# awmc

Figure 1. Local utilization (awmc).
(6 px per um) The die is cut into 9 by 9 equal tiles; white is low, dark blue is high, 0 to 100% covered.
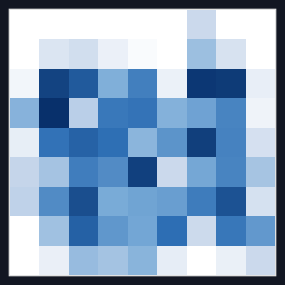
Figure 2. Clock distribution (awmc).
(12 px per um)
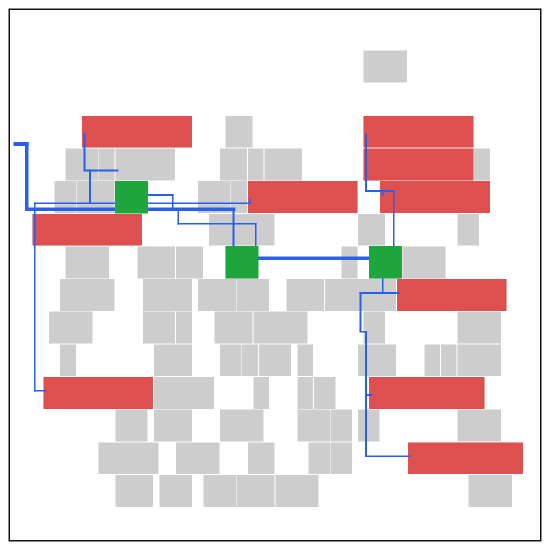
--- config.mk ---
export PLATFORM = sky130hd
export DESIGN_NAME = awmc
export DESIGN_NICKNAME = d
export VERILOG_FILES = /design/src/rtl/awmc_pkg.sv /design/src/rtl/awmc_stage_timer.sv /design/src/rtl/awmc.sv
export SDC_FILE = /design/constraint.sdc
export NUM_CORES = 1
export LEC_CHECK = 0
export CAP_MARGIN = 20
export CORE_UTILIZATION = 35
export DETAILED_ROUTE_END_ITERATION = 10
export SETUP_SLACK_MARGIN = 0.15
export SYNTH_ARGS = -nofsm -noshare
export SYNTH_HDL_FRONTEND = slang
export SYNTH_HIERARCHICAL = 1
export SYNTH_SLANG_ARGS = --single-unit
--- constraint.sdc ---
create_clock -name clk -period 2.8 [get_ports clk]
set_clock_uncertainty 0.05 [all_clocks]
set_input_delay 0.84 -clock clk [delete_from_list [all_inputs] [get_ports clk]]
set_output_delay 0.84 -clock clk [all_outputs]
set_load 0.03 [all_outputs]
--- src/rtl/awmc_pkg.sv ---
// Shared definitions for the coin-operated washing machine controller.
//   stage_t            3-bit stage encoding as presented on the stage output
//   DEF_*_CYCLES       default dwell time of each running stage, in clocks
//   max_cycles()       longest of the five dwell times (sizes the stage timer)
//   next_run_stage()   successor of a running stage in the wash sequence
package awmc_pkg;

  typedef enum logic [2:0] {
    ST_IDLE  = 3'd0,
    ST_FILL  = 3'd1,
    ST_WASH  = 3'd2,
    ST_DRAIN = 3'd3,
    ST_RINSE = 3'd4,
    ST_SPIN  = 3'd5,
    ST_DONE  = 3'd6
  } stage_t;

  localparam int DEF_FILL_CYCLES  = 4;
  localparam int DEF_WASH_CYCLES  = 8;
  localparam int DEF_DRAIN_CYCLES = 4;
  localparam int DEF_RINSE_CYCLES = 6;
  localparam int DEF_SPIN_CYCLES  = 6;

  function automatic int max_cycles(input int a, input int b, input int c,
                                    input int d, input int e);
    int m;
    m = a;
    if (b > m) m = b;
    if (c > m) m = c;
    if (d > m) m = d;
    if (e > m) m = e;
    return m;
  endfunction

  function automatic stage_t next_run_stage(input stage_t s);
    case (s)
      ST_FILL:  return ST_WASH;
      ST_WASH:  return ST_DRAIN;
      ST_DRAIN: return ST_RINSE;
      ST_RINSE: return ST_SPIN;
      ST_SPIN:  return ST_DONE;
      default:  return ST_IDLE;
    endcase
  endfunction

endpackage

--- src/rtl/awmc_stage_timer.sv ---
// Stage dwell timer: loadable (clear to zero), holdable up-counter with a
// terminal-count compare against a per-stage limit.
//   clk    in   system clock
//   reset  in   asynchronous active-low reset (count -> 0)
//   clr    in   load 0 on the next edge (priority over en)
//   en     in   increment on the next edge
//   limit  in   terminal value (stage length - 1)
//   tc     out  count == limit
module awmc_stage_timer #(
  parameter int W = 4
) (
  input  logic         clk,
  input  logic         reset,
  input  logic         clr,
  input  logic         en,
  input  logic [W-1:0] limit,
  output logic         tc
);

  logic [W-1:0] count;

  always_ff @(posedge clk or negedge reset) begin
    if (!reset) begin
      count <= '0;
    end else if (clr) begin
      count <= '0;
    end else if (en) begin
      count <= count + 1'b1;
    end
  end

  assign tc = (count == limit);

endmodule

--- src/rtl/awmc.sv ---
// Coin-operated automatic washing machine controller. Sequences
// FILL -> WASH -> DRAIN -> RINSE -> SPIN -> DONE after a credited start,
// drives the inlet valve and drain pump, and reports stage and completion.
//   clk           in   system clock, rising edge
//   reset         in   asynchronous active-low reset
//   c_in          in   coin sensor; a sampled 0->1 edge credits one wash
//   start         in   start request (level)
//   pause         in   1 = freeze the running cycle
//   lid           in   1 = lid closed/locked
//   stage         out  current stage code (0..6)
//   done          out  wash complete
//   input_valve   out  water inlet valve enable
//   output_drain  out  drain pump enable
module awmc
  import awmc_pkg::*;
#(
  parameter int FILL_CYCLES  = DEF_FILL_CYCLES,
  parameter int WASH_CYCLES  = DEF_WASH_CYCLES,
  parameter int DRAIN_CYCLES = DEF_DRAIN_CYCLES,
  parameter int RINSE_CYCLES = DEF_RINSE_CYCLES,
  parameter int SPIN_CYCLES  = DEF_SPIN_CYCLES
) (
  input  logic       clk,
  input  logic       reset,
  input  logic       c_in,
  input  logic       start,
  input  logic       pause,
  input  logic       lid,
  output logic [2:0] stage,
  output logic       done,
  output logic       input_valve,
  output logic       output_drain
);

  localparam int MAXC = max_cycles(FILL_CYCLES, WASH_CYCLES, DRAIN_CYCLES,
                                   RINSE_CYCLES, SPIN_CYCLES);
  localparam int TW   = $clog2(MAXC) + 1;

  stage_t        state, state_nxt;
  logic          c_q, c_q_prev, credit;
  logic          coin_edge, credit_eff, credit_clr;
  logic          frozen;
  logic          tmr_clr, tmr_en, tmr_tc;
  logic [TW-1:0] tmr_limit;

  // Coin sensor history and credit (saturating at one wash).
  always_ff @(posedge clk or negedge reset) begin
    if (!reset) begin
      c_q      <= 1'b0;
      c_q_prev <= 1'b0;
      credit   <= 1'b0;
    end else begin
      c_q      <= c_in;
      c_q_prev <= c_q;
      credit   <= credit_clr ? 1'b0 : credit_eff;
    end
  end

  assign coin_edge  = c_q & ~c_q_prev;
  // A coin edge in the same cycle as start already counts toward the start.
  assign credit_eff = credit | coin_edge;
  assign frozen     = pause | ~lid;

  always_ff @(posedge clk or negedge reset) begin
    if (!reset) begin
      state <= ST_IDLE;
    end else begin
      state <= state_nxt;
    end
  end

  always_comb begin
    state_nxt  = state;
    tmr_clr    = 1'b0;
    tmr_en     = 1'b0;
    credit_clr = 1'b0;
    case (state)
      ST_IDLE: begin
        tmr_clr = 1'b1;
        if (start && lid && !pause && credit_eff) begin
          state_nxt  = ST_FILL;
          credit_clr = 1'b1;
        end
      end
      ST_FILL, ST_WASH, ST_DRAIN, ST_RINSE, ST_SPIN: begin
        if (!frozen) begin
          if (tmr_tc) begin
            state_nxt = next_run_stage(state);
            tmr_clr   = 1'b1;
          end else begin
            tmr_en = 1'b1;
          end
        end
      end
      ST_DONE: begin
        tmr_clr = 1'b1;
        if (!lid) state_nxt = ST_IDLE;
      end
      default: begin
        state_nxt = ST_IDLE;
        tmr_clr   = 1'b1;
      end
    endcase
  end

  always_comb begin
    tmr_limit = '0;
    case (state)
      ST_FILL:  tmr_limit = TW'(FILL_CYCLES  - 1);
      ST_WASH:  tmr_limit = TW'(WASH_CYCLES  - 1);
      ST_DRAIN: tmr_limit = TW'(DRAIN_CYCLES - 1);
      ST_RINSE: tmr_limit = TW'(RINSE_CYCLES - 1);
      ST_SPIN:  tmr_limit = TW'(SPIN_CYCLES  - 1);
      default:  tmr_limit = '0;
    endcase
  end

  awmc_stage_timer #(
    .W(TW)
  ) u_timer (
    .clk  (clk),
    .reset(reset),
    .clr  (tmr_clr),
    .en   (tmr_en),
    .limit(tmr_limit),
    .tc   (tmr_tc)
  );

  assign stage        = state;
  assign done         = (state == ST_DONE);
  assign input_valve  = ((state == ST_FILL)  || (state == ST_RINSE)) && !frozen;
  assign output_drain = ((state == ST_DRAIN) || (state == ST_SPIN))  && !frozen;

endmodule

==> results.sh <==
# yosys + openroad results
export IMPL_outcome="finished, final reports clean"
export IMPL_route_detailed_drc=0
export IMPL_post_synth_inst_count=63
export IMPL_dieWidth_um=44.2
export IMPL_final_instance_count_excl_fill=95
export IMPL_use_met3_pct=6.53
export IMPL_power_clock_uw=127
export IMPL_yosys_area_share_adder_pct=2.01
export IMPL_slowest_delay_ns=0.67
export IMPL_postRouteAntennaNets=0
export IMPL_drv_slew=0
export IMPL_finalClockPeriodUsage_pct=90.8
export IMPL_tap_cell_count=16
export IMPL_postSynthNetCount=70
export IMPL_worst_path_max_fanout=13
export IMPL_switching_power_uw=259
export IMPL_post_synth_cell_area_avg_um2=9.87
export IMPL_synth_main_ff_cell="dfrtp_1"
export IMPL_cp_required_ns=1.91
export IMPL_top_level_ports=12
## Picture notes: Figure 1
- nearly empty tiles: 17%
- fullest tile: 100%
- densest ninth of the die: centre
- mean over tiles: 40%

## Picture notes: Figure 2
- green: cells driving clock nets (count 3)
- red: flip-flops (count 10)
- blue: clock wires (length 134 um)
- routed clock nets: 4

-- worst paths after layout --
check / startpoint / end / slack [ns] / cells after the start
min: c_q / c_q_prev / 0.33 / 0
min reg2reg: c_q / c_q_prev / 0.33 / 0
min in group asynchronous: reset / u_timer/count[1] / 0.85 / 1
max: stage[2] / done / 0.26 / 3
max reg2reg: stage[2] / u_timer/count[3] / 0.55 / 9
max in group asynchronous: reset / stage[2] / 1.49 / 1
-- what timing repair did --
action	in CTS	in global routing
gates resized	7	0
setup endpoints to repair	3	0
setup buffers	1	0
hold buffers	0	0
-- critical path, delay by kind of cell, from the launching register on --
kind	cells	cell delay, ns
buffers and inverters	1	0.67
DFF	1	0.53
and+or+nand+nor	2	0.20
-- layout by cell type (no fill, tap or decap), drive strengths merged --
master          n
a21bo           1
a21oi           5
a31oi           1
and4            1
buf             6
clkbuf          4
clkdlybuf4s50   7
conb            1
dfrtp          10
dlygate4sd2     2
ha              1
inv             3
mux2            2
mux2i           1
nand2           4
nand2b          1
nand3           1
nand3b          1
nand4           1
nor2            5
nor2b           3
nor3            3
nor3b           1
nor4            1
o211ai          1
o21ai           4
o31ai           1
xnor2           3
xor2            4

# uart_rx_bg

### src/rtl/uart_pkg.sv
// uart_pkg: shared UART state encodings and default parameters.
package uart_pkg;
    localparam int DBIT_DEF     = 8;
    localparam int SB_TICK_DEF  = 16;
    localparam int NB_STATE_DEF = 2;
    localparam int BAUD_DIV_DEF = 163;
    localparam int NB_DIV_DEF   = 8;
    localparam int OVERSAMPLE   = 16;
    typedef enum logic [NB_STATE_DEF-1:0] {
        IDLE  = 2'b00,
        START = 2'b01,
        DATA  = 2'b10,
        STOP  = 2'b11
    } state_t;
endpackage

### src/rtl/uart_rx_bg_baud_rate_gen.sv
// baud_rate_gen: free-running divider emitting a one-cycle oversample tick.
module baud_rate_gen
    import uart_pkg::*;
#(
    parameter int BAUD_DIV = BAUD_DIV_DEF,
    parameter int NB_DIV   = NB_DIV_DEF
) (
    input  logic i_clock,
    input  logic i_reset,
    output logic o_tick
);
    logic [NB_DIV-1:0] r_cnt;
    assign o_tick = (r_cnt == NB_DIV'(BAUD_DIV - 1));
    always_ff @(posedge i_clock) begin
        r_cnt <= (i_reset || o_tick) ? '0 : r_cnt + NB_DIV'(1);
    end
endmodule

### src/rtl/uart_rx_bg.sv
// uart_rx_bg: 8N1 UART receiver, 16x oversampled mid-bit sampling, built-in baud tick.
module uart_rx_bg
    import uart_pkg::*;
#(
    parameter int DBIT     = DBIT_DEF,
    parameter int SB_TICK  = SB_TICK_DEF,
    parameter int NB_STATE = NB_STATE_DEF,
    parameter int BAUD_DIV = BAUD_DIV_DEF,
    parameter int NB_DIV   = NB_DIV_DEF
) (
    input  logic            i_clock,
    input  logic            i_reset,
    input  logic            i_rx,
    output logic [DBIT-1:0] o_rx_data,
    output logic            o_rx_done_tick,
    output logic            o_frame_err
);
    localparam int NB_S = $clog2(SB_TICK > OVERSAMPLE ? SB_TICK : OVERSAMPLE);
    localparam int NB_N = (DBIT > 1) ? $clog2(DBIT) : 1;
    localparam logic [NB_STATE-1:0] S_IDLE  = NB_STATE'(IDLE);
    localparam logic [NB_STATE-1:0] S_START = NB_STATE'(START);
    localparam logic [NB_STATE-1:0] S_DATA  = NB_STATE'(DATA);
    localparam logic [NB_STATE-1:0] S_STOP  = NB_STATE'(STOP);

    logic                r_sync0, r_sync1;
    logic [NB_STATE-1:0] r_state;
    logic [NB_S-1:0]     r_s;
    logic [NB_N-1:0]     r_n;
    logic [DBIT-1:0]     r_b;
    logic                w_tick;
    logic                w_rx_s;

    assign w_rx_s = r_sync1;

    baud_rate_gen #(
        .BAUD_DIV(BAUD_DIV),
        .NB_DIV  (NB_DIV)
    ) u_baud (
        .i_clock(i_clock),
        .i_reset(i_reset),
        .o_tick (w_tick)
    );

    always_ff @(posedge i_clock) begin
        if (i_reset) begin
            r_sync0 <= 1'b1;
            r_sync1 <= 1'b1;
        end else begin
            r_sync0 <= i_rx;
            r_sync1 <= r_sync0;
        end
    end

    // Outputs are registered: the STOP->IDLE transition loads them for the following cycle.
    always_ff @(posedge i_clock) begin
        if (i_reset) begin
            r_state        <= S_IDLE;
            r_s            <= '0;
            r_n            <= '0;
            r_b            <= '0;
            o_rx_data      <= '0;
            o_rx_done_tick <= 1'b0;
            o_frame_err    <= 1'b0;
        end else begin
            o_rx_done_tick <= 1'b0;
            case (r_state)
                S_IDLE: begin
                    if (!w_rx_s) begin
                        r_state <= S_START;
                        r_s     <= '0;
                    end
                end
                S_START: begin
                    if (w_tick) begin
                        if (r_s == NB_S'(OVERSAMPLE / 2 - 1)) begin
                            r_state <= w_rx_s ? S_IDLE : S_DATA;
                            r_s     <= '0;
                            r_n     <= '0;
                        end else begin
                            r_s <= r_s + NB_S'(1);
                        end
                    end
                end
                S_DATA: begin
                    if (w_tick) begin
                        if (r_s == NB_S'(OVERSAMPLE - 1)) begin
                            r_s <= '0;
                            r_b <= {w_rx_s, r_b[DBIT-1:1]};
                            if (r_n == NB_N'(DBIT - 1)) r_state <= S_STOP;
                            else r_n <= r_n + NB_N'(1);
                        end else begin
                            r_s <= r_s + NB_S'(1);
                        end
                    end
                end
                default: begin
                    if (w_tick) begin
                        if (r_s == NB_S'(SB_TICK - 1)) begin
                            r_state        <= S_IDLE;
                            o_rx_done_tick <= 1'b1;
                            o_rx_data      <= r_b;
                            o_frame_err    <= ~w_rx_s;
                        end else begin
                            r_s <= r_s + NB_S'(1);
                        end
                    end
                end
            endcase
        end
    end
endmodule

### config.mk
export PLATFORM = sky130hd
export DESIGN_NAME = uart_rx_bg
export DESIGN_NICKNAME = d
export VERILOG_FILES = /design/src/rtl/uart_pkg.sv /design/src/rtl/uart_rx_bg_baud_rate_gen.sv /design/src/rtl/uart_rx_bg.sv
export SDC_FILE = /design/constraint.sdc
export NUM_CORES = 1
export LEC_CHECK = 0
export ABC_CLOCK_PERIOD_IN_PS = 3200
export CAP_MARGIN = 25
export CELL_PAD_IN_SITES_DETAIL_PLACEMENT = 0
export CELL_PAD_IN_SITES_GLOBAL_PLACEMENT = 2
export CORE_MARGIN = 1
export CORE_UTILIZATION = 30
export CTS_BUF_LIST = sky130_fd_sc_hd__clkbuf_2
export DETAILED_ROUTE_END_ITERATION = 8
export PLACE_DENSITY_LB_ADDON = 0.2
export SYNTH_ARGS = -nofsm -noshare
export SYNTH_HDL_FRONTEND = slang
export SYNTH_HIERARCHICAL = 1
export SYNTH_SLANG_ARGS = --single-unit
### constraint.sdc
create_clock -name i_clock -period 3.2 [get_ports i_clock]
set_input_delay 0.48 -clock i_clock [delete_from_list [all_inputs] [get_ports i_clock]]
set_output_delay 0.48 -clock i_clock [all_outputs]
set_load 0.1 [all_outputs]
Figure 3. Clock distribution (uart_rx_bg).
(8 px per um)
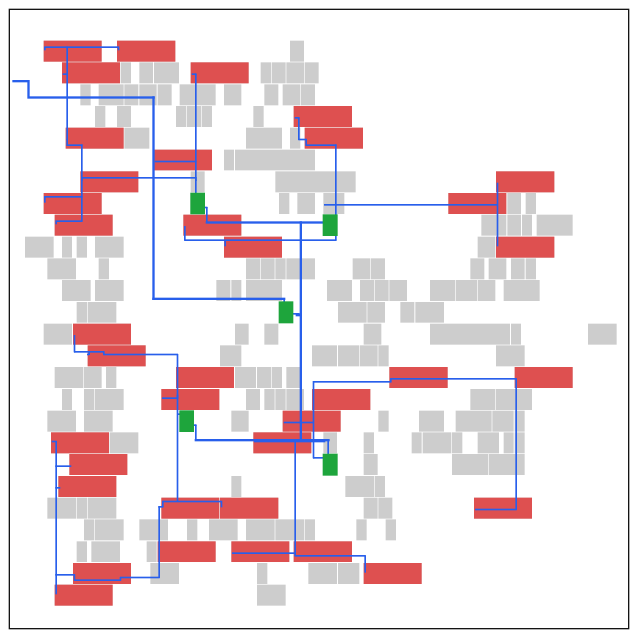
- green: cells driving clock nets (count 5)
- blue: clock wires (length 478 um)
- red: flip-flops (count 37)
- routed clock nets: 6

Figure 4. Local utilization (uart_rx_bg).
(4 px per um) The die is cut into 8 by 8 equal tiles; white is low, dark blue is high, 0 to 100% covered.
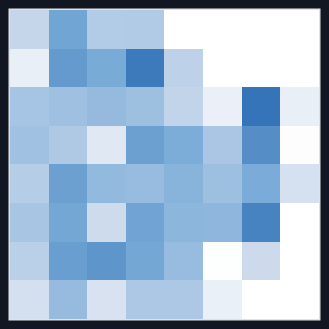
- mean over tiles: 31%
- nearly empty tiles: 20%
- fullest tile: 72%
- densest ninth of the die: centre
- emptiest ninth of the die: north-east

==> results.sh <==
# yosys + openroad results
export IMPL_outcome="finished, final reports clean"
export IMPL_worst_r2r_path_depth=8
export IMPL_placed_cells=257
export IMPL_cts_setup_buffers=0
export IMPL_drt_wl_total_um=3270
export IMPL_final_period_minus_worst_setup_slack_ns=2.50
export IMPL_chipArea_mm2=0.00596
export IMPL_placeableCoreArea_mm2=0.00547
export IMPL_cellLeakagePower_uw=0.000780
export IMPL_top_level_ports=13
export IMPL_yosys_area_share_adder_pct=6.63
export IMPL_finalSetupViolations=0
export IMPL_topRoutingLayerUsed="met4"
export IMPL_pre_placement_core_utilization_pct=31.0
export IMPL_design_seq_count=37
export IMPL_grt_setup_unrepaired="false"
export IMPL_number_of_nets_in_the_layout=204
export IMPL_slowest_delay_ns=0.45
export IMPL_seq_area_share_pct=38.7
export IMPL_grt_pass1_wl_um=5880
export IMPL_startpoint="u_baud/r_cnt[1]"
export IMPL_synth_cell_area_mm2=0.00170
export IMPL_tap_cell_count=72
export IMPL_async_reset_ff_share_pct=0
export IMPL_globalplace_congestion=0.729
export IMPL_cts_sinks=37
export IMPL_finalHoldViolCount=0
==> synthesized netlist by cell type (2+ instances only) <==
cell type,count,area [um2]
or2_1,3,18.8
nand4_1,3,18.8
inv_1,7,26.3
nor4_1,2,12.5
a21oi_1,13,65.1
ha_1,9,113
o21ai_1,2,10.0
mux2i_1,16,160
nor2_1,26,97.6
o21ai_0,4,20.0
nand2_1,12,45.0
a31oi_1,2,12.5
buf_2,3,15.0
clkbuf_1,4,15.0
or3_1,3,18.8
dfxtp_1,37,741
nand3_1,9,45.0
nor4b_1,2,17.5
xor2_1,2,17.5
==> worst reg2reg max path: cells and delay by family, from the launching register on <==
family	cells	cell delay, ns
flip-flops	1	0.45
AND-OR/OR-AND	3	0.81
adder cells (fa/ha/maj)	1	0.22
AND/OR/NAND/NOR	4	0.96
==> report_power, final <==
group | internal, uW | switching, uW | total [uW]
logic | 66.4 | 105 | 171
clock network | 51.2 | 156 | 207
registers | 473 | 14.1 | 487
==> per-stage QoR <==
step	power (uW)	utilization (%)	area, um2	hold WS, ns
finish	866	35.0	1910	0.427
global placement	668	34.2	1870	0.399
global route	932	35.0	1910	0.480
CTS	884	35.0	1910	0.439
floorplan	634	-	1700	0.383
detailed placement	669	34.2	1870	0.399

# s3511_host

File: src/rtl/s3511_host.sv
// Serial master for the S-3511A RTC three-wire bus: command byte MSB-first,
// then N data bytes LSB-first, written to or read from the RTC.
module s3511_host #(
  parameter int CLK_DIV = 4
) (
  input  logic        clock,
  input  logic        reset_n,
  input  logic        start,
  input  logic [2:0]  cmd,
  input  logic        rnw,
  input  logic [55:0] wdata,
  output logic [55:0] rdata,
  output logic        busy,
  output logic        done,
  output logic        rtc_cs,
  output logic        rtc_sck,
  output logic        sio_out,
  output logic        sio_oe,
  input  logic        sio_in,
  output logic [2:0]  dbg_state
);

  localparam int DW = (CLK_DIV > 1) ? $clog2(CLK_DIV) : 1;
  localparam logic [DW-1:0] DIV_LAST = DW'(CLK_DIV - 1);

  typedef enum logic [2:0] {
    S_IDLE, S_SETUP, S_BIT_LO, S_BIT_HI, S_HOLD, S_END
  } state_t;

  state_t          r_state, w_next;
  logic [DW-1:0]   r_div;
  logic [5:0]      r_bit;
  logic [2:0]      r_nbyte;
  logic [7:0]      r_cmd_byte;
  logic            r_rnw;
  logic [55:0]     r_wdata;
  logic [55:0]     r_rdata;
  logic [7:0]      r_shift;
  logic            r_sio_out;
  logic            r_sio_oe;

  logic            w_accept;
  logic            w_div_end;
  logic            w_last_bit;
  logic            w_enter_lo;
  logic [5:0]      w_bit_n;
  logic            w_tx_bit;
  logic            w_rd_bit;
  logic [7:0]      w_byte;
  logic [2:0]      w_k;

  function automatic logic [2:0] f_nbyte(input logic [2:0] c);
    case (c)
      3'd1:    f_nbyte = 3'd1;
      3'd2:    f_nbyte = 3'd7;
      3'd3:    f_nbyte = 3'd3;
      3'd4:    f_nbyte = 3'd3;
      3'd5:    f_nbyte = 3'd2;
      default: f_nbyte = 3'd0;
    endcase
  endfunction

  // start is a one-cycle request with no ready: it is taken when the FSM is
  // idle, which includes the END (done) cycle so back-to-back transfers leave
  // chip-select low for exactly one cycle; otherwise it is dropped.
  assign w_accept   = start && (r_state == S_IDLE || r_state == S_END);
  assign w_div_end  = (r_div == DIV_LAST);
  assign w_last_bit = (r_bit == {r_nbyte, 3'b111});
  assign w_enter_lo = (w_next == S_BIT_LO) && (r_state != S_BIT_LO);
  assign w_bit_n    = (r_state == S_SETUP) ? 6'd0 : r_bit + 6'd1;
  assign w_tx_bit   = (w_bit_n < 6'd8) ? r_cmd_byte[~w_bit_n[2:0]]
                                       : r_wdata[w_bit_n - 6'd8];
  assign w_rd_bit   = r_rnw && (w_bit_n >= 6'd8);
  assign w_byte     = {sio_in, r_shift[7:1]};
  assign w_k        = r_bit[5:3] - 3'd1;

  always_ff @(posedge clock or negedge reset_n) begin
    if (!reset_n) r_state <= S_IDLE;
    else          r_state <= w_next;
  end

  always_comb begin
    w_next = r_state;
    case (r_state)
      S_IDLE:   if (start) w_next = S_SETUP;
      S_SETUP:  if (w_div_end) w_next = S_BIT_LO;
      S_BIT_LO: if (w_div_end) w_next = S_BIT_HI;
      S_BIT_HI: if (w_div_end) w_next = w_last_bit ? S_HOLD : S_BIT_LO;
      S_HOLD:   if (w_div_end) w_next = S_END;
      S_END:    w_next = start ? S_SETUP : S_IDLE;
      default:  w_next = S_IDLE;
    endcase
  end

  always_comb begin
    busy      = (r_state == S_SETUP) || (r_state == S_BIT_LO) ||
                (r_state == S_BIT_HI) || (r_state == S_HOLD);
    rtc_cs    = busy;
    rtc_sck   = (r_state != S_BIT_LO);
    done      = (r_state == S_END);
    sio_out   = r_sio_out;
    sio_oe    = r_sio_oe;
    rdata     = r_rdata;
    dbg_state = r_state;
  end

  // Half-period counter reloads on every state change and never free-runs.
  always_ff @(posedge clock or negedge reset_n) begin
    if (!reset_n)               r_div <= '0;
    else if (w_next != r_state) r_div <= '0;
    else if (r_state != S_IDLE) r_div <= r_div + DW'(1);
  end

  always_ff @(posedge clock or negedge reset_n) begin
    if (!reset_n) begin
      r_bit      <= '0;
      r_nbyte    <= '0;
      r_cmd_byte <= '0;
      r_rnw      <= 1'b0;
      r_wdata    <= '0;
      r_rdata    <= '0;
      r_shift    <= '0;
      r_sio_out  <= 1'b0;
      r_sio_oe   <= 1'b1;
    end else begin
      if (w_accept) begin
        r_cmd_byte <= {4'b0110, cmd, rnw};
        r_rnw      <= rnw;
        r_wdata    <= wdata;
        r_nbyte    <= f_nbyte(cmd);
        r_rdata    <= '0;
        r_bit      <= '0;
        r_sio_out  <= 1'b0;
        r_sio_oe   <= 1'b1;
      end
      if (w_enter_lo) begin
        r_bit     <= w_bit_n;
        r_sio_out <= w_rd_bit ? 1'b0 : w_tx_bit;
        r_sio_oe  <= !w_rd_bit;
      end
      // Read data is sampled on the last low cycle, just before sck rises.
      if (r_state == S_BIT_LO && w_div_end && r_rnw && r_bit >= 6'd8) begin
        r_shift <= w_byte;
        if (r_bit[2:0] == 3'd7) r_rdata[{w_k, 3'b000} +: 8] <= w_byte;
      end
      if (r_state == S_HOLD && w_next == S_END) begin
        r_sio_out <= 1'b0;
        r_sio_oe  <= 1'b1;
      end
    end
  end

endmodule

File: config.mk
export PLATFORM = sky130hd
export DESIGN_NAME = s3511_host
export DESIGN_NICKNAME = d
export VERILOG_FILES = /design/src/rtl/s3511_host.sv
export SDC_FILE = /design/constraint.sdc
export NUM_CORES = 1
export LEC_CHECK = 0
export CORE_MARGIN = 3
export CORE_UTILIZATION = 52
export DETAILED_ROUTE_END_ITERATION = 10
export PLACE_DENSITY = 0.81
export SLEW_MARGIN = 10
export SYNTH_ARGS = -nofsm -noshare
export SYNTH_HDL_FRONTEND = slang
export SYNTH_SLANG_ARGS = --single-unit
File: constraint.sdc
create_clock -name clock -period 3.3 [get_ports clock]
set_clock_uncertainty 0.2 [all_clocks]
set_input_delay 0.66 -clock clock [delete_from_list [all_inputs] [get_ports clock]]
set_output_delay 0.66 -clock clock [all_outputs]
set_load 0.01 [all_outputs]
Figure 5. Local utilization (s3511_host).
(2 px per um) The die is cut into 12 by 12 equal tiles; white is low, dark blue is high, 0 to 100% covered.
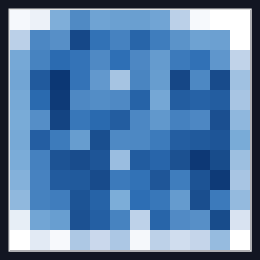
- emptiest ninth of the die: north-east
- nearly empty tiles: 3.5%
- fullest tile: 97%

Figure 6. Congestion heat map (s3511_host).
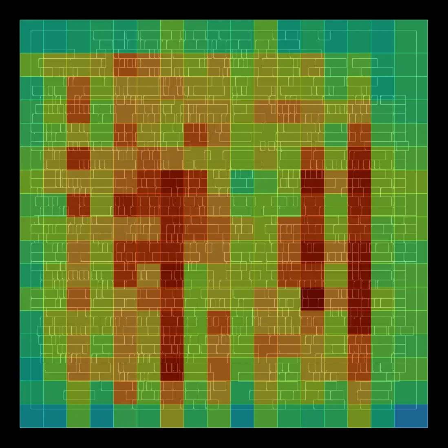
gr busiest metal: met2
average detailed-routed wire length per instance: 16.3 um
global routing usage summed across all routing layers: 24.2%
global routing usage on met3: 4.81%

==> results.sh <==
# yosys + openroad results
export IMPL_postSynthSeqShare_pct=51.7
export IMPL_timing_critical_path_from_type="flop"
export IMPL_cp_required_ns=3.41
export IMPL_critical_path_slowest_cell="ha_1"
export IMPL_area_share_clock_buf_inv_pct=6.50
export IMPL_worst_hold_check_path_type="in -> async"
export IMPL_io_buffers=128
export IMPL_cap_violations=0
export IMPL_final_cell_mix="235 x nand2_1, 139 x dfrtp_1, 127 x clkdlybuf4s50_1"
export IMPL_finalClockPeriodUsage_pct=90.5
export IMPL_worst_slew_pin_transition_ns=0.853
export IMPL_yosys_area_share_adder_pct=2.22
export IMPL_power_per_cell_area_mw_per_mm2=418
export IMPL_outcome="finished, final reports clean"
export IMPL_post_drt_via_cell_ratio=5.62
export IMPL_chipArea_mm2=0.0144
export IMPL_ctsHtreeMaxLevel=4
export IMPL_dr_wl_met3_um=1020
export IMPL_finish_instance_area_mm2=0.00882
export IMPL_synth_yosys_warnings=0
export IMPL_yosys_stat_chipArea_mm2=0.00677
export IMPL_first_drt_iteration_drcs=414
export IMPL_route_detailed_drc=0
export IMPL_cts_sinks=140
==> synthesized netlist by cell type (all sizes together), types with 2 or more instances <==
master / n
inv: 16
nor2b: 6
nand2b: 8
dfrtp: 139
mux2: 2
o211ai: 3
a22oi: 2
nor3: 6
xor2: 8
ha: 12
nand3: 55
and2: 2
a21oi: 12
a311oi: 2
or3b: 2
nand4: 3
clkbuf: 23
a211oi: 6
and3: 2
mux2i: 10
nor3b: 2
a21o: 3
a21boi: 2
nand2: 237
a22o: 8
o311ai: 2
nor4: 4
buf: 24
xnor2: 8
nand4bb: 2
nor2: 14
a211o: 2
a31oi: 6
o31ai: 3
or4: 2
o21ai: 74
mux4: 2
nand3b: 2
clkinv: 3
==> metrics by stage <==
stage	worst slack, ns	hold slack (ns)	power, uW	util, %
finish	0.313	0.0345	3690	69.6
CTS	0.327	0.0771	3720	69.6
global placement	0.492	0.255	1870	65.1
global route	0.137	0.0981	3790	69.6
floorplan	0.535	0.164	1750	-
detailed placement	0.385	0.259	1870	65.1
==> where the power goes <==
group | switching [uW] | internal (uW) | total [uW]
registers | 0.298 | 1720 | 1720
clock network | 739 | 1110 | 1850
logic | 48.4 | 72.1 | 120

# alu_cmd_issuer

**src/rtl/alu_cmd_issuer.sv**
```systemverilog
// Command issuer for an external combinational ALU: accepts one command, drives the ALU
// for one cycle, captures result and flags, and holds them until the response is taken.
// Optional feature macro ALU_CMD_ISSUER_CHAIN_EN adds cmd_chain (reuse last result as operand a).
module alu_cmd_issuer #(
    parameter int OPW  = 4,
    parameter int CNTW = 8
) (
    input  logic            clk,
    input  logic            rst,
    input  logic            cmd_valid,
    output logic            cmd_ready,
    input  logic [OPW-1:0]  cmd_a,
    input  logic [OPW-1:0]  cmd_b,
    input  logic [2:0]      cmd_op,
`ifdef ALU_CMD_ISSUER_CHAIN_EN
    input  logic            cmd_chain,
`endif
    output logic [OPW-1:0]  alu_a,
    output logic [OPW-1:0]  alu_b,
    output logic [2:0]      alu_ctrl,
    input  logic [OPW-1:0]  alu_res,
    input  logic            alu_car,
    input  logic            alu_of,
    output logic            rsp_valid,
    input  logic            rsp_ready,
    output logic [OPW-1:0]  rsp_res,
    output logic            rsp_car,
    output logic            rsp_of,
    output logic            rsp_zero,
    output logic [CNTW-1:0] op_count
);

    typedef enum logic [1:0] {
        IDLE  = 2'd0,
        DRIVE = 2'd1,
        RESP  = 2'd2
    } state_e;

    state_e          state_q,     state_d;
    logic            cmd_ready_q, cmd_ready_d;
    logic            rsp_valid_q, rsp_valid_d;
    logic [OPW-1:0]  opa_q,       opa_d;
    logic [OPW-1:0]  opb_q,       opb_d;
    logic [2:0]      opc_q,       opc_d;
    logic [OPW-1:0]  rsp_res_q,   rsp_res_d;
    logic            rsp_car_q,   rsp_car_d;
    logic            rsp_of_q,    rsp_of_d;
    logic            rsp_zero_q,  rsp_zero_d;
    logic [CNTW-1:0] op_count_q,  op_count_d;
    logic            chain_s;

`ifdef ALU_CMD_ISSUER_CHAIN_EN
    assign chain_s = cmd_chain;
`else
    assign chain_s = 1'b0;
`endif

    // Next-state and next-output computation; alu_* inputs are only sampled in DRIVE.
    always_comb begin
        state_d    = state_q;
        opa_d      = opa_q;
        opb_d      = opb_q;
        opc_d      = opc_q;
        rsp_res_d  = rsp_res_q;
        rsp_car_d  = rsp_car_q;
        rsp_of_d   = rsp_of_q;
        rsp_zero_d = rsp_zero_q;
        op_count_d = op_count_q;
        case (state_q)
            IDLE: begin
                if (cmd_valid && cmd_ready_q) begin
                    state_d = DRIVE;
                    // rsp_res_q still holds the last completed result while in IDLE
                    opa_d   = chain_s ? rsp_res_q : cmd_a;
                    opb_d   = cmd_b;
                    opc_d   = cmd_op;
                end else begin
                    state_d = IDLE;
                end
            end
            DRIVE: begin
                state_d    = RESP;
                rsp_res_d  = alu_res;
                rsp_car_d  = alu_car;
                rsp_of_d   = alu_of;
                rsp_zero_d = (alu_res == {OPW{1'b0}});
            end
            RESP: begin
                if (rsp_valid_q && rsp_ready) begin
                    state_d    = IDLE;
                    op_count_d = op_count_q + {{(CNTW-1){1'b0}}, 1'b1};
                end else begin
                    state_d = RESP;
                end
            end
            default: begin
                state_d = IDLE;
            end
        endcase
        cmd_ready_d = (state_d == IDLE);
        rsp_valid_d = (state_d == RESP);
    end

    // State and registered outputs; rst overrides any handshake in the same cycle.
    always_ff @(posedge clk) begin
        if (rst) begin
            state_q     <= IDLE;
            cmd_ready_q <= 1'b1;
            rsp_valid_q <= 1'b0;
            opa_q       <= {OPW{1'b0}};
            opb_q       <= {OPW{1'b0}};
            opc_q       <= 3'b000;
            rsp_res_q   <= {OPW{1'b0}};
            rsp_car_q   <= 1'b0;
            rsp_of_q    <= 1'b0;
            rsp_zero_q  <= 1'b0;
            op_count_q  <= {CNTW{1'b0}};
        end else begin
            state_q     <= state_d;
            cmd_ready_q <= cmd_ready_d;
            rsp_valid_q <= rsp_valid_d;
            opa_q       <= opa_d;
            opb_q       <= opb_d;
            opc_q       <= opc_d;
            rsp_res_q   <= rsp_res_d;
            rsp_car_q   <= rsp_car_d;
            rsp_of_q    <= rsp_of_d;
            rsp_zero_q  <= rsp_zero_d;
            op_count_q  <= op_count_d;
        end
    end

    assign cmd_ready = cmd_ready_q;
    assign rsp_valid = rsp_valid_q;
    assign alu_a     = opa_q;
    assign alu_b     = opb_q;
    assign alu_ctrl  = opc_q;
    assign rsp_res   = rsp_res_q;
    assign rsp_car   = rsp_car_q;
    assign rsp_of    = rsp_of_q;
    assign rsp_zero  = rsp_zero_q;
    assign op_count  = op_count_q;

endmodule

```
**config.mk**
```make
export PLATFORM = sky130hd
export DESIGN_NAME = alu_cmd_issuer
export DESIGN_NICKNAME = d
export VERILOG_FILES = /design/src/rtl/alu_cmd_issuer.sv
export SDC_FILE = /design/constraint.sdc
export NUM_CORES = 1
export LEC_CHECK = 0
export CAP_MARGIN = 10
export CORE_UTILIZATION = 43
export CTS_BUF_LIST = sky130_fd_sc_hd__clkbuf_2 sky130_fd_sc_hd__clkbuf_4 sky130_fd_sc_hd__clkbuf_8
export DETAILED_ROUTE_END_ITERATION = 12
export PLACE_DENSITY = 0.8
export SYNTH_ARGS = -nofsm -noshare
export SYNTH_HDL_FRONTEND = slang
export SYNTH_SLANG_ARGS = --single-unit
export TNS_END_PERCENT = 20
```
**constraint.sdc**
```tcl
create_clock -name clk -period 1.7 [get_ports clk]
set_input_delay 0.51 -clock clk [delete_from_list [all_inputs] [get_ports clk]]
set_output_delay 0.51 -clock clk [all_outputs]
set_load 0.01 [all_outputs]
```
==> results.sh <==
# yosys + openroad results
export IMPL_outcome="finished, final reports clean"
export IMPL_r2r_end="op_count[5]"
export IMPL_route_detailed_drc=0
export IMPL_slowest_delay_ns=0.55
export IMPL_placed_cells=209
export IMPL_tap_cell_count=30
export IMPL_most_common_library_cell_in_the_layout_ignoring_fill_and_taps="nand2_1"
export IMPL_edf_count=0
export IMPL_fmaxAchievable_mhz=612
export IMPL_post_drt_via_cell_ratio=5.33
export IMPL_critical_path_slowest_cell="or4_1"
export IMPL_cts_setup_buffers=0
export IMPL_area_share_clock_buf_inv_pct=3.01
export IMPL_synth_cells_yosys=133
export IMPL_floorplan_rows=18
export IMPL_drv_slew=0
export IMPL_largestClassByArea="flip-flops and latches"
export IMPL_count_of_cell_instances_traversed_by_the_critical_path=4
export IMPL_number_of_nets_in_the_layout=208
export IMPL_clockBufferCount=6
export IMPL_min_to="alu_ctrl[0]"
## tightest hold or removal path, stage by stage, from the launching register on
cell     delay, ns
dfxtp_1       0.31
nand2_1       0.05
a21oi_1       0.05
## metal layers
metal	vias up	track usage, %	wire length (um)
met3	6	11.3	257
met4	0	7.89	39
met5	-	0	0
met2	53	36.0	1380
met1	523	20.8	1140
li1	564	-	-
## cell families after synthesis
family,after synthesis,synth area share (%)
and+or+nand+nor,58,25.4
xor gates and xnor gates,1,0.764
muxes,1,0.873
adders and majority gates,1,1.09
DFF,30,52.4
AOI/OAI and AO/OA,33,15.8
buffers and inverters,9,3.60
## sequential cells by signal (all words and copies together), names as in the netlist
signal and count:
state_q 2, rsp_res 4, alu_b 4, alu_a 4, rsp_valid 1, rsp_of 1
op_count 8, alu_ctrl 3, cmd_ready 1, rsp_zero 1, rsp_car 1
## metrics by stage
step	total power, uW	worst slack, ns	utilization, %
floorplan	885	0.294	-
global placement	1030	-0.196	67.2
detailed placement	1040	-0.260	67.2
CTS	1420	0.0681	68.0
global route	1480	0.00128	68.2
finish	1420	0.0650	68.2
Figure 7. Signal wires by layer (alu_cmd_issuer).
(12 px per um) Two of the layers only.
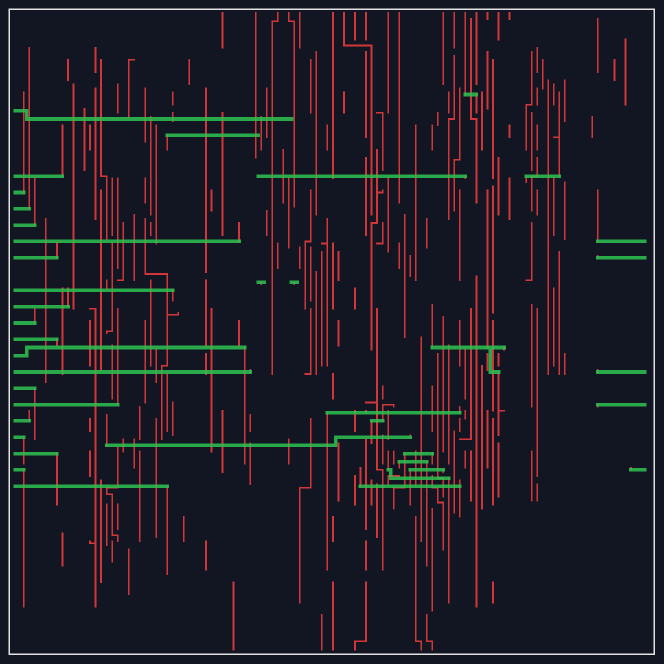
- red: met2 (wire length 1380 um)
- green: met3 (wire length 258 um)

Figure 8. Supply network (alu_cmd_issuer).
(10 px per um) Pins as bars on the die edge.
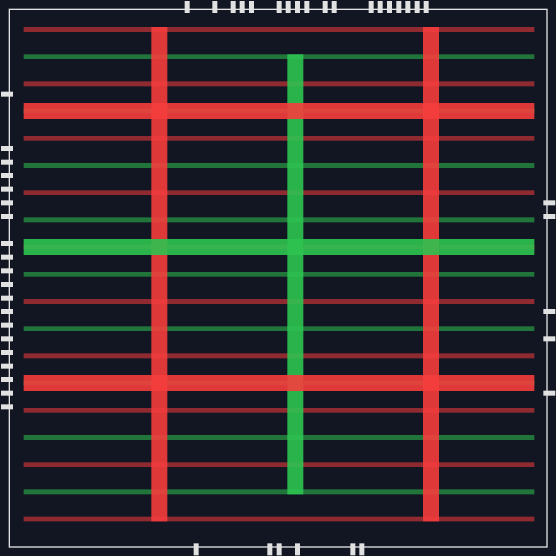
- red: VSS
- green: VDD
- met4 straps: 3
- rows: 18
- signal pins: 49
- met1 rails: 19
- met5 straps: 3


# osc_clock_gen

Figure 9. Signal wires by layer (osc_clock_gen).
(12 px per um) Two of the layers only.
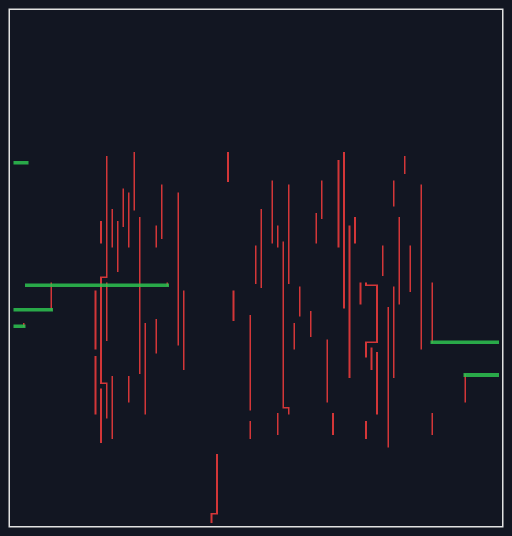
Figure 10. Supply network (osc_clock_gen).
(12 px per um) Pins as bars on the die edge.
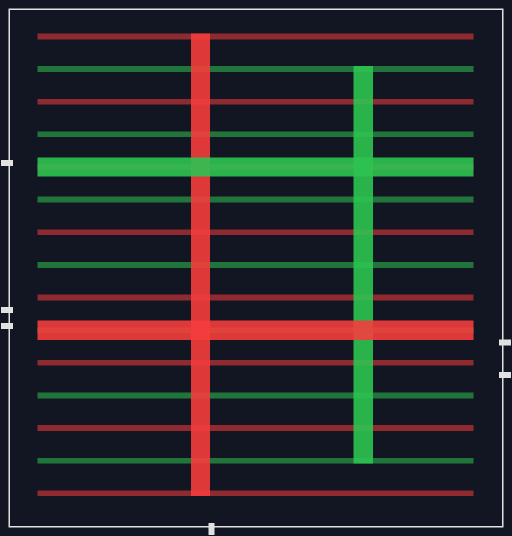
Figure 11. Clock distribution (osc_clock_gen).
(12 px per um)
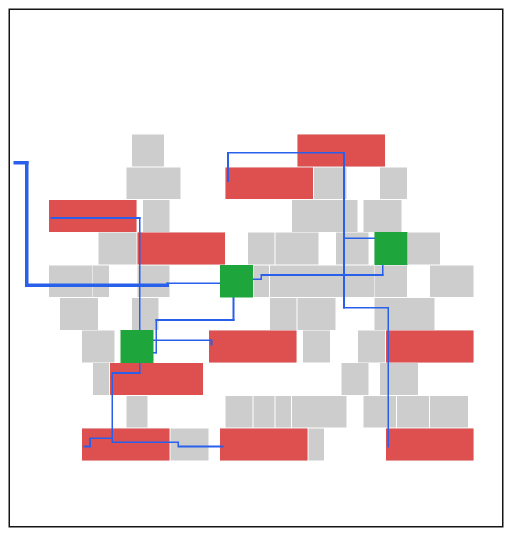
## src/rtl/osc_pkg.sv

```systemverilog
// Shared limits and helpers for the oscillator stand-in blocks.
package osc_pkg;

    localparam int unsigned OSC_FREQ_DIV_MIN = 32'd2;
    localparam int unsigned OSC_FREQ_DIV_MAX = 32'd128;
    localparam int unsigned OSC_STARTUP_MAX  = 32'd255;

    // Number of bits needed to hold any value from 0 up to max_val (at least 1).
    function automatic int unsigned osc_cnt_width(input int unsigned max_val);
        int unsigned width;
        width = 32'd1;
        for (int i = 0; i < 32; i++) begin
            if ((max_val >> i) != 32'd0) begin
                width = i + 1;
            end
        end
        return width;
    endfunction

endpackage

```

## src/rtl/osc_startup_timer.sv

```systemverilog
// Settling timer: counts reference edges after reset release and raises
// osc_ready on the STARTUP_CYCLES-th one. The flag is sticky until reset and
// the counter parks at its terminal value instead of wrapping.
module osc_startup_timer
    import osc_pkg::*;
#(
    parameter int unsigned STARTUP_CYCLES = 32'd16
)
(
    input  logic clk,
    input  logic reset_n,
    output logic osc_ready
);

    localparam int unsigned            CNT_W      = osc_cnt_width(STARTUP_CYCLES);
    localparam logic [CNT_W-1:0]       START_TERM = CNT_W'(STARTUP_CYCLES - 32'd1);
    localparam logic [CNT_W-1:0]       CNT_ZERO   = CNT_W'(32'd0);
    localparam logic [CNT_W-1:0]       CNT_ONE    = CNT_W'(32'd1);

    if ((STARTUP_CYCLES < 32'd1) || (STARTUP_CYCLES > OSC_STARTUP_MAX)) begin : g_bad_startup
        $error("osc_startup_timer: STARTUP_CYCLES=%0d outside 1..%0d",
               STARTUP_CYCLES, OSC_STARTUP_MAX);
    end

    logic [CNT_W-1:0] cnt_r;
    logic [CNT_W-1:0] cnt_nxt_s;
    logic             ready_r;
    logic             ready_nxt_s;

    // Next-state: count until the terminal edge, then hold with ready set.
    always_comb begin
        cnt_nxt_s   = cnt_r;
        ready_nxt_s = ready_r;
        if (ready_r) begin
            cnt_nxt_s   = cnt_r;
            ready_nxt_s = 1'b1;
        end else if (cnt_r == START_TERM) begin
            cnt_nxt_s   = cnt_r + CNT_ONE;
            ready_nxt_s = 1'b1;
        end else begin
            cnt_nxt_s   = cnt_r + CNT_ONE;
            ready_nxt_s = 1'b0;
        end
    end

    // State register with synchronous active-low reset.
    always_ff @(posedge clk) begin
        if (!reset_n) begin
            cnt_r   <= CNT_ZERO;
            ready_r <= 1'b0;
        end else begin
            cnt_r   <= cnt_nxt_s;
            ready_r <= ready_nxt_s;
        end
    end

    assign osc_ready = ready_r;

endmodule

```

## src/rtl/osc_clock_gen.sv

```systemverilog
// Synthesizable stand-in for the on-chip oscillator: divides clk by FREQ_DIV
// into a 50%-duty oscout after a startup settling delay, with glitch-free
// enable gating and a strobe on every oscout rise.
module osc_clock_gen
    import osc_pkg::*;
#(
    parameter int unsigned FREQ_DIV       = 32'd8,
    parameter int unsigned STARTUP_CYCLES = 32'd16
)
(
    input  logic clk,
    input  logic reset_n,
    input  logic oscen,
    output logic oscout,
    output logic osc_ready,
    output logic tick
);

    localparam int unsigned       HALF      = FREQ_DIV / 32'd2;
    localparam int unsigned       HALF_W    = osc_cnt_width(HALF - 32'd1);
    localparam logic [HALF_W-1:0] HALF_TERM = HALF_W'(HALF - 32'd1);
    localparam logic [HALF_W-1:0] CNT_ZERO  = HALF_W'(32'd0);
    localparam logic [HALF_W-1:0] CNT_ONE   = HALF_W'(32'd1);

    if ((FREQ_DIV < OSC_FREQ_DIV_MIN) || (FREQ_DIV > OSC_FREQ_DIV_MAX) ||
        ((FREQ_DIV % 32'd2) != 32'd0)) begin : g_bad_freq_div
        $error("osc_clock_gen: FREQ_DIV=%0d must be even and within %0d..%0d",
               FREQ_DIV, OSC_FREQ_DIV_MIN, OSC_FREQ_DIV_MAX);
    end

    logic              osc_ready_s;
    logic [HALF_W-1:0] half_cnt_r;
    logic [HALF_W-1:0] half_cnt_nxt_s;
    logic              oscout_r;
    logic              oscout_nxt_s;
    logic              tick_r;
    logic              tick_nxt_s;

    osc_startup_timer #(
        .STARTUP_CYCLES (STARTUP_CYCLES)
    ) u_startup (
        .clk       (clk),
        .reset_n   (reset_n),
        .osc_ready (osc_ready_s)
    );

    // Toggle and gating: a high phase always runs to completion, while a
    // disabled low phase parks the counter at zero so re-enabling starts a
    // full-length low phase (no runt pulses in either direction).
    always_comb begin
        half_cnt_nxt_s = half_cnt_r;
        oscout_nxt_s   = oscout_r;
        tick_nxt_s     = 1'b0;
        if (!osc_ready_s) begin
            half_cnt_nxt_s = CNT_ZERO;
            oscout_nxt_s   = 1'b0;
        end else if (oscen || oscout_r) begin
            if (half_cnt_r == HALF_TERM) begin
                half_cnt_nxt_s = CNT_ZERO;
                oscout_nxt_s   = ~oscout_r;
                tick_nxt_s     = ~oscout_r;
            end else begin
                half_cnt_nxt_s = half_cnt_r + CNT_ONE;
            end
        end else begin
            half_cnt_nxt_s = CNT_ZERO;
            oscout_nxt_s   = 1'b0;
        end
    end

    // Output and counter registers with synchronous active-low reset.
    always_ff @(posedge clk) begin
        if (!reset_n) begin
            half_cnt_r <= CNT_ZERO;
            oscout_r   <= 1'b0;
            tick_r     <= 1'b0;
        end else begin
            half_cnt_r <= half_cnt_nxt_s;
            oscout_r   <= oscout_nxt_s;
            tick_r     <= tick_nxt_s;
        end
    end

    assign oscout    = oscout_r;
    assign osc_ready = osc_ready_s;
    assign tick      = tick_r;

endmodule

```

## config.mk

```make
export PLATFORM = sky130hd
export DESIGN_NAME = osc_clock_gen
export DESIGN_NICKNAME = d
export VERILOG_FILES = /design/src/rtl/osc_pkg.sv /design/src/rtl/osc_startup_timer.sv /design/src/rtl/osc_clock_gen.sv
export SDC_FILE = /design/constraint.sdc
export NUM_CORES = 1
export LEC_CHECK = 0
export CAP_MARGIN = 5
export CORE_AREA = 2 2 39 41
export DETAILED_ROUTE_END_ITERATION = 6
export DIE_AREA = 0 0 41 43
export PLACE_DENSITY = 0.58
export SLEW_MARGIN = 20
export SYNTH_ARGS = -nofsm -noshare
export SYNTH_HDL_FRONTEND = slang
export SYNTH_SLANG_ARGS = --single-unit
```

## constraint.sdc

```tcl
create_clock -name clk -period 1.3 [get_ports clk]
set_input_delay 0.26 -clock clk [delete_from_list [all_inputs] [get_ports clk]]
set_output_delay 0.26 -clock clk [all_outputs]
set_load 0.005 [all_outputs]
```

==> results.sh <==
# yosys + openroad results
export IMPL_outcome="finished, final reports clean"
export IMPL_finalSetupViolations=0
export IMPL_route_detailed_drc=0
export IMPL_final_instance_count_excl_fill=69
export IMPL_timing_critical_path_to_type="flop"
export IMPL_seq_area_share_pct=35.6
export IMPL_synth_cell_area_um2=418
export IMPL_fillerInstances=132
export IMPL_yosys_area_share_adder_pct=8.98
export IMPL_power_per_cell_area_mw_per_mm2=1140
export IMPL_worst_path_max_fanout=2
export IMPL_grt_start_max_net_pins=9
export IMPL_combAreaFraction_pct=36.3
export IMPL_holdPathStages=1
export IMPL_worst_hold_check_path_type="reg -> reg"
export IMPL_cap_violations=0
export IMPL_synth_cells_yosys=38
export IMPL_placed_cells=64
export IMPL_non_clock_buffer_area_share_pct=17.5
export IMPL_synth_main_ff_cell="dfxtp_1"
export IMPL_antenna_found_initial=0
export IMPL_startpoint="u_startup.cnt_r[0]"
export IMPL_finalHoldViolCount=0
export IMPL_route_detailed_wl_per_inst_um=9.80
export IMPL_drv_slew=0
## Picture notes: Figure 9
- red: met2 (wire length 311 um)
- green: met3 (wire length 24.4 um)

## Picture notes: Figure 10
- red: VSS
- green: VDD
- met4 straps: 2
- rows: 14
- met5 straps: 2
- signal pins: 6

## Picture notes: Figure 11
- blue: clock wires (length 147 um)
- red: flip-flops (count 10)
- green: cells driving clock nets (count 3)
- routed clock nets: 4

## report_power, final
group          total, uW  switching (uW)  leakage, uW  internal, uW
sequential           319            4.40    0.0000817           314
combinational       48.1            19.6     0.000160          28.5
clock                279             109    0.0000210           170
total                645             133     0.000263           513
## routing by layer
layer	GRT usage [%]	wire length, um	vias up	share of wire (%)
met4	6.00	10	0	1.5
met5	0	0	-	0
li1	-	-	158	-
met3	7.85	24	2	3.6
met1	10.5	330	141	49
met2	14.1	310	5	46
## flip-flops by register name (all words and copies together), names as in the netlist
register             count
half_cnt_r               2
oscout                   1
tick                     1
u_startup.cnt_r          5
u_startup.osc_ready      1
## placed cells by master (no fill, tap or decap), types with 2 or more instances in the layout
cell type        netlist  routed
and2_1                 4       4
buf_4                  0       7
clkbuf_4               0       3
clkdlybuf4s50_1        0       2
dfxtp_1               10       9
dlygate4sd2_1          0       3
ha_1                   3       2
nand2_1                2       2
nand2b_1               2       2
nor2_1                 2       2
xnor2_1                3       3
## stage by stage
stage	total power (uW)	utilization (%)
final	645	40.9
after global placement	372	37.7
after floorplan	347	-
after global routing	682	40.9
after detailed placement	373	37.7
after CTS	658	40.7

# imem_boot_loader

`config.mk`:
```
export PLATFORM = sky130hd
export DESIGN_NAME = imem_boot_loader
export DESIGN_NICKNAME = d
export VERILOG_FILES = /design/src/rtl/imem_boot_loader_pkg.sv /design/src/rtl/imem_boot_loader.sv
export SDC_FILE = /design/constraint.sdc
export NUM_CORES = 1
export LEC_CHECK = 0
export CAP_MARGIN = 0
export CORE_MARGIN = 1.5
export CORE_UTILIZATION = 44
export DETAILED_ROUTE_END_ITERATION = 8
export GPL_TIMING_DRIVEN = 0
export PLACE_DENSITY = 0.81
export SYNTH_ARGS = -nofsm -noshare
export SYNTH_HDL_FRONTEND = slang
export SYNTH_SLANG_ARGS = --single-unit
```
`constraint.sdc`:
```
create_clock -name clk -period 2.8 [get_ports clk]
set_input_delay 0.42 -clock clk [delete_from_list [all_inputs] [get_ports clk]]
set_output_delay 0.42 -clock clk [all_outputs]
set_load 0.1 [all_outputs]
```
`src/rtl/imem_boot_loader_pkg.sv`:
```
// Shared definitions for the instruction-memory boot loader: CPU width,
// instruction memory depth and loader FSM state encodings.
package imem_boot_loader_pkg;

  localparam int CPU_W      = 32;
  localparam int IMEM_DEPTH = 256;

  typedef enum logic [1:0] {
    IMEM_LD_IDLE  = 2'd0,
    IMEM_LD_LOAD  = 2'd1,
    IMEM_LD_FLUSH = 2'd2,
    IMEM_LD_RUN   = 2'd3
  } ld_state_e;

endpackage

```
`src/rtl/imem_boot_loader.sv`:
```
// Shares the instruction memory port between a boot-time word loader and CPU
// fetch; loaded words pass through a one-stage registered write pipeline.
//
// state | meaning
// IDLE  | after reset, core held, waiting for load_start_i
// LOAD  | accepting words, writing consecutive word addresses from 0
// FLUSH | one cycle for the last accepted word to drain to memory
// RUN   | port owned by cpu_pc_i, core released
module imem_boot_loader
  import imem_boot_loader_pkg::*;
#(
  parameter  int DATA_W = CPU_W,
  parameter  int DEPTH  = IMEM_DEPTH,
  localparam int ADDR_W = $clog2(DEPTH)
) (
  input  logic              clk,
  input  logic              rst_n,
  input  logic              load_start_i,
  input  logic [ADDR_W:0]   load_len_i,
  input  logic              ld_valid_i,
  input  logic [DATA_W-1:0] ld_data_i,
  output logic              ld_ready_o,
  input  logic [DATA_W-1:0] cpu_pc_i,
  output logic              cpu_hold_o,
  output logic              mem_wr_en_o,
  output logic [DATA_W-1:0] mem_addr_o,
  output logic [DATA_W-1:0] mem_data_o,
  output logic              load_done_o,
  output logic              load_err_o
);

  localparam logic [ADDR_W:0] DEPTH_L = (ADDR_W+1)'(DEPTH);
  localparam logic [ADDR_W:0] ONE_L   = (ADDR_W+1)'(1);

  ld_state_e         state_q, state_d;
  logic [ADDR_W:0]   cnt_q, cnt_d;
  logic [ADDR_W:0]   len_q, len_d;
  logic              wr_vld_q, wr_vld_d;
  logic [DATA_W-1:0] wr_addr_q, wr_addr_d;
  logic [DATA_W-1:0] wr_data_q, wr_data_d;
  logic              done_q, done_d;
  logic              err_q, err_d;
  logic              ready;

  always_ff @(posedge clk or negedge rst_n) begin
    if (!rst_n) begin
      state_q   <= IMEM_LD_IDLE;
      cnt_q     <= '0;
      len_q     <= '0;
      wr_vld_q  <= 1'b0;
      wr_addr_q <= '0;
      wr_data_q <= '0;
      done_q    <= 1'b0;
      err_q     <= 1'b0;
    end else begin
      state_q   <= state_d;
      cnt_q     <= cnt_d;
      len_q     <= len_d;
      wr_vld_q  <= wr_vld_d;
      wr_addr_q <= wr_addr_d;
      wr_data_q <= wr_data_d;
      done_q    <= done_d;
      err_q     <= err_d;
    end
  end

  always_comb begin
    state_d    = state_q;
    cnt_d      = cnt_q;
    len_d      = len_q;
    wr_vld_d   = 1'b0;
    wr_addr_d  = wr_addr_q;
    wr_data_d  = wr_data_q;
    done_d     = done_q;
    err_d      = err_q;
    ready      = 1'b0;
    cpu_hold_o = 1'b1;

    unique case (state_q)
      IMEM_LD_IDLE, IMEM_LD_RUN: begin
        cpu_hold_o = (state_q != IMEM_LD_RUN);
        if (load_start_i) begin
          if (load_len_i == '0) begin
            state_d = IMEM_LD_RUN;
            done_d  = 1'b1;
          end else if (load_len_i > DEPTH_L) begin
            err_d = 1'b1;
          end else begin
            len_d   = load_len_i;
            cnt_d   = '0;
            done_d  = 1'b0;
            err_d   = 1'b0;
            state_d = IMEM_LD_LOAD;
          end
        end
      end
      IMEM_LD_LOAD: begin
        // ready depends only on registers so the source may wait on it
        ready = (cnt_q < len_q);
        if (ld_valid_i && ready) begin
          wr_vld_d                 = 1'b1;
          wr_addr_d                = '0;
          wr_addr_d[ADDR_W+2:0]    = {cnt_q, 2'b00};
          wr_data_d                = ld_data_i;
          cnt_d                    = cnt_q + ONE_L;
          if (cnt_q + ONE_L == len_q) state_d = IMEM_LD_FLUSH;
        end
      end
      IMEM_LD_FLUSH: begin
        state_d = IMEM_LD_RUN;
        done_d  = 1'b1;
      end
      default: state_d = IMEM_LD_IDLE;
    endcase
  end

  assign ld_ready_o  = ready;
  assign mem_wr_en_o = wr_vld_q;
  assign mem_addr_o  = (state_q == IMEM_LD_RUN) ? cpu_pc_i : wr_addr_q;
  assign mem_data_o  = wr_data_q;
  assign load_done_o = done_q;
  assign load_err_o  = err_q;

endmodule

```
Figure 12. Signal wires by layer (imem_boot_loader).
(6 px per um) Two of the layers only.
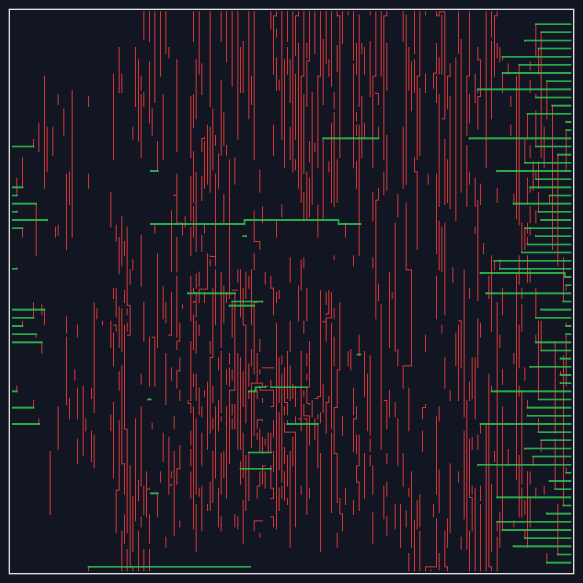
- green: met3 (wire length 608 um)
- red: met2 (wire length 4510 um)

Figure 13. Local utilization (imem_boot_loader).
(3 px per um) The die is cut into 9 by 9 equal tiles; white is low, dark blue is high, 0 to 100% covered.
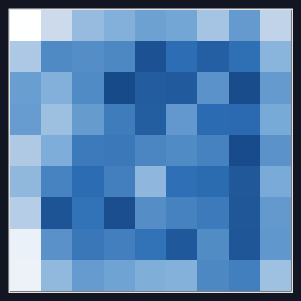
- mean over tiles: 60%
- emptiest ninth of the die: north-west
- fullest tile: 90%
- nearly empty tiles: 1.2%
- tiles over 75% full: 24%

==> results.sh <==
# yosys + openroad results
export IMPL_r2r_start="cnt_q[6]"
export IMPL_worst_hold_check_path_type="in -> async"
export IMPL_grt_overflow_total=0
export IMPL_chipArea_mm2=0.00880
export IMPL_warning_count=32
export IMPL_finalClockPeriodUsage_pct=97.6
export IMPL_clockBufferCount=9
export IMPL_switching_power_uw=422
export IMPL_power_clock_uw=795
export IMPL_yosys_stat_chipArea_mm2=0.00363
export IMPL_number_of_nets_in_the_layout=560
export IMPL_outcome="finished, final reports clean"
export IMPL_clk_insertion_delay_late_ns=0.34
export IMPL_ir_drop_mv=0.251
export IMPL_synth_main_ff_cell="dfrtp_1"
export IMPL_n_multi_input_combinational_cell=213
export IMPL_drtPass1Iterations=4
export IMPL_synth_yosys_warnings=0
export IMPL_max_slew_margin_rel_pct=33.0
export IMPL_route_detailed_wl_per_inst_um=15.9
export IMPL_drv_slew=0
export IMPL_placement_cell_area_mm2=0.00520
Figure 14. Clock distribution (imem_boot_loader).
(6 px per um)
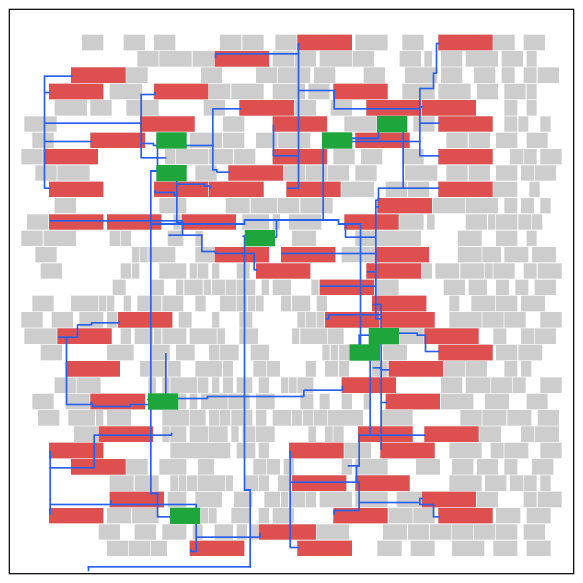
- red: flip-flops (count 64)
- blue: clock wires (length 907 um)
- green: cells driving clock nets (count 9)
- flops lie: all over the die
- routed clock nets: 10

## final timing paths
path,cells past startpoint,end
worst min-delay path,1,len_q[4]
worst max-delay path,6,ld_ready_o
worst min register to register,1,mem_data_o[1]
max in group asynchronous,1,cnt_q[6]
worst max register to register,8,mem_data_o[2]
min in group clk,1,mem_data_o[1]
## through the flow
step	setup slack (ns)	utilization, %
floorplan	0.272	-
global placement	-0.757	66.4
detailed placement	-0.547	66.3
CTS	-0.0956	69.1
global route	0.00541	68.9
finish	0.0678	68.9
## flip-flops by register name, indices dropped and copies added, names as in the netlist
register and count:
len_q 9, load_err_o 1, load_done_o 1, wr_addr_q 9, mem_wr_en_o 1, mem_data_o 32
cnt_q 9, state_q 2
## metal layers
layer  global-route usage (%)  vias to the layer above  routed length, um
met3                     3.72                        8                608
met4                     8.46                        0                131
met5                        0                        -                  0
met1                     26.9                     1396               3850
li1                         -                     1399                  -
met2                     36.7                      109               4510
## critical path, stage by stage (launching register included)
cell     delay, ns
dfrtp_2       0.47
ha_1          0.32
a22o_1        0.25
o41ai_4       0.31
buf_4         0.19
and3_4        0.23
buf_8         0.20

# sign_narrower

File: src/rtl/sign_narrower.sv
// sign_narrower: streaming 16-to-8 bit signed narrowing with overflow tracking and a 2-entry output buffer
module sign_narrower #(
  parameter bit SATURATE = 1'b1,
  parameter int CNT_W = 8
) (
  input  logic             CLK,
  input  logic             RST,
  input  logic             in_valid,
  output logic             in_ready,
  input  logic [15:0]      in_data,
  output logic             out_valid,
  input  logic             out_ready,
  output logic [7:0]       out_data,
  output logic             out_ovf,
  input  logic             clr_ovf,
  output logic             ovf_sticky,
  output logic [CNT_W-1:0] ovf_count
);
  logic [1:0] occ;
  logic [8:0] head, tail;
  logic       ovf, push, pop;
  logic [7:0] res;
  // narrow the incoming word and derive handshake strobes from registered occupancy
  always_comb begin
    ovf = ~(&in_data[15:7] | ~|in_data[15:7]);
    res = (ovf && SATURATE) ? (in_data[15] ? 8'h80 : 8'h7F) : in_data[7:0];
    in_ready = occ != 2'd2;
    out_valid = occ != 2'd0;
    push = in_valid & in_ready;
    pop = out_valid & out_ready;
    out_data = out_valid ? head[8:1] : 8'h00;
    out_ovf = out_valid & head[0];
  end
  // two-slot buffer: head is shown at the output, tail waits behind it
  always_ff @(posedge CLK) begin
    if (RST) begin
      occ <= 2'd0;
      head <= 9'd0;
      tail <= 9'd0;
    end else begin
      occ <= occ + {1'b0, push} - {1'b0, pop};
      if (pop) head <= (push && occ == 2'd1) ? {res, ovf} : tail;
      else if (push && occ == 2'd0) head <= {res, ovf};
      if (push && !pop && occ == 2'd1) tail <= {res, ovf};
    end
  end
  // overflow sticky flag and saturating counter; a new overflow beats a clear
  always_ff @(posedge CLK) begin
    if (RST) begin
      ovf_sticky <= 1'b0;
      ovf_count <= '0;
    end else if (push && ovf) begin
      ovf_sticky <= 1'b1;
      ovf_count <= clr_ovf ? CNT_W'(1) : (&ovf_count ? ovf_count : ovf_count + CNT_W'(1));
    end else if (clr_ovf) begin
      ovf_sticky <= 1'b0;
      ovf_count <= '0;
    end
  end
endmodule

File: config.mk
export PLATFORM = sky130hd
export DESIGN_NAME = sign_narrower
export DESIGN_NICKNAME = d
export VERILOG_FILES = /design/src/rtl/sign_narrower.sv
export SDC_FILE = /design/constraint.sdc
export NUM_CORES = 1
export LEC_CHECK = 0
export CORE_UTILIZATION = 27
export DETAILED_ROUTE_END_ITERATION = 10
export GPL_ROUTABILITY_DRIVEN = 0
export HOLD_SLACK_MARGIN = 0.08
export PLACE_DENSITY_LB_ADDON = 0.25
export SLEW_MARGIN = 20
export SYNTH_ARGS = -nofsm -noshare
export SYNTH_HDL_FRONTEND = slang
export SYNTH_SLANG_ARGS = --single-unit
File: constraint.sdc
create_clock -name CLK -period 6.1 [get_ports CLK]
set_input_delay 1.22 -clock CLK [delete_from_list [all_inputs] [get_ports CLK]]
set_output_delay 1.22 -clock CLK [all_outputs]
set_load 0.02 [all_outputs]
Figure 15. Signal wires by layer (sign_narrower).
(8 px per um) Two of the layers only.
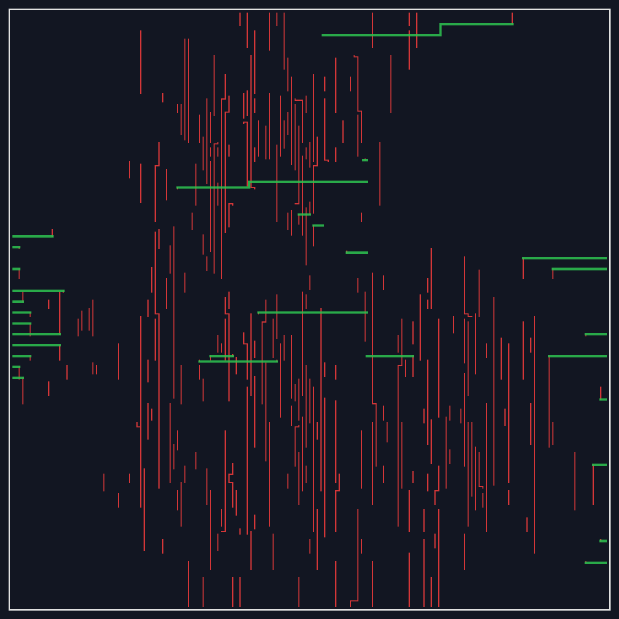
- green: met3 (wire length 151 um)
- red: met2 (wire length 1500 um)

==> results.sh <==
# yosys + openroad results
export IMPL_grt_overflow_total=0
export IMPL_r2r_start="occ[0]"
export IMPL_fmaxAchievable_mhz=330
export IMPL_drive_above_1_share_pct=9.18
export IMPL_topRoutingLayerUsed="met4"
export IMPL_edf_count=0
export IMPL_outcome="finished, final reports clean"
export IMPL_cts_buffer_depth=2
export IMPL_async_reset_ff_share_pct=0
export IMPL_grt_busiest_layer="met2"
export IMPL_postRouteAntennaNets=0
export IMPL_synthSimpleGateAreaFrac_pct=26.2
export IMPL_placed_cells=269
export IMPL_cp_required_ns=6.23
export IMPL_dieWidth_um=74.9
export IMPL_seq_power_uw=254
export IMPL_yosys_stat_chipArea_mm2=0.00143
export IMPL_n_antenna_cell=0
export IMPL_finalSetupViolations=0
export IMPL_worst_hold_check_path_type="reg -> reg"
export IMPL_route_detailed_drc=0
export IMPL_synth_cell_type_count=39
export IMPL_place_ws_ns=2.76
export IMPL_holdPathStages=2
export IMPL_count_of_cell_instances_traversed_by_the_critical_path=6
export IMPL_cts_made_buffers=5
export IMPL_cts_setup_buffers=0
export IMPL_final_period_minus_worst_setup_slack_ns=3.03
Figure 16. Supply network (sign_narrower).
(6 px per um) Pins as bars on the die edge.
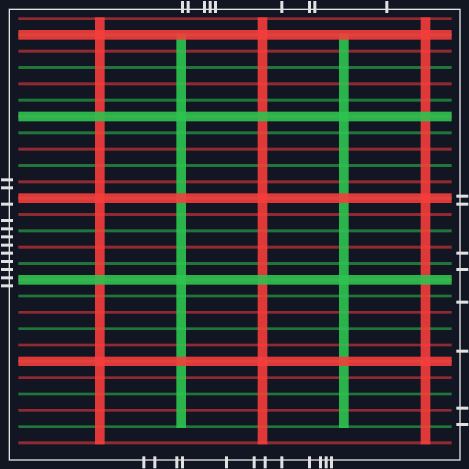
- green: VDD
- red: VSS
- met1 rails: 27
- rows: 26
- met4 straps: 5

-- state kept, by name (all words and copies together), names as in the netlist --
signal	cells
tail	9
head	9
ovf_count	8
ovf_sticky	1
occ	2
-- stage by stage --
step	instance area, um2	power [uW]	hold WS, ns
final	2010	737	0.500
after global routing	2010	791	0.537
after CTS	2010	747	0.502
after detailed placement	1890	535	0.487
after global placement	1890	532	0.474
after floorplan	1430	439	0.460
-- synth_stat cells (3+ instances only) --
cell type | count | area [um2]
dfxtp_1 | 29 | 581
nor2_1 | 24 | 90.1
a211oi_1 | 17 | 128
nand2_1 | 14 | 52.6
and2_1 | 10 | 62.6
o22ai_1 | 8 | 50.1
a21oi_1 | 6 | 30.0
clkbuf_1 | 5 | 18.8
inv_1 | 5 | 18.8
mux2i_1 | 5 | 50.1
ha_1 | 4 | 50.1
nand3_1 | 3 | 15.0
nor2b_1 | 3 | 18.8
-- area by class of cell --
type	instances	area (um2)
fill	554	3100
multi-input combinational	124	796
sequential	29	581
timing repair buffer	41	408
tap	70	87.6
clock buffer	6	82.6
clock inverter	2	37.5
inverter	5	18.8

# kyber_compress_unit

Figure 17. Local utilization (kyber_compress_unit).
(1 px per um) The die is cut into 20 by 12 equal tiles; white is low, dark blue is high, 0 to 100% covered.
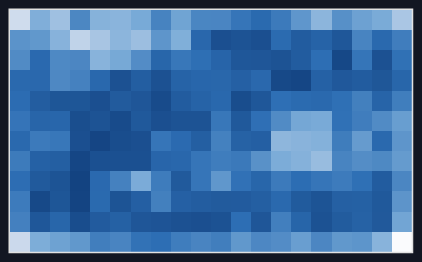
Figure 18. Congestion heat map (kyber_compress_unit).
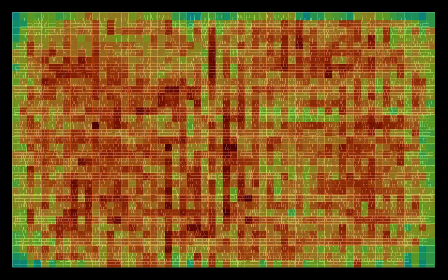
`config.mk`:
```
export PLATFORM = sky130hd
export DESIGN_NAME = kyber_compress_unit
export DESIGN_NICKNAME = d
export VERILOG_FILES = /design/src/rtl/kyber_compress_unit.sv
export SDC_FILE = /design/constraint.sdc
export NUM_CORES = 2
export LEC_CHECK = 0
export CAP_MARGIN = 20
export CORE_ASPECT_RATIO = 0.6
export CORE_UTILIZATION = 70
export CTS_BUF_LIST = sky130_fd_sc_hd__clkbuf_8
export DETAILED_ROUTE_END_ITERATION = 8
export PLACE_DENSITY = 0.89
export SLEW_MARGIN = 10
export SYNTH_ARGS = -nofsm -noshare
export SYNTH_HDL_FRONTEND = slang
export SYNTH_SLANG_ARGS = --single-unit
```
`constraint.sdc`:
```
create_clock -name clk -period 15.3 [get_ports clk]
set_input_delay 2.295 -clock clk [delete_from_list [all_inputs] [get_ports clk]]
set_output_delay 2.295 -clock clk [all_outputs]
set_load 0.01 [all_outputs]
```
`src/rtl/kyber_compress_unit.sv`:
```
// rtl/kyber_compress_unit.sv - multi-lane Kyber compress/decompress pipeline with valid/ready flow control
// Optional decompress path: define KYBER_DECOMPRESS_EN to build it.
module kyber_compress_unit #(
  parameter int LANES = 4,
  parameter int Q     = 3329,
  parameter int D_MAX = 11
) (
  input  logic                clk,
  input  logic                rst_n,
  input  logic                in_valid,
  output logic                in_ready,
  input  logic                in_mode,
  input  logic [3:0]          in_d,
  input  logic [12*LANES-1:0] in_data,
  output logic                out_valid,
  input  logic                out_ready,
  output logic [12*LANES-1:0] out_data,
  output logic                out_mode,
  output logic [3:0]          out_d,
  output logic                out_err
);

  localparam logic [11:0] Q12    = 12'(Q);
  localparam logic [23:0] HALF_Q = 24'(Q / 2);
  // floor(2^32/Q): the quotient estimate is at most one below the true quotient
  localparam logic [31:0] RECIP  = 32'((64'd1 << 32) / 64'(Q));
  localparam logic [3:0]  DMAX4  = 4'(D_MAX);

  logic                adv;
  logic                in_err;
  logic                s1_valid, s2_valid, s3_valid;
  logic                s1_mode, s2_mode, s3_mode;
  logic                s1_err, s2_err, s3_err;
  logic [3:0]          s1_d, s2_d, s3_d;
  logic [12*LANES-1:0] lane_res;

  assign adv      = !out_valid || out_ready;
  assign in_ready = adv;

  always_comb begin
    in_err = (in_d == 4'd0) || (in_d > DMAX4);
`ifndef KYBER_DECOMPRESS_EN
    if (in_mode) in_err = 1'b1;
`endif
  end

  always_ff @(posedge clk or negedge rst_n) begin
    if (!rst_n) begin
      s1_valid  <= 1'b0;
      s2_valid  <= 1'b0;
      s3_valid  <= 1'b0;
      out_valid <= 1'b0;
      s1_mode   <= 1'b0;
      s2_mode   <= 1'b0;
      s3_mode   <= 1'b0;
      out_mode  <= 1'b0;
      s1_err    <= 1'b0;
      s2_err    <= 1'b0;
      s3_err    <= 1'b0;
      out_err   <= 1'b0;
      s1_d      <= 4'd0;
      s2_d      <= 4'd0;
      s3_d      <= 4'd0;
      out_d     <= 4'd0;
      out_data  <= '0;
    end else if (adv) begin
      s1_valid  <= in_valid;
      s1_mode   <= in_mode;
      s1_d      <= in_d;
      s1_err    <= in_err;
      s2_valid  <= s1_valid;
      s2_mode   <= s1_mode;
      s2_d      <= s1_d;
      s2_err    <= s1_err;
      s3_valid  <= s2_valid;
      s3_mode   <= s2_mode;
      s3_d      <= s2_d;
      s3_err    <= s2_err;
      out_valid <= s3_valid;
      out_mode  <= s3_mode;
      out_d     <= s3_d;
      out_err   <= s3_err;
      out_data  <= lane_res;
    end
  end

  for (genvar i = 0; i < LANES; i++) begin : g_lane
    logic [11:0] x_in;
    logic [11:0] x_sel;
    logic [11:0] s1_x;
    logic [23:0] s2_num;
    logic [23:0] s3_num;
    logic [12:0] s3_qe;
    logic [23:0] rem;
    logic [11:0] q_fix;
    logic [11:0] mask;
    logic [11:0] r_cmp;
    logic [11:0] r_dec;

    assign x_in = in_data[12*i +: 12];

    always_comb begin
      x_sel = (x_in >= Q12) ? x_in - Q12 : x_in;
`ifdef KYBER_DECOMPRESS_EN
      if (in_mode) x_sel = x_in & 12'((13'd1 << in_d) - 13'd1);
`endif
    end

    always_ff @(posedge clk or negedge rst_n) begin
      if (!rst_n) begin
        s1_x   <= '0;
        s2_num <= '0;
        s3_num <= '0;
        s3_qe  <= '0;
      end else if (adv) begin
        s1_x   <= x_sel;
        s2_num <= (24'(s1_x) << s1_d) + HALF_Q;
        s3_num <= s2_num;
        s3_qe  <= 13'((56'(s2_num) * 56'(RECIP)) >> 32);
      end
    end

    // One conditional step lifts the reciprocal estimate to the exact quotient
    always_comb begin
      mask  = 12'((13'd1 << s3_d) - 13'd1);
      rem   = s3_num - 24'(s3_qe) * 24'(Q12);
      q_fix = (rem >= 24'(Q12)) ? 12'(s3_qe + 13'd1) : 12'(s3_qe);
      r_cmp = q_fix & mask;
    end

`ifdef KYBER_DECOMPRESS_EN
    logic [23:0] s2_dp;
    logic [23:0] s3_dp;
    logic [23:0] dsum;

    always_ff @(posedge clk or negedge rst_n) begin
      if (!rst_n) begin
        s2_dp <= '0;
        s3_dp <= '0;
      end else if (adv) begin
        s2_dp <= 24'(s1_x) * 24'(Q12);
        s3_dp <= s2_dp;
      end
    end

    always_comb begin
      dsum  = s3_dp + (24'd1 << (s3_d - 4'd1));
      r_dec = 12'(dsum >> s3_d);
    end
`else
    assign r_dec = 12'd0;
`endif

    assign lane_res[12*i +: 12] = s3_err ? 12'd0 : (s3_mode ? r_dec : r_cmp);
  end

endmodule

```
==> results.sh <==
# yosys + openroad results
export IMPL_outcome="finished, final reports clean"
export IMPL_drt_wl_total_um=203000
export IMPL_postRouteAntennaNets=0
export IMPL_route_vias_total=51700
export IMPL_synthSimpleGateAreaFrac_pct=8.55
export IMPL_clock_skew_ns=0.0667
export IMPL_postSynthSeqShare_pct=13.7
export IMPL_grt_start_max_net_pins=137
export IMPL_buffer_cell_driving_the_clock_tree_root="clkbuf_8"
export IMPL_first_drt_iteration_drcs=5861
export IMPL_slowest_delay_ns=0.94
export IMPL_biggestRegsByFlops="g_lane.s2_num x96, g_lane.s3_num x96, g_lane.s3_qe x52"
export IMPL_detailed_place_hpwl_um=170000
export IMPL_setup_total_negative_slack_ns=0
export IMPL_final_period_minus_worst_setup_slack_ns=7.95
export IMPL_timing_critical_path_to_type="flop"
export IMPL_chipArea_mm2=0.0971
export IMPL_yosys_stat_chipArea_mm2=0.0671
export IMPL_setup_cp_type="reg -> reg"
export IMPL_comb_area_mm2=0.0512
Notes on Figure 17 above:
- tiles over 75% full: 52%
- mean over tiles: 72%
- fullest tile: 92%

Notes on Figure 18 above:
gr busiest metal: met1
global routing usage summed across all routing layers: 42.9%
average detailed-routed wire length per instance: 24.4 um

## layout make-up
type	instances	area share, %
Multi-Input combinational cell	4800	72.0
Sequential cell	368	13.0
Inverter	1632	8.63
Tap cell	1246	2.19
Timing Repair Buffer	146	1.98
Clock buffer	76	1.47
Clock inverter	46	0.669
Antenna cell	19	0.0669
## through the flow
stage	instances	hold slack [ns]	utilization, %
2_1_floorplan	6949	0.430	-
3_5_place_dp	8189	0.456	73.5
4_1_cts	8311	0.471	75.1
5_1_grt	8327	0.494	75.2
3_3_place_gp	8189	0.442	73.5
6_report	8333	0.468	75.2
## metal layers
metal  share of wire [%]  up-vias
met5               0.019        -
met4                 3.1        8
met3                  16      372
met2                  38     3139
met1                  42    25600
li1                    -    22600
## worst min-delay path by stage
stage | from | end | slack (ns) | depth (start not counted)
after global routing | s3_valid | s3_valid | 0.49 | 2
final | s3_valid | s3_valid | 0.47 | 2
after CTS | s2_valid | s2_valid | 0.47 | 2
after global placement | s3_valid | s3_valid | 0.44 | 2
after detailed placement | s2_valid | s2_valid | 0.46 | 2
after floorplan | s3_valid | s3_valid | 0.43 | 2

# uart_receiver

Figure 19. Congestion heat map (uart_receiver).
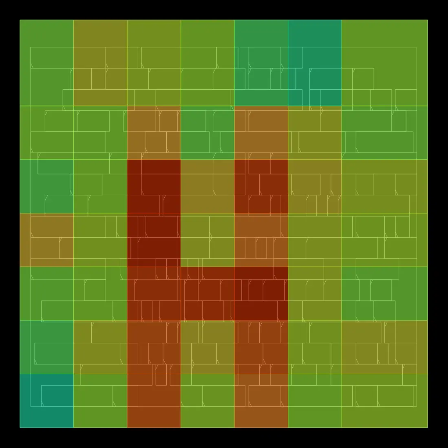
Figure 20. Signal wires by layer (uart_receiver).
(12 px per um) Two of the layers only.
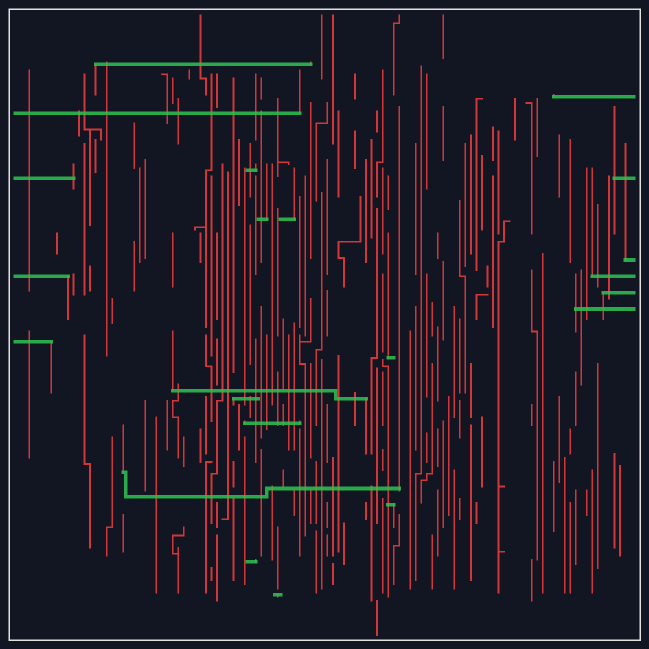
Figure 21. Local utilization (uart_receiver).
(6 px per um) The die is cut into 10 by 10 equal tiles; white is low, dark blue is high, 0 to 100% covered.
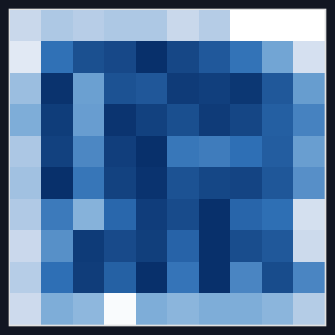
[src/rtl/uart_pkg.sv]
// Types and defaults that the UART receiver and transmitter both use.
package uart_pkg;
    localparam int UART_DATA_BITS  = 8;
    localparam int UART_OVERSAMPLE = 16;

    typedef enum logic [2:0] {IDLE, START, DATA, STOP, BREAK} rx_state_t;
endpackage

[src/rtl/uart_sync2.sv]
// Two-flop synchronizer for an asynchronous single-bit input.
// Both flops reset to RST_VAL so an idle-high line reads as idle straight out of reset.
module uart_sync2 #(
    parameter logic RST_VAL = 1'b1
) (
    input  logic clk_i,
    input  logic rst_i,
    input  logic d_i,
    output logic q_o
);
    logic meta_q;
    logic sync_q;

    always_ff @(posedge clk_i or posedge rst_i) begin
        if (rst_i) begin
            meta_q <= RST_VAL;
            sync_q <= RST_VAL;
        end else begin
            meta_q <= d_i;
            sync_q <= meta_q;
        end
    end

    assign q_o = sync_q;
endmodule

[src/rtl/uart_receiver.sv]
// 8N1 UART receive path: each bit is sampled once at its centre on an oversampled clock.
// Received data and the ready, framing and overrun flags stay held until the host reads RBR.
module uart_receiver
    import uart_pkg::*;
#(
    parameter int DATA_BITS  = UART_DATA_BITS,
    parameter int OVERSAMPLE = UART_OVERSAMPLE
) (
    input  logic                 bclk,
    input  logic                 rst,
    input  logic                 rx_data,
    input  logic                 rx_rd,
    output logic [DATA_BITS-1:0] RBR,
    output logic                 rx_status,
    output logic                 framing_err,
    output logic                 overrun_err,
    output logic                 rx_busy
);
    localparam int CW = $clog2(OVERSAMPLE);
    localparam int BW = (DATA_BITS > 1) ? $clog2(DATA_BITS) : 1;
    localparam logic [CW-1:0] HALF_M1  = CW'(OVERSAMPLE / 2 - 1);
    localparam logic [CW-1:0] FULL_M1  = CW'(OVERSAMPLE - 1);
    localparam logic [BW-1:0] LAST_BIT = BW'(DATA_BITS - 1);

    logic rxs;

    rx_state_t            state_q, state_d;
    logic [CW-1:0]        cnt_q, cnt_d;
    logic [BW-1:0]        idx_q, idx_d;
    logic [DATA_BITS-1:0] sr_q, sr_d;
    logic [DATA_BITS-1:0] rbr_q, rbr_d;
    logic                 status_q, status_d;
    logic                 fe_q, fe_d;
    logic                 ov_q, ov_d;

    uart_sync2 #(.RST_VAL(1'b1)) u_sync (
        .clk_i (bclk),
        .rst_i (rst),
        .d_i   (rx_data),
        .q_o   (rxs)
    );

    always_ff @(posedge bclk or posedge rst) begin
        if (rst) begin
            state_q  <= IDLE;
            cnt_q    <= '0;
            idx_q    <= '0;
            sr_q     <= '0;
            rbr_q    <= '0;
            status_q <= 1'b0;
            fe_q     <= 1'b0;
            ov_q     <= 1'b0;
        end else begin
            state_q  <= state_d;
            cnt_q    <= cnt_d;
            idx_q    <= idx_d;
            sr_q     <= sr_d;
            rbr_q    <= rbr_d;
            status_q <= status_d;
            fe_q     <= fe_d;
            ov_q     <= ov_d;
        end
    end

    always_comb begin
        state_d  = state_q;
        cnt_d    = (cnt_q == FULL_M1) ? '0 : cnt_q + 1'b1;
        idx_d    = idx_q;
        sr_d     = sr_q;
        rbr_d    = rbr_q;
        status_d = status_q;
        fe_d     = fe_q;
        ov_d     = ov_q;

        if (rx_rd) begin
            status_d = 1'b0;
            fe_d     = 1'b0;
            ov_d     = 1'b0;
        end

        case (state_q)
            IDLE: begin
                if (!rxs) state_d = START;
            end
            START: begin
                idx_d = '0;
                if (cnt_q == HALF_M1) state_d = rxs ? IDLE : DATA;
            end
            DATA: begin
                if (cnt_q == FULL_M1) begin
                    sr_d  = {rxs, sr_q[DATA_BITS-1:1]};
                    idx_d = idx_q + 1'b1;
                    if (idx_q == LAST_BIT) state_d = STOP;
                end
            end
            STOP: begin
                if (cnt_q == FULL_M1) begin
                    // A read landing on the load cycle frees RBR, so the new frame is taken.
                    if (status_q && !rx_rd) begin
                        ov_d = 1'b1;
                    end else begin
                        rbr_d    = sr_q;
                        fe_d     = ~rxs;
                        status_d = 1'b1;
                        ov_d     = 1'b0;
                    end
                    state_d = rxs ? IDLE : BREAK;
                end
            end
            BREAK: begin
                if (rxs) state_d = IDLE;
            end
            default: state_d = IDLE;
        endcase

        if (state_d != state_q) cnt_d = '0;
    end

    assign RBR         = rbr_q;
    assign rx_status   = status_q;
    assign framing_err = fe_q;
    assign overrun_err = ov_q;
    assign rx_busy     = (state_q != IDLE);
endmodule

[config.mk]
export PLATFORM = sky130hd
export DESIGN_NAME = uart_receiver
export DESIGN_NICKNAME = d
export VERILOG_FILES = /design/src/rtl/uart_pkg.sv /design/src/rtl/uart_sync2.sv /design/src/rtl/uart_receiver.sv
export SDC_FILE = /design/constraint.sdc
export NUM_CORES = 1
export LEC_CHECK = 0
export CAP_MARGIN = 20
export CORE_UTILIZATION = 55
export CTS_BUF_LIST = sky130_fd_sc_hd__clkbuf_4 sky130_fd_sc_hd__clkbuf_8 sky130_fd_sc_hd__clkbuf_16
export CTS_CLUSTER_DIAMETER = 30
export DETAILED_ROUTE_END_ITERATION = 10
export DONT_BUFFER_PORTS = 1
export PLACE_DENSITY_LB_ADDON = 0.12
export RECOVER_POWER = 100
export SYNTH_ARGS = -nofsm -noshare
export SYNTH_HDL_FRONTEND = slang
export SYNTH_SLANG_ARGS = --single-unit
[constraint.sdc]
create_clock -name bclk -period 1.64 [get_ports bclk]
set_input_delay 0.41 -clock bclk [delete_from_list [all_inputs] [get_ports bclk]]
set_output_delay 0.41 -clock bclk [all_outputs]
set_load 0.1 [all_outputs]
==> results.sh <==
# yosys + openroad results
export IMPL_cp_required_ns=1.23
export IMPL_final_period_minus_worst_setup_slack_ns=1.82
export IMPL_number_of_nets_in_the_layout=151
export IMPL_detailed_place_hpwl_um=1850
export IMPL_maxPowerGroup="combinational logic"
export IMPL_violated_checks="negative setup slack"
export IMPL_final_setup_worst_slack_ns=-0.181
export IMPL_post_synth_cell_area_avg_um2=12.6
export IMPL_switching_power_uw=846
export IMPL_synthSimpleGateAreaFrac_pct=10.7
export IMPL_route_detailed_drc=0
export IMPL_outcome="finished with violations"
export IMPL_setup_total_negative_slack_ns=-1.12
export IMPL_cts_sinks=31
export IMPL_finalSetupViolations=19
export IMPL_grt_start_max_net_pins=32
export IMPL_drv_slew=0
export IMPL_die_h_um=52.5
export IMPL_power_sequential_fraction_pct=36.2
export IMPL_synth_top_cells_by_area="dfrtp_1 52%, mux2_2 14%, dfstp_2 3.8%"
export IMPL_min_from="rx_data"
export IMPL_cap_violations=0
export IMPL_combPwrFrac_pct=38.4
export IMPL_r2r_start="cnt_q[0]"
export IMPL_floorplan_rows=17
export IMPL_route_vias_total=999
export IMPL_grt_pass1_wl_um=5000
export IMPL_drive_above_1_share_pct=56.6
export IMPL_buffer_cell_driving_the_clock_tree_root="clkbuf_4"
export IMPL_holdPathStages=0
About Figure 19:
average detailed-routed wire length per instance: 19.2 um
global routing usage summed across all routing layers: 26.1%
global routing usage on met3: 8.12%
met1 global-route usage: 34.1%

About Figure 20:
- red: met2 (wire length 1670 um)
- green: met3 (wire length 127 um)

About Figure 21:
- nearly empty tiles: 3.0%
- mean over tiles: 66%
- tiles over 75% full: 47%
- densest ninth of the die: centre

==> Yosys cell counts, drive strengths merged <==
master and n:
or3 1, o21ai 1, nor2 7, nand3 1
buf 5, mux2 17, a31oi 1, and2 3
and3 1, o21a 1, o22ai 4, a21oi 5
a2bb2oi 2, a311oi 1, xnor2 2, mux2i 3
nor3b 2, inv 7, nor2b 2, nor3 2
a211oi 1, a21boi 1, dfstp 2, nand2 4
ha 3, nor4 2, a221o 1, dfrtp 29
==> final cells by class <==
cell class	count	area (um2)
clock inverter	2	35.0
clock buffer	6	51.3
tap	28	35.0
multi-input combinational	69	683
fill	123	440
timing repair buffer	30	240
sequential	31	786
inverter	7	26.3
==> sequential cells by signal (all words and copies together), names as in the netlist <==
signal,flops
RBR,8
sr_q,8
cnt_q,4
idx_q,3
state_q,3
framing_err,1
overrun_err,1
rx_status,1
u_sync.meta_q,1
u_sync.q_o,1
==> what timing repair did <==
| item | in CTS | in global routing |
|---|---|---|
| pin swaps | 11 | 9 |
| setup buffers | 7 | 5 |
| cloned | 1 | 0 |
| hold endpoints to repair | 0 | 0 |
| setup endpoints to repair | 27 | 22 |
| hold buffers | 0 | 0 |
| gates resized | 22 | 13 |

# regfile_wr_arb

Figure 22. Clock distribution (regfile_wr_arb).
(4 px per um)
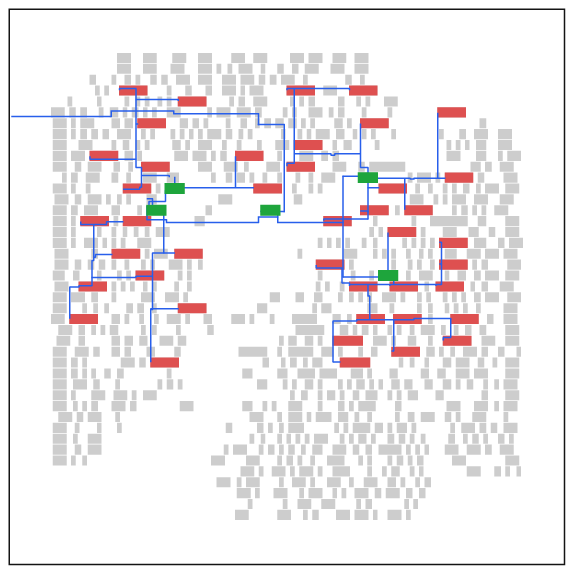
Figure 23. Signal wires on met4 (regfile_wr_arb).
(3 px per um)
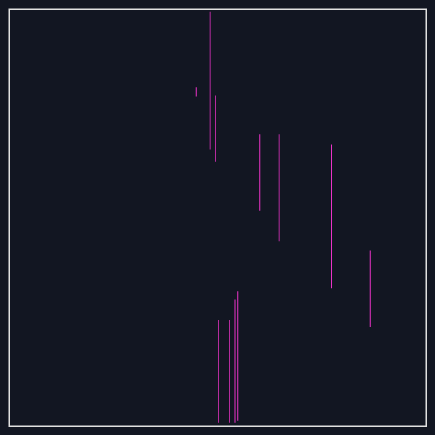
===== src/rtl/regfile_wr_pkg.sv =====
// Constants and types shared by the register-file write arbiter and its users.
package regfile_wr_pkg;

    localparam int ADDR_W = 5;
    localparam int DATA_W = 32;

    localparam int REQ_ALU = 0;
    localparam int REQ_LSU = 1;
    localparam int REQ_CSR = 2;

    typedef struct packed {
        logic [ADDR_W-1:0] addr;
        logic [DATA_W-1:0] data;
    } wr_req_t;

endpackage


===== src/rtl/regfile_wr_arb_rr_arbiter.sv =====
// Round-robin arbiter: the search begins at rr_ptr and the pointer moves just
// past each winner once that winner is actually granted.
module rr_arbiter
    import regfile_wr_pkg::*;
#(
    parameter int N = 3,
    localparam int IDX_W = (N > 1) ? $clog2(N) : 1
) (
    input  logic             clk_i,
    input  logic             nrst_i,
    input  logic [N-1:0]     req,
    input  logic             enable,
    output logic [N-1:0]     grant,
    output logic [IDX_W-1:0] index
);

    logic [IDX_W-1:0] rr_ptr;
    logic             found;
    int               k;

    always_comb begin
        grant = '0;
        index = '0;
        found = 1'b0;
        k     = 0;
        for (int i = 0; i < N; i++) begin
            k = int'(rr_ptr) + i;
            if (k >= N) begin
                k = k - N;
            end
            if (!found && req[IDX_W'(k)]) begin
                found = 1'b1;
                index = IDX_W'(k);
            end
        end
        if (found && enable) begin
            grant[index] = 1'b1;
        end
    end

    always_ff @(posedge clk_i) begin
        if (!nrst_i) begin
            rr_ptr <= '0;
        end else if (|grant) begin
            rr_ptr <= (index == IDX_W'(N - 1)) ? '0 : index + 1'b1;
        end
    end

endmodule


===== src/rtl/regfile_wr_arb.sv =====
// Shares the register-file write port between ALU, LSU and CSR writeback through
// one registered write stage, with a forwarding view of the pending entry.
module regfile_wr_arb
    import regfile_wr_pkg::*;
#(
    parameter int NUM_REQ = 3,
    parameter int ADDR_W  = 5,
    parameter int DATA_W  = 32,
    localparam int IDX_W  = (NUM_REQ > 1) ? $clog2(NUM_REQ) : 1
) (
    input  logic                      clk_i,
    input  logic                      nrst_i,
    input  logic [NUM_REQ-1:0]        req_valid_i,
    output logic [NUM_REQ-1:0]        req_ready_o,
    input  logic [NUM_REQ*ADDR_W-1:0] req_addr_i,
    input  logic [NUM_REQ*DATA_W-1:0] req_data_i,
    input  logic                      stall_i,
    input  logic                      flush_i,
    output logic                      rf_we_o,
    output logic [ADDR_W-1:0]         rf_waddr_o,
    output logic [DATA_W-1:0]         rf_wdata_o,
    output logic [IDX_W-1:0]          grant_id_o,
    input  logic [ADDR_W-1:0]         fwd_addr_i,
    output logic                      fwd_hit_o,
    output logic [DATA_W-1:0]         fwd_data_o
);

    logic                vld_p1;
    logic [ADDR_W-1:0]   addr_p1;
    logic [DATA_W-1:0]   data_p1;
    logic [IDX_W-1:0]    id_p1;

    logic                accept;
    logic [NUM_REQ-1:0]  grant;
    logic [IDX_W-1:0]    win_idx;
    logic [ADDR_W-1:0]   win_addr;
    logic [DATA_W-1:0]   win_data;
    logic                load;

    // Holding reset low keeps every grant off, so nothing is consumed during reset.
    assign accept = nrst_i & ~flush_i & (~vld_p1 | ~stall_i);

    rr_arbiter #(.N(NUM_REQ)) u_arb (
        .clk_i  (clk_i),
        .nrst_i (nrst_i),
        .req    (req_valid_i),
        .enable (accept),
        .grant  (grant),
        .index  (win_idx)
    );

    assign req_ready_o = grant;
    assign win_addr    = req_addr_i[int'(win_idx)*ADDR_W +: ADDR_W];
    assign win_data    = req_data_i[int'(win_idx)*DATA_W +: DATA_W];
    // x0 writes are consumed here but never occupy the stage.
    assign load        = (|grant) & (win_addr != '0);

    // ---- stage p1: the single pending register-file write ----
    always_ff @(posedge clk_i) begin
        if (!nrst_i) begin
            vld_p1  <= 1'b0;
            addr_p1 <= '0;
            data_p1 <= '0;
            id_p1   <= IDX_W'(REQ_ALU);
        end else if (flush_i) begin
            vld_p1  <= 1'b0;
        end else if (load) begin
            vld_p1  <= 1'b1;
            addr_p1 <= win_addr;
            data_p1 <= win_data;
            id_p1   <= win_idx;
        end else if (vld_p1 && !stall_i) begin
            vld_p1  <= 1'b0;
        end
    end

    assign rf_we_o    = vld_p1 & ~stall_i & ~flush_i & nrst_i;
    assign rf_waddr_o = addr_p1;
    assign rf_wdata_o = data_p1;
    assign grant_id_o = id_p1;

    assign fwd_hit_o  = vld_p1 & (fwd_addr_i == addr_p1) & (fwd_addr_i != '0);
    assign fwd_data_o = fwd_hit_o ? data_p1 : '0;

endmodule


===== config.mk =====
export PLATFORM = sky130hd
export DESIGN_NAME = regfile_wr_arb
export DESIGN_NICKNAME = d
export VERILOG_FILES = /design/src/rtl/regfile_wr_pkg.sv /design/src/rtl/regfile_wr_arb_rr_arbiter.sv /design/src/rtl/regfile_wr_arb.sv
export SDC_FILE = /design/constraint.sdc
export NUM_CORES = 1
export LEC_CHECK = 0
export ABC_AREA = 1
export CAP_MARGIN = 20
export CELL_PAD_IN_SITES_DETAIL_PLACEMENT = 1
export CELL_PAD_IN_SITES_GLOBAL_PLACEMENT = 1
export CORE_MARGIN = 10
export CORE_UTILIZATION = 24
export CTS_BUF_LIST = sky130_fd_sc_hd__clkbuf_8
export DETAILED_ROUTE_END_ITERATION = 10
export PLACE_DENSITY = 0.89
export SETUP_SLACK_MARGIN = 0.2
export SYNTH_ARGS = -nofsm -noshare
export SYNTH_HDL_FRONTEND = slang
export SYNTH_HIERARCHICAL = 1
export SYNTH_SLANG_ARGS = --single-unit

===== constraint.sdc =====
create_clock -name clk_i -period 3.7 [get_ports clk_i]
set_clock_uncertainty 0.15 [all_clocks]
set_input_delay 0.555 -clock clk_i [delete_from_list [all_inputs] [get_ports clk_i]]
set_output_delay 0.555 -clock clk_i [all_outputs]
set_load 0.02 [all_outputs]

==> results.sh <==
# yosys + openroad results
export IMPL_synth_mux_area_fraction_pct=0
export IMPL_final_cell_mix="194 x clkdlybuf4s50_1, 119 x nand2_1, 111 x nor2_1"
export IMPL_place_ws_ns=0.119
export IMPL_post_route_util_pct=41.3
export IMPL_power_per_cell_area_mw_per_mm2=410
export IMPL_finish_instance_area_mm2=0.00571
export IMPL_globalplace_congestion=0.851
export IMPL_synth_cell_type_count=32
export IMPL_post_drt_via_cell_ratio=4.69
export IMPL_clk_insertion_delay_late_ns=0.30
export IMPL_holdWs_ns=0.363
export IMPL_route_detailed_wl_per_inst_um=17.4
export IMPL_outcome="finished, final reports clean"
export IMPL_die_h_um=138
export IMPL_post_synth_inst_count=609
export IMPL_drt_wl_total_um=16900
export IMPL_io_buffers=198
export IMPL_synth_main_ff_cell="dfxtp_1"
export IMPL_async_reset_ff_share_pct=0
export IMPL_internal_power_uw=1230
export IMPL_synth_cell_area_mm2=0.00337
export IMPL_dieWidth_um=138
export IMPL_route_vias_total=4562
export IMPL_worst_hold_check_path_type="reg -> reg"
export IMPL_count_of_cell_instances_traversed_by_the_critical_path=7
export IMPL_crit_path_cell_trace="clkdlybuf4s50_1, xor2_1, nor2_1, o2111ai_4, buf_4, nor3_1, clkdlybuf4s50_1"
export IMPL_first_drt_iteration_drcs=142
Notes on Figure 22 above:
- red: flip-flops (count 42)
- blue: clock wires (length 692 um)
- green: cells driving clock nets (count 5)
- routed clock nets: 6

Notes on Figure 23 above:
- nets with wire on the layer: 10
- main direction: vertical
- longest straight run: 47.6 um
- share of all routed wire: 2.1%
- wire length on this layer: 355 um

final timing paths:
| check | startpoint | end |
|---|---|---|
| min | u_arb/rr_ptr[0] | u_arb/rr_ptr[0] |
| max reg2reg | u_arb/rr_ptr[0] | rf_wdata_o[24] |
| max | fwd_addr_i[3] | fwd_data_o[29] |
| min reg2reg | u_arb/rr_ptr[0] | u_arb/rr_ptr[0] |
layer usage:
layer / track usage (%) / share of wire [%] / vias up
li1: - / - / 2256
met1: 18.5 / 41 / 2122
met2: 28.9 / 48 / 161
met3: 6.40 / 9.1 / 23
met4: 3.55 / 2.1 / 0
met5: 0 / 0 / -
layout make-up:
cell class / instances / area, um2 / share of cell area [%]
Antenna cell: 1 / 2.50 / 0.0438
Clock buffer: 5 / 68.8 / 1.21
Clock inverter: 3 / 21.3 / 0.372
Inverter: 115 / 438 / 7.67
Multi-Input combinational cell: 410 / 1950 / 34.1
Sequential cell: 42 / 843 / 14.8
Tap cell: 180 / 225 / 3.94
Timing Repair Buffer: 217 / 2170 / 37.9
power groups by stage:
stage	logic, uW	registers [uW]	clock network [uW]
floorplan	783	655	0
global placement	1400	576	0
detailed placement	1440	581	0
CTS	1450	570	330
global route	1620	581	348
finish	1460	570	314

# pgmap_stat_ctl

Figure 24. Signal wires by layer (pgmap_stat_ctl).
(6 px per um) Two of the layers only.
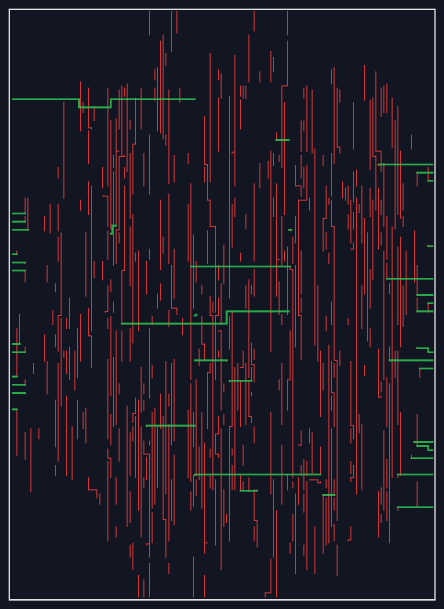
<file path="config.mk">
export PLATFORM = sky130hd
export DESIGN_NAME = pgmap_stat_ctl
export DESIGN_NICKNAME = d
export VERILOG_FILES = /design/src/rtl/pgmap_stat_ctl.sv
export SDC_FILE = /design/constraint.sdc
export NUM_CORES = 1
export LEC_CHECK = 0
export CORE_ASPECT_RATIO = 1.4
export CORE_UTILIZATION = 50
export CTS_BUF_LIST = sky130_fd_sc_hd__clkbuf_2
export DETAILED_ROUTE_END_ITERATION = 12
export GPL_TIMING_DRIVEN = 0
export PLACE_DENSITY = 0.76
export SYNTH_ARGS = -nofsm -noshare
export SYNTH_HDL_FRONTEND = slang
export SYNTH_SLANG_ARGS = --single-unit
</file>
<file path="constraint.sdc">
create_clock -name CLK -period 2.34 [get_ports CLK]
set_input_delay 0.468 -clock CLK [delete_from_list [all_inputs] [get_ports CLK]]
set_output_delay 0.468 -clock CLK [all_outputs]
set_load 0.01 [all_outputs]
</file>
<file path="src/rtl/pgmap_stat_ctl.sv">
// pgmap_stat_ctl: queues page-map accessed/modified updates and writes them back through a req/gnt slot.
// Define STAT_COALESCE_EN to merge an update into a queued entry for the same page.
module pgmap_stat_ctl #(
    parameter int PAGE_AW = 12,
    parameter int DEPTH   = 4
) (
    input  logic               CLK,
    input  logic               RST_n,
    input  logic               ref_valid,
    input  logic [PAGE_AW-1:0] ref_page,
    input  logic               ref_read,
    input  logic               p_fc0,
    input  logic               p_fc1,
    input  logic               p_back,
    input  logic               booten,
    input  logic               pm_acc_in,
    input  logic               pm_mod_in,
    output logic               ref_stall,
    output logic               pm_req,
    input  logic               pm_gnt,
    output logic               pm_we,
    output logic [PAGE_AW-1:0] pm_addr,
    output logic               pm_acc,
    output logic               pm_mod,
    output logic               busy
);
    localparam int PW = $clog2(DEPTH);
    typedef enum logic [1:0] {IDLE, REQ, WR} state_t;
    state_t             state_q, state_d;
    logic [PAGE_AW-1:0] page_q [DEPTH];
    logic [DEPTH-1:0]   acc_q, mod_q, hit;
    logic [PW-1:0]      wr_ptr_q, rd_ptr_q;
    logic [PW:0]        cnt_q, cnt_d;
    logic               dis, need, new_mod, full, push, pop;

    assign dis       = (p_fc0 & p_fc1 & ~p_back) | (p_fc1 & p_back) | booten;
    assign need      = ref_valid & ~dis & (~pm_acc_in | (~ref_read & ~pm_mod_in));
    assign new_mod   = pm_mod_in | ~ref_read;
    assign full      = cnt_q == (PW+1)'(DEPTH);
    assign ref_stall = full;
    assign pop       = state_q == WR;
    assign push      = need & ~full & ~|hit;
    assign cnt_d     = cnt_q + (PW+1)'(push) - (PW+1)'(pop);

`ifdef STAT_COALESCE_EN
    // A slot is live when it lies within cnt_q of the head; the head is frozen while being written.
    always_comb begin
        hit = '0;
        for (int i = 0; i < DEPTH; i++)
            hit[i] = need && page_q[i] == ref_page && {1'b0, PW'(i) - rd_ptr_q} < cnt_q &&
                     !(pop && PW'(i) == rd_ptr_q);
    end
`else
    assign hit = '0;
`endif

    always_comb begin
        state_d = state_q;
        case (state_q)
            IDLE:    state_d = cnt_q != '0 ? REQ : IDLE;
            REQ:     state_d = pm_gnt ? WR : REQ;
            WR:      state_d = cnt_d != '0 ? REQ : IDLE;
            default: state_d = IDLE;
        endcase
    end

    assign pm_req  = state_q == REQ;
    assign pm_we   = pop;
    assign pm_addr = pop ? page_q[rd_ptr_q] : '0;
    assign pm_acc  = pop & acc_q[rd_ptr_q];
    assign pm_mod  = pop & mod_q[rd_ptr_q];
    assign busy    = cnt_q != '0 || state_q != IDLE;

    always_ff @(posedge CLK or negedge RST_n) begin
        if (!RST_n) begin
            state_q  <= IDLE;
            wr_ptr_q <= '0;
            rd_ptr_q <= '0;
            cnt_q    <= '0;
            acc_q    <= '0;
            mod_q    <= '0;
            for (int i = 0; i < DEPTH; i++) page_q[i] <= '0;
        end else begin
            state_q <= state_d;
            cnt_q   <= cnt_d;
            for (int i = 0; i < DEPTH; i++)
                if (hit[i]) mod_q[i] <= mod_q[i] | new_mod;
            if (push) begin
                page_q[wr_ptr_q] <= ref_page;
                acc_q[wr_ptr_q]  <= 1'b1;
                mod_q[wr_ptr_q]  <= new_mod;
                wr_ptr_q         <= wr_ptr_q + PW'(1);
            end
            if (pop) rd_ptr_q <= rd_ptr_q + PW'(1);
        end
    end
endmodule

</file>
==> results.sh <==
# yosys + openroad results
export IMPL_yosys_stat_chipArea_mm2=0.00330
export IMPL_grt_pass1_wl_um=10200
export IMPL_ctsResizeCount=93
export IMPL_final_period_minus_worst_setup_slack_ns=2.45
export IMPL_route_detailed_drc=4
export IMPL_ys_flops=65
export IMPL_chipArea_mm2=0.00694
export IMPL_max_flop_register="page_q"
export IMPL_power_per_cell_area_mw_per_mm2=1170
export IMPL_yosys_area_share_aoi_pct=1.21
export IMPL_capture_point_of_the_critical_path="state_q[0]"
export IMPL_postRouteAntennaNets=0
export IMPL_final_setup_worst_slack_ns=-0.111
export IMPL_finalSetupViolations=7
export IMPL_violated_checks="design-rule violations, negative setup slack"
export IMPL_n_antenna_cell=0
export IMPL_outcome="finished with violations"
export IMPL_cellLeakagePower_uw=0.00200
export IMPL_cts_tree="yes"
export IMPL_timing_critical_path_from_type="flop"
export IMPL_yosys_area_top_type="dfrtp_1"
Notes on Figure 24 above:
- red: met2 (wire length 3220 um)
- green: met3 (wire length 207 um)

==> cell type report <==
cell class | count | share of cell area, %
clock buffers | 9 | 1.08
clock inverters | 7 | 1.69
flip-flops and latches | 65 | 39.2
multi-input cells | 119 | 38.9
plain buffers | 9 | 3.46
inverters | 6 | 0.542
well taps | 72 | 2.17
repair buffers | 58 | 13.1
==> worst max-delay path, delay by kind of cell, from the launching register on <==
family	cells	cell delay, ns
compound gates	1	0.12
xor+xnor	1	0.21
fa+ha+maj	3	0.78
buf+inv	2	0.14
flops	1	0.44
simple gates	3	0.65
==> metal layers <==
metal	global-route usage, %	vias up	routed length, um
met3	3.20	8	207
met1	25.2	992	2650
li1	-	855	-
met4	9.23	0	83
met2	32.5	49	3220
met5	0	-	0
==> worst min path at each step <==
stage | cells after the start | slack (ns) | startpoint | to
finish | 1 | 0.04 | RST_n | page_q[46]
global route | 1 | 0.07 | RST_n | page_q[16]
floorplan | 0 | 0.17 | RST_n | acc_q[0]
global placement | 1 | 0.45 | acc_q[3] | acc_q[3]
detailed placement | 1 | 0.45 | acc_q[3] | acc_q[3]
CTS | 1 | 0.04 | RST_n | page_q[46]

# xcel_ctrl_flat

## src/rtl/xcel_ctrl_if.sv

```systemverilog
// MMIO bus between the CPU register decoder (master) and xcel_ctrl (slave).
// Read data returns one cycle after the read strobe.
interface xcel_ctrl_if;
    logic [3:0]  mmio_addr;
    logic [31:0] mmio_wdata;
    logic        mmio_we;
    logic        mmio_re;
    logic [31:0] mmio_rdata;

    modport master (
        output mmio_addr,
        output mmio_wdata,
        output mmio_we,
        output mmio_re,
        input  mmio_rdata
    );

    modport slave (
        input  mmio_addr,
        input  mmio_wdata,
        input  mmio_we,
        input  mmio_re,
        output mmio_rdata
    );
endinterface

```

## src/rtl/xcel_ctrl.sv

```systemverilog
// Accelerator control/status block: MMIO register file, start/done sequencing,
// run-latency counter, completed-run counter and level completion interrupt.
module xcel_ctrl #(
    parameter int AXI_AWIDTH = 32
) (
    input  logic                  clk,
    input  logic                  rst,
    xcel_ctrl_if.slave            mmio,
    output logic                  xcel_start,
    input  logic                  xcel_done,
    input  logic                  xcel_idle,
    output logic [AXI_AWIDTH-1:0] cfg_ifm_addr,
    output logic [AXI_AWIDTH-1:0] cfg_wt_addr,
    output logic [AXI_AWIDTH-1:0] cfg_ofm_addr,
    output logic [15:0]           cfg_ifm_dim,
    output logic [15:0]           cfg_wt_dim,
    output logic                  irq
);

    typedef enum logic [1:0] {
        ST_IDLE,
        ST_WAIT_IDLE,
        ST_PULSE,
        ST_BUSY
    } state_t;

    state_t                state_q;
    logic                  start_q;
    logic [31:0]           cycles_q;
    logic [31:0]           runs_q;
    logic                  done_flag_q;
    logic                  err_q;
    logic                  irq_en_q;
    logic [31:0]           rdata_q;
    logic [31:0]           rdata_d;
    logic [AXI_AWIDTH-1:0] addr_q [3];
    logic [15:0]           dim_q  [2];

    logic busy;
    logic ctrl_wr;
    logic start_req;
    logic clear_req;
    logic cfg_sel;
    logic cfg_wr;

    assign busy      = (state_q != ST_IDLE);
    assign ctrl_wr   = mmio.mmio_we && (mmio.mmio_addr == 4'd0);
    assign start_req = ctrl_wr && mmio.mmio_wdata[0];
    assign clear_req = ctrl_wr && mmio.mmio_wdata[2];
    assign cfg_sel   = (mmio.mmio_addr >= 4'd2) && (mmio.mmio_addr <= 4'd6);
    assign cfg_wr    = mmio.mmio_we && cfg_sel && !busy;

    // Configuration registers are frozen while a run is in flight.
    generate
        for (genvar gi = 0; gi < 3; gi++) begin : g_addr
            always_ff @(posedge clk) begin
                if (rst) begin
                    addr_q[gi] <= '0;
                end else if (cfg_wr && (mmio.mmio_addr == 4'(gi + 2))) begin
                    addr_q[gi] <= AXI_AWIDTH'(mmio.mmio_wdata);
                end
            end
        end
        for (genvar gi = 0; gi < 2; gi++) begin : g_dim
            always_ff @(posedge clk) begin
                if (rst) begin
                    dim_q[gi] <= '0;
                end else if (cfg_wr && (mmio.mmio_addr == 4'(gi + 5))) begin
                    dim_q[gi] <= mmio.mmio_wdata[15:0];
                end
            end
        end
    endgenerate

    always_ff @(posedge clk) begin
        if (rst) begin
            state_q     <= ST_IDLE;
            start_q     <= 1'b0;
            cycles_q    <= '0;
            runs_q      <= '0;
            done_flag_q <= 1'b0;
            err_q       <= 1'b0;
            irq_en_q    <= 1'b0;
        end else begin
            start_q <= 1'b0;
            if (ctrl_wr) begin
                irq_en_q <= mmio.mmio_wdata[1];
            end
            // Clear takes effect before any error or completion raised this cycle.
            if (clear_req) begin
                done_flag_q <= 1'b0;
                err_q       <= 1'b0;
            end
            if (busy && ((mmio.mmio_we && cfg_sel) || start_req)) begin
                err_q <= 1'b1;
            end
            case (state_q)
                ST_IDLE: begin
                    if (start_req) begin
                        if (xcel_idle) begin
                            state_q <= ST_PULSE;
                            start_q <= 1'b1;
                        end else begin
                            state_q <= ST_WAIT_IDLE;
                        end
                    end
                end
                ST_WAIT_IDLE: begin
                    if (xcel_idle) begin
                        state_q <= ST_PULSE;
                        start_q <= 1'b1;
                    end
                end
                ST_PULSE: begin
                    cycles_q <= '0;
                    state_q  <= ST_BUSY;
                end
                ST_BUSY: begin
                    if (cycles_q != 32'hFFFF_FFFF) begin
                        cycles_q <= cycles_q + 32'd1;
                    end
                    if (xcel_done) begin
                        state_q     <= ST_IDLE;
                        done_flag_q <= 1'b1;
                        runs_q      <= runs_q + 32'd1;
                    end
                end
                default: state_q <= ST_IDLE;
            endcase
        end
    end

    always_comb begin
        rdata_d = '0;
        case (mmio.mmio_addr)
            4'd0:    rdata_d = {30'd0, irq_en_q, 1'b0};
            4'd1:    rdata_d = {28'd0, xcel_idle, err_q, done_flag_q, busy};
            4'd2:    rdata_d = 32'(addr_q[0]);
            4'd3:    rdata_d = 32'(addr_q[1]);
            4'd4:    rdata_d = 32'(addr_q[2]);
            4'd5:    rdata_d = {16'd0, dim_q[0]};
            4'd6:    rdata_d = {16'd0, dim_q[1]};
            4'd7:    rdata_d = cycles_q;
            4'd8:    rdata_d = runs_q;
            default: rdata_d = '0;
        endcase
    end

    always_ff @(posedge clk) begin
        if (rst) begin
            rdata_q <= '0;
        end else if (mmio.mmio_re) begin
            rdata_q <= rdata_d;
        end
    end

    assign mmio.mmio_rdata = rdata_q;
    assign xcel_start      = start_q;
    assign irq             = done_flag_q & irq_en_q;
    assign cfg_ifm_addr    = addr_q[0];
    assign cfg_wt_addr     = addr_q[1];
    assign cfg_ofm_addr    = addr_q[2];
    assign cfg_ifm_dim     = dim_q[0];
    assign cfg_wt_dim      = dim_q[1];

endmodule

```

## src/flat_wrapper.sv

```systemverilog
// flat-port wrapper written by rule: the top's interface ports become plain ports
module xcel_ctrl_flat 
#(
    parameter int AXI_AWIDTH = 32
)
  (clk, rst, xcel_start, xcel_done, xcel_idle, cfg_ifm_addr, cfg_wt_addr, cfg_ofm_addr, cfg_ifm_dim, cfg_wt_dim, irq, mmio_mmio_addr, mmio_mmio_wdata, mmio_mmio_we, mmio_mmio_re, mmio_mmio_rdata);
  xcel_ctrl_if mmio_i ();
  input  logic clk;
  input  logic rst;
  output logic xcel_start;
  input  logic xcel_done;
  input  logic xcel_idle;
  output logic [AXI_AWIDTH-1:0] cfg_ifm_addr;
  output logic [AXI_AWIDTH-1:0] cfg_wt_addr;
  output logic [AXI_AWIDTH-1:0] cfg_ofm_addr;
  output logic [15:0] cfg_ifm_dim;
  output logic [15:0] cfg_wt_dim;
  output logic irq;
  input wire logic [$bits(mmio_i.mmio_addr)-1:0] mmio_mmio_addr;
  input wire logic [$bits(mmio_i.mmio_wdata)-1:0] mmio_mmio_wdata;
  input wire logic [$bits(mmio_i.mmio_we)-1:0] mmio_mmio_we;
  input wire logic [$bits(mmio_i.mmio_re)-1:0] mmio_mmio_re;
  output wire logic [$bits(mmio_i.mmio_rdata)-1:0] mmio_mmio_rdata;
  assign mmio_i.mmio_addr = mmio_mmio_addr;
  assign mmio_i.mmio_wdata = mmio_mmio_wdata;
  assign mmio_i.mmio_we = mmio_mmio_we;
  assign mmio_i.mmio_re = mmio_mmio_re;
  assign mmio_mmio_rdata = mmio_i.mmio_rdata;
  xcel_ctrl #(.AXI_AWIDTH(AXI_AWIDTH)) u_core (.clk(clk), .rst(rst), .mmio(mmio_i), .xcel_start(xcel_start), .xcel_done(xcel_done), .xcel_idle(xcel_idle), .cfg_ifm_addr(cfg_ifm_addr), .cfg_wt_addr(cfg_wt_addr), .cfg_ofm_addr(cfg_ofm_addr), .cfg_ifm_dim(cfg_ifm_dim), .cfg_wt_dim(cfg_wt_dim), .irq(irq));
endmodule
```

## config.mk

```make
export PLATFORM = sky130hd
export DESIGN_NAME = xcel_ctrl_flat
export DESIGN_NICKNAME = d
export VERILOG_FILES = /design/src/rtl/xcel_ctrl_if.sv /design/src/rtl/xcel_ctrl.sv /design/src/flat_wrapper.sv
export SDC_FILE = /design/constraint.sdc
export NUM_CORES = 1
export LEC_CHECK = 0
export CORE_MARGIN = 2
export CORE_UTILIZATION = 47
export CTS_CLUSTER_DIAMETER = 120
export DETAILED_ROUTE_END_ITERATION = 7
export PLACE_DENSITY = 0.76
export RECOVER_POWER = 50
export SETUP_SLACK_MARGIN = 0.2
export SLEW_MARGIN = 20
export SYNTH_ARGS = -nofsm -noshare
export SYNTH_HDL_FRONTEND = slang
export SYNTH_SLANG_ARGS = --single-unit
```

## constraint.sdc

```tcl
create_clock -name clk -period 3 [get_ports clk]
set_clock_uncertainty 0.1 [all_clocks]
set_input_delay 0.45 -clock clk [delete_from_list [all_inputs] [get_ports clk]]
set_output_delay 0.45 -clock clk [all_outputs]
set_load 0.01 [all_outputs]
```

Figure 25. Congestion heat map (xcel_ctrl_flat).
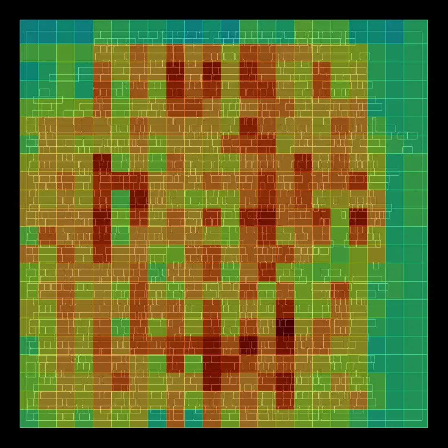
met2 capacity usage during global routing: 45.7%
global routing usage summed across all routing layers: 28.0%

Figure 26. Clock distribution (xcel_ctrl_flat).
(4 px per um)
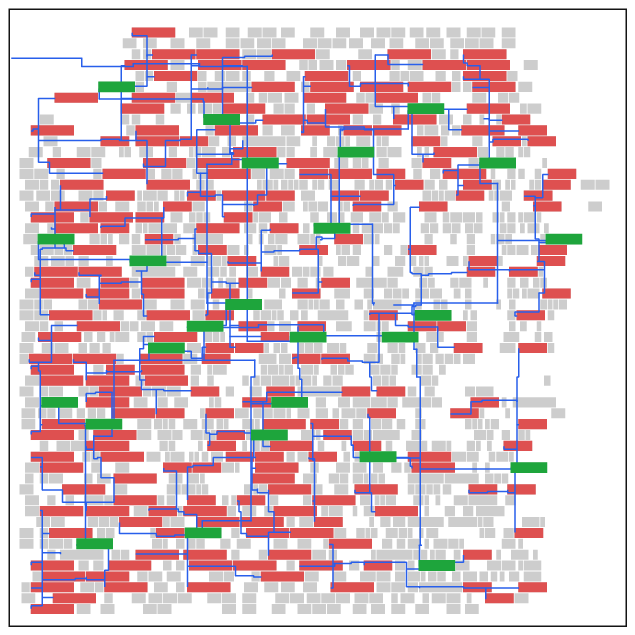
- green: cells driving clock nets (count 25)
- blue: clock wires (length 2780 um)
- red: flip-flops (count 230)
- routed clock nets: 26

==> results.sh <==
# yosys + openroad results
export IMPL_synth_top_cells_by_area="edfxtp_1 36%, dfxtp_1 19%, and2_1 7.4%"
export IMPL_design_seq_count=230
export IMPL_setup_total_negative_slack_ns=0
export IMPL_cts_made_buffers=25
export IMPL_edf_count=128
export IMPL_power_clock_uw=3460
export IMPL_clk_insertion_delay_late_ns=0.53
export IMPL_violated_checks="design-rule violations"
export IMPL_cts_setup_buffers=0
export IMPL_largestClassByArea="flip-flops and latches"
export IMPL_outcome="finished with violations"
export IMPL_grtUsageMet1_pct=36.0
export IMPL_route_detailed_wl_per_inst_um=22.4
export IMPL_ctsResizeCount=0
export IMPL_synth_yosys_warnings=0
export IMPL_routedLengthMet1_um=13200
export IMPL_route_detailed_drc=1
export IMPL_p_clk_share_pct=45.1
export IMPL_capture_point_of_the_critical_path="u_core.mmio.mmio_rdata[30]"
export IMPL_cp_required_ns=3.36
export IMPL_clk_pin_slew_worst_paths_ns=0.06
export IMPL_die_h_um=154
cells in the mapped netlist, types with 5 or more instances:
master    number
or3_1         13
a211o_1        5
mux2i_1        5
xnor2_1       20
nor2_1        80
nand3_1       23
o21ai_0       22
and2_1       125
o31ai_1        5
edfxtp_1     128
ha_1           6
buf_2          9
nand4_1       16
o21bai_1       5
inv_1         21
o21ai_1        5
o211ai_1       8
a31oi_1       32
a22oi_1       60
nor4_1        11
dfxtp_1      102
or3_2          5
a21oi_1       49
nand2_1       49
nor3_1        26
clkbuf_1      52
a222oi_1      18
and3_1         9
cell families after synthesis:
group / after synthesis / share of synthesized area (%)
muxes: 7 / 0.688
AOI/OAI and AO/OA: 236 / 15.5
and+or+nand+nor: 402 / 21.7
buffers and inverters: 88 / 3.64
adders and majority gates: 6 / 0.711
xor gates and xnor gates: 24 / 1.99
DFF: 230 / 55.8
through the flow:
step,hold WS (ns),utilization [%]
2_1_floorplan,0.350,-
3_3_place_gp,0.363,59.9
3_5_place_dp,0.362,59.9
4_1_cts,0.297,64.2
5_1_grt,0.323,63.7
6_report,0.308,63.7


==> notes/layouts.md <==
Pictures saved along the way, in no particular order.

Congestion heat map.
panel A
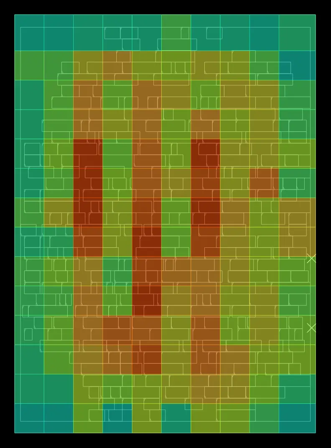
panel B
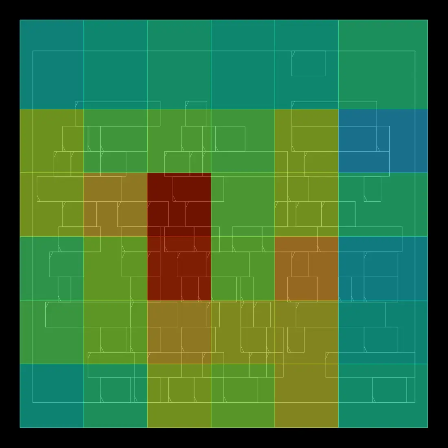
panel C
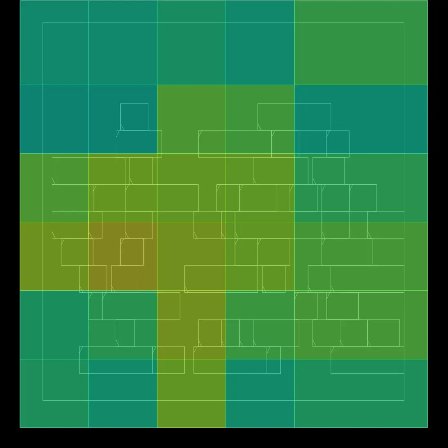
panel D
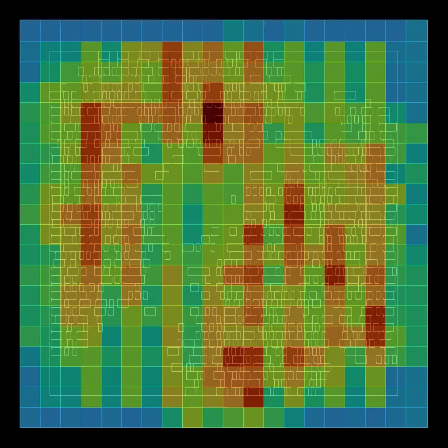
panel E
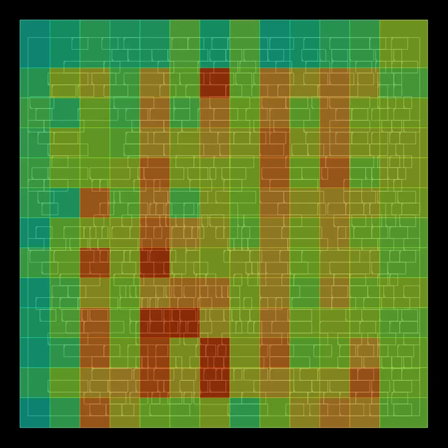
panel F
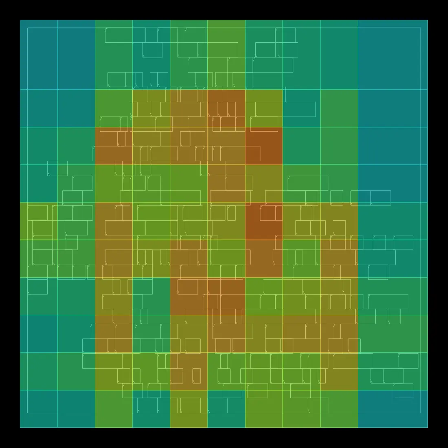
osc_clock_gen -> panel C
imem_boot_loader -> panel E
regfile_wr_arb -> panel D
awmc -> panel B
pgmap_stat_ctl -> panel A
sign_narrower -> panel F
The one with the least wire per cell is panel C.
The one with the lowest track usage is panel C.


## Gallery

Supply network.
(a)
(12 px per um) Pins as bars on the die edge.
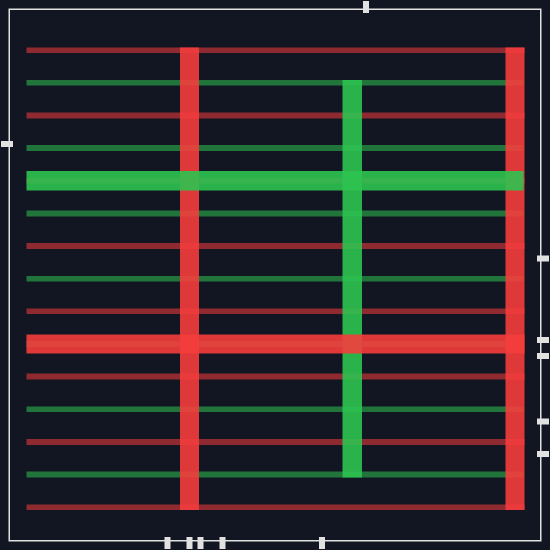
(b)
(4 px per um) Pins as bars on the die edge.
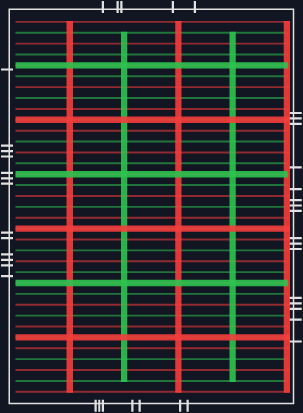
(c)
(3 px per um) Pins as bars on the die edge.
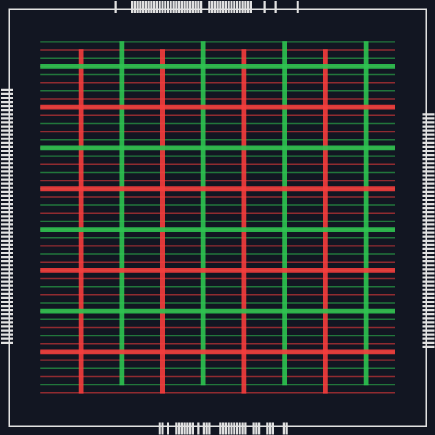
(d)
(6 px per um) Pins as bars on the die edge.
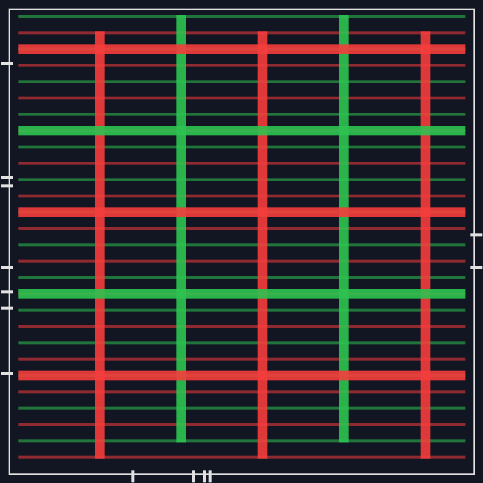
(e)
(1.5 px per um) Pins as bars on the die edge.
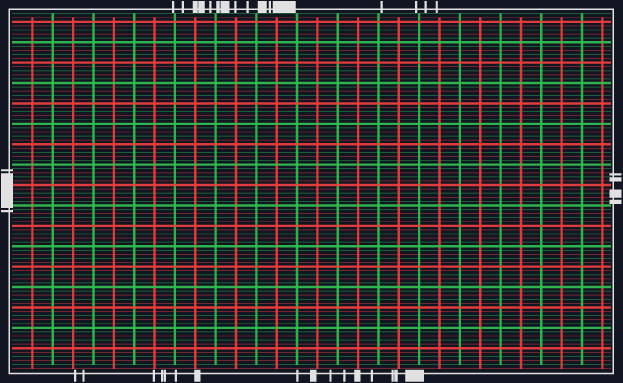
(f)
(4 px per um) Pins as bars on the die edge.
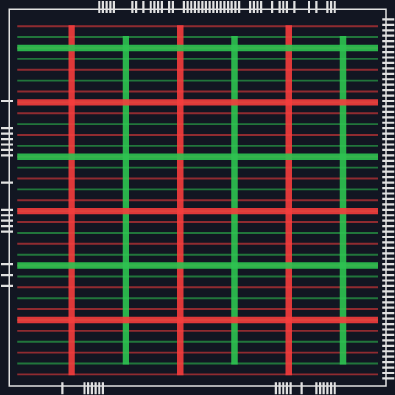
- largest die: (e)
regfile_wr_arb: (c)
awmc: (a)
pgmap_stat_ctl: (b)
imem_boot_loader: (f)
kyber_compress_unit: (e)
uart_rx_bg: (d)

Key to (f):
- green: VDD
- red: VSS
- rows: 32
- signal pins: 146
- met5 straps: 6
- met1 rails: 33

Power and IR drop assume default switching activity.
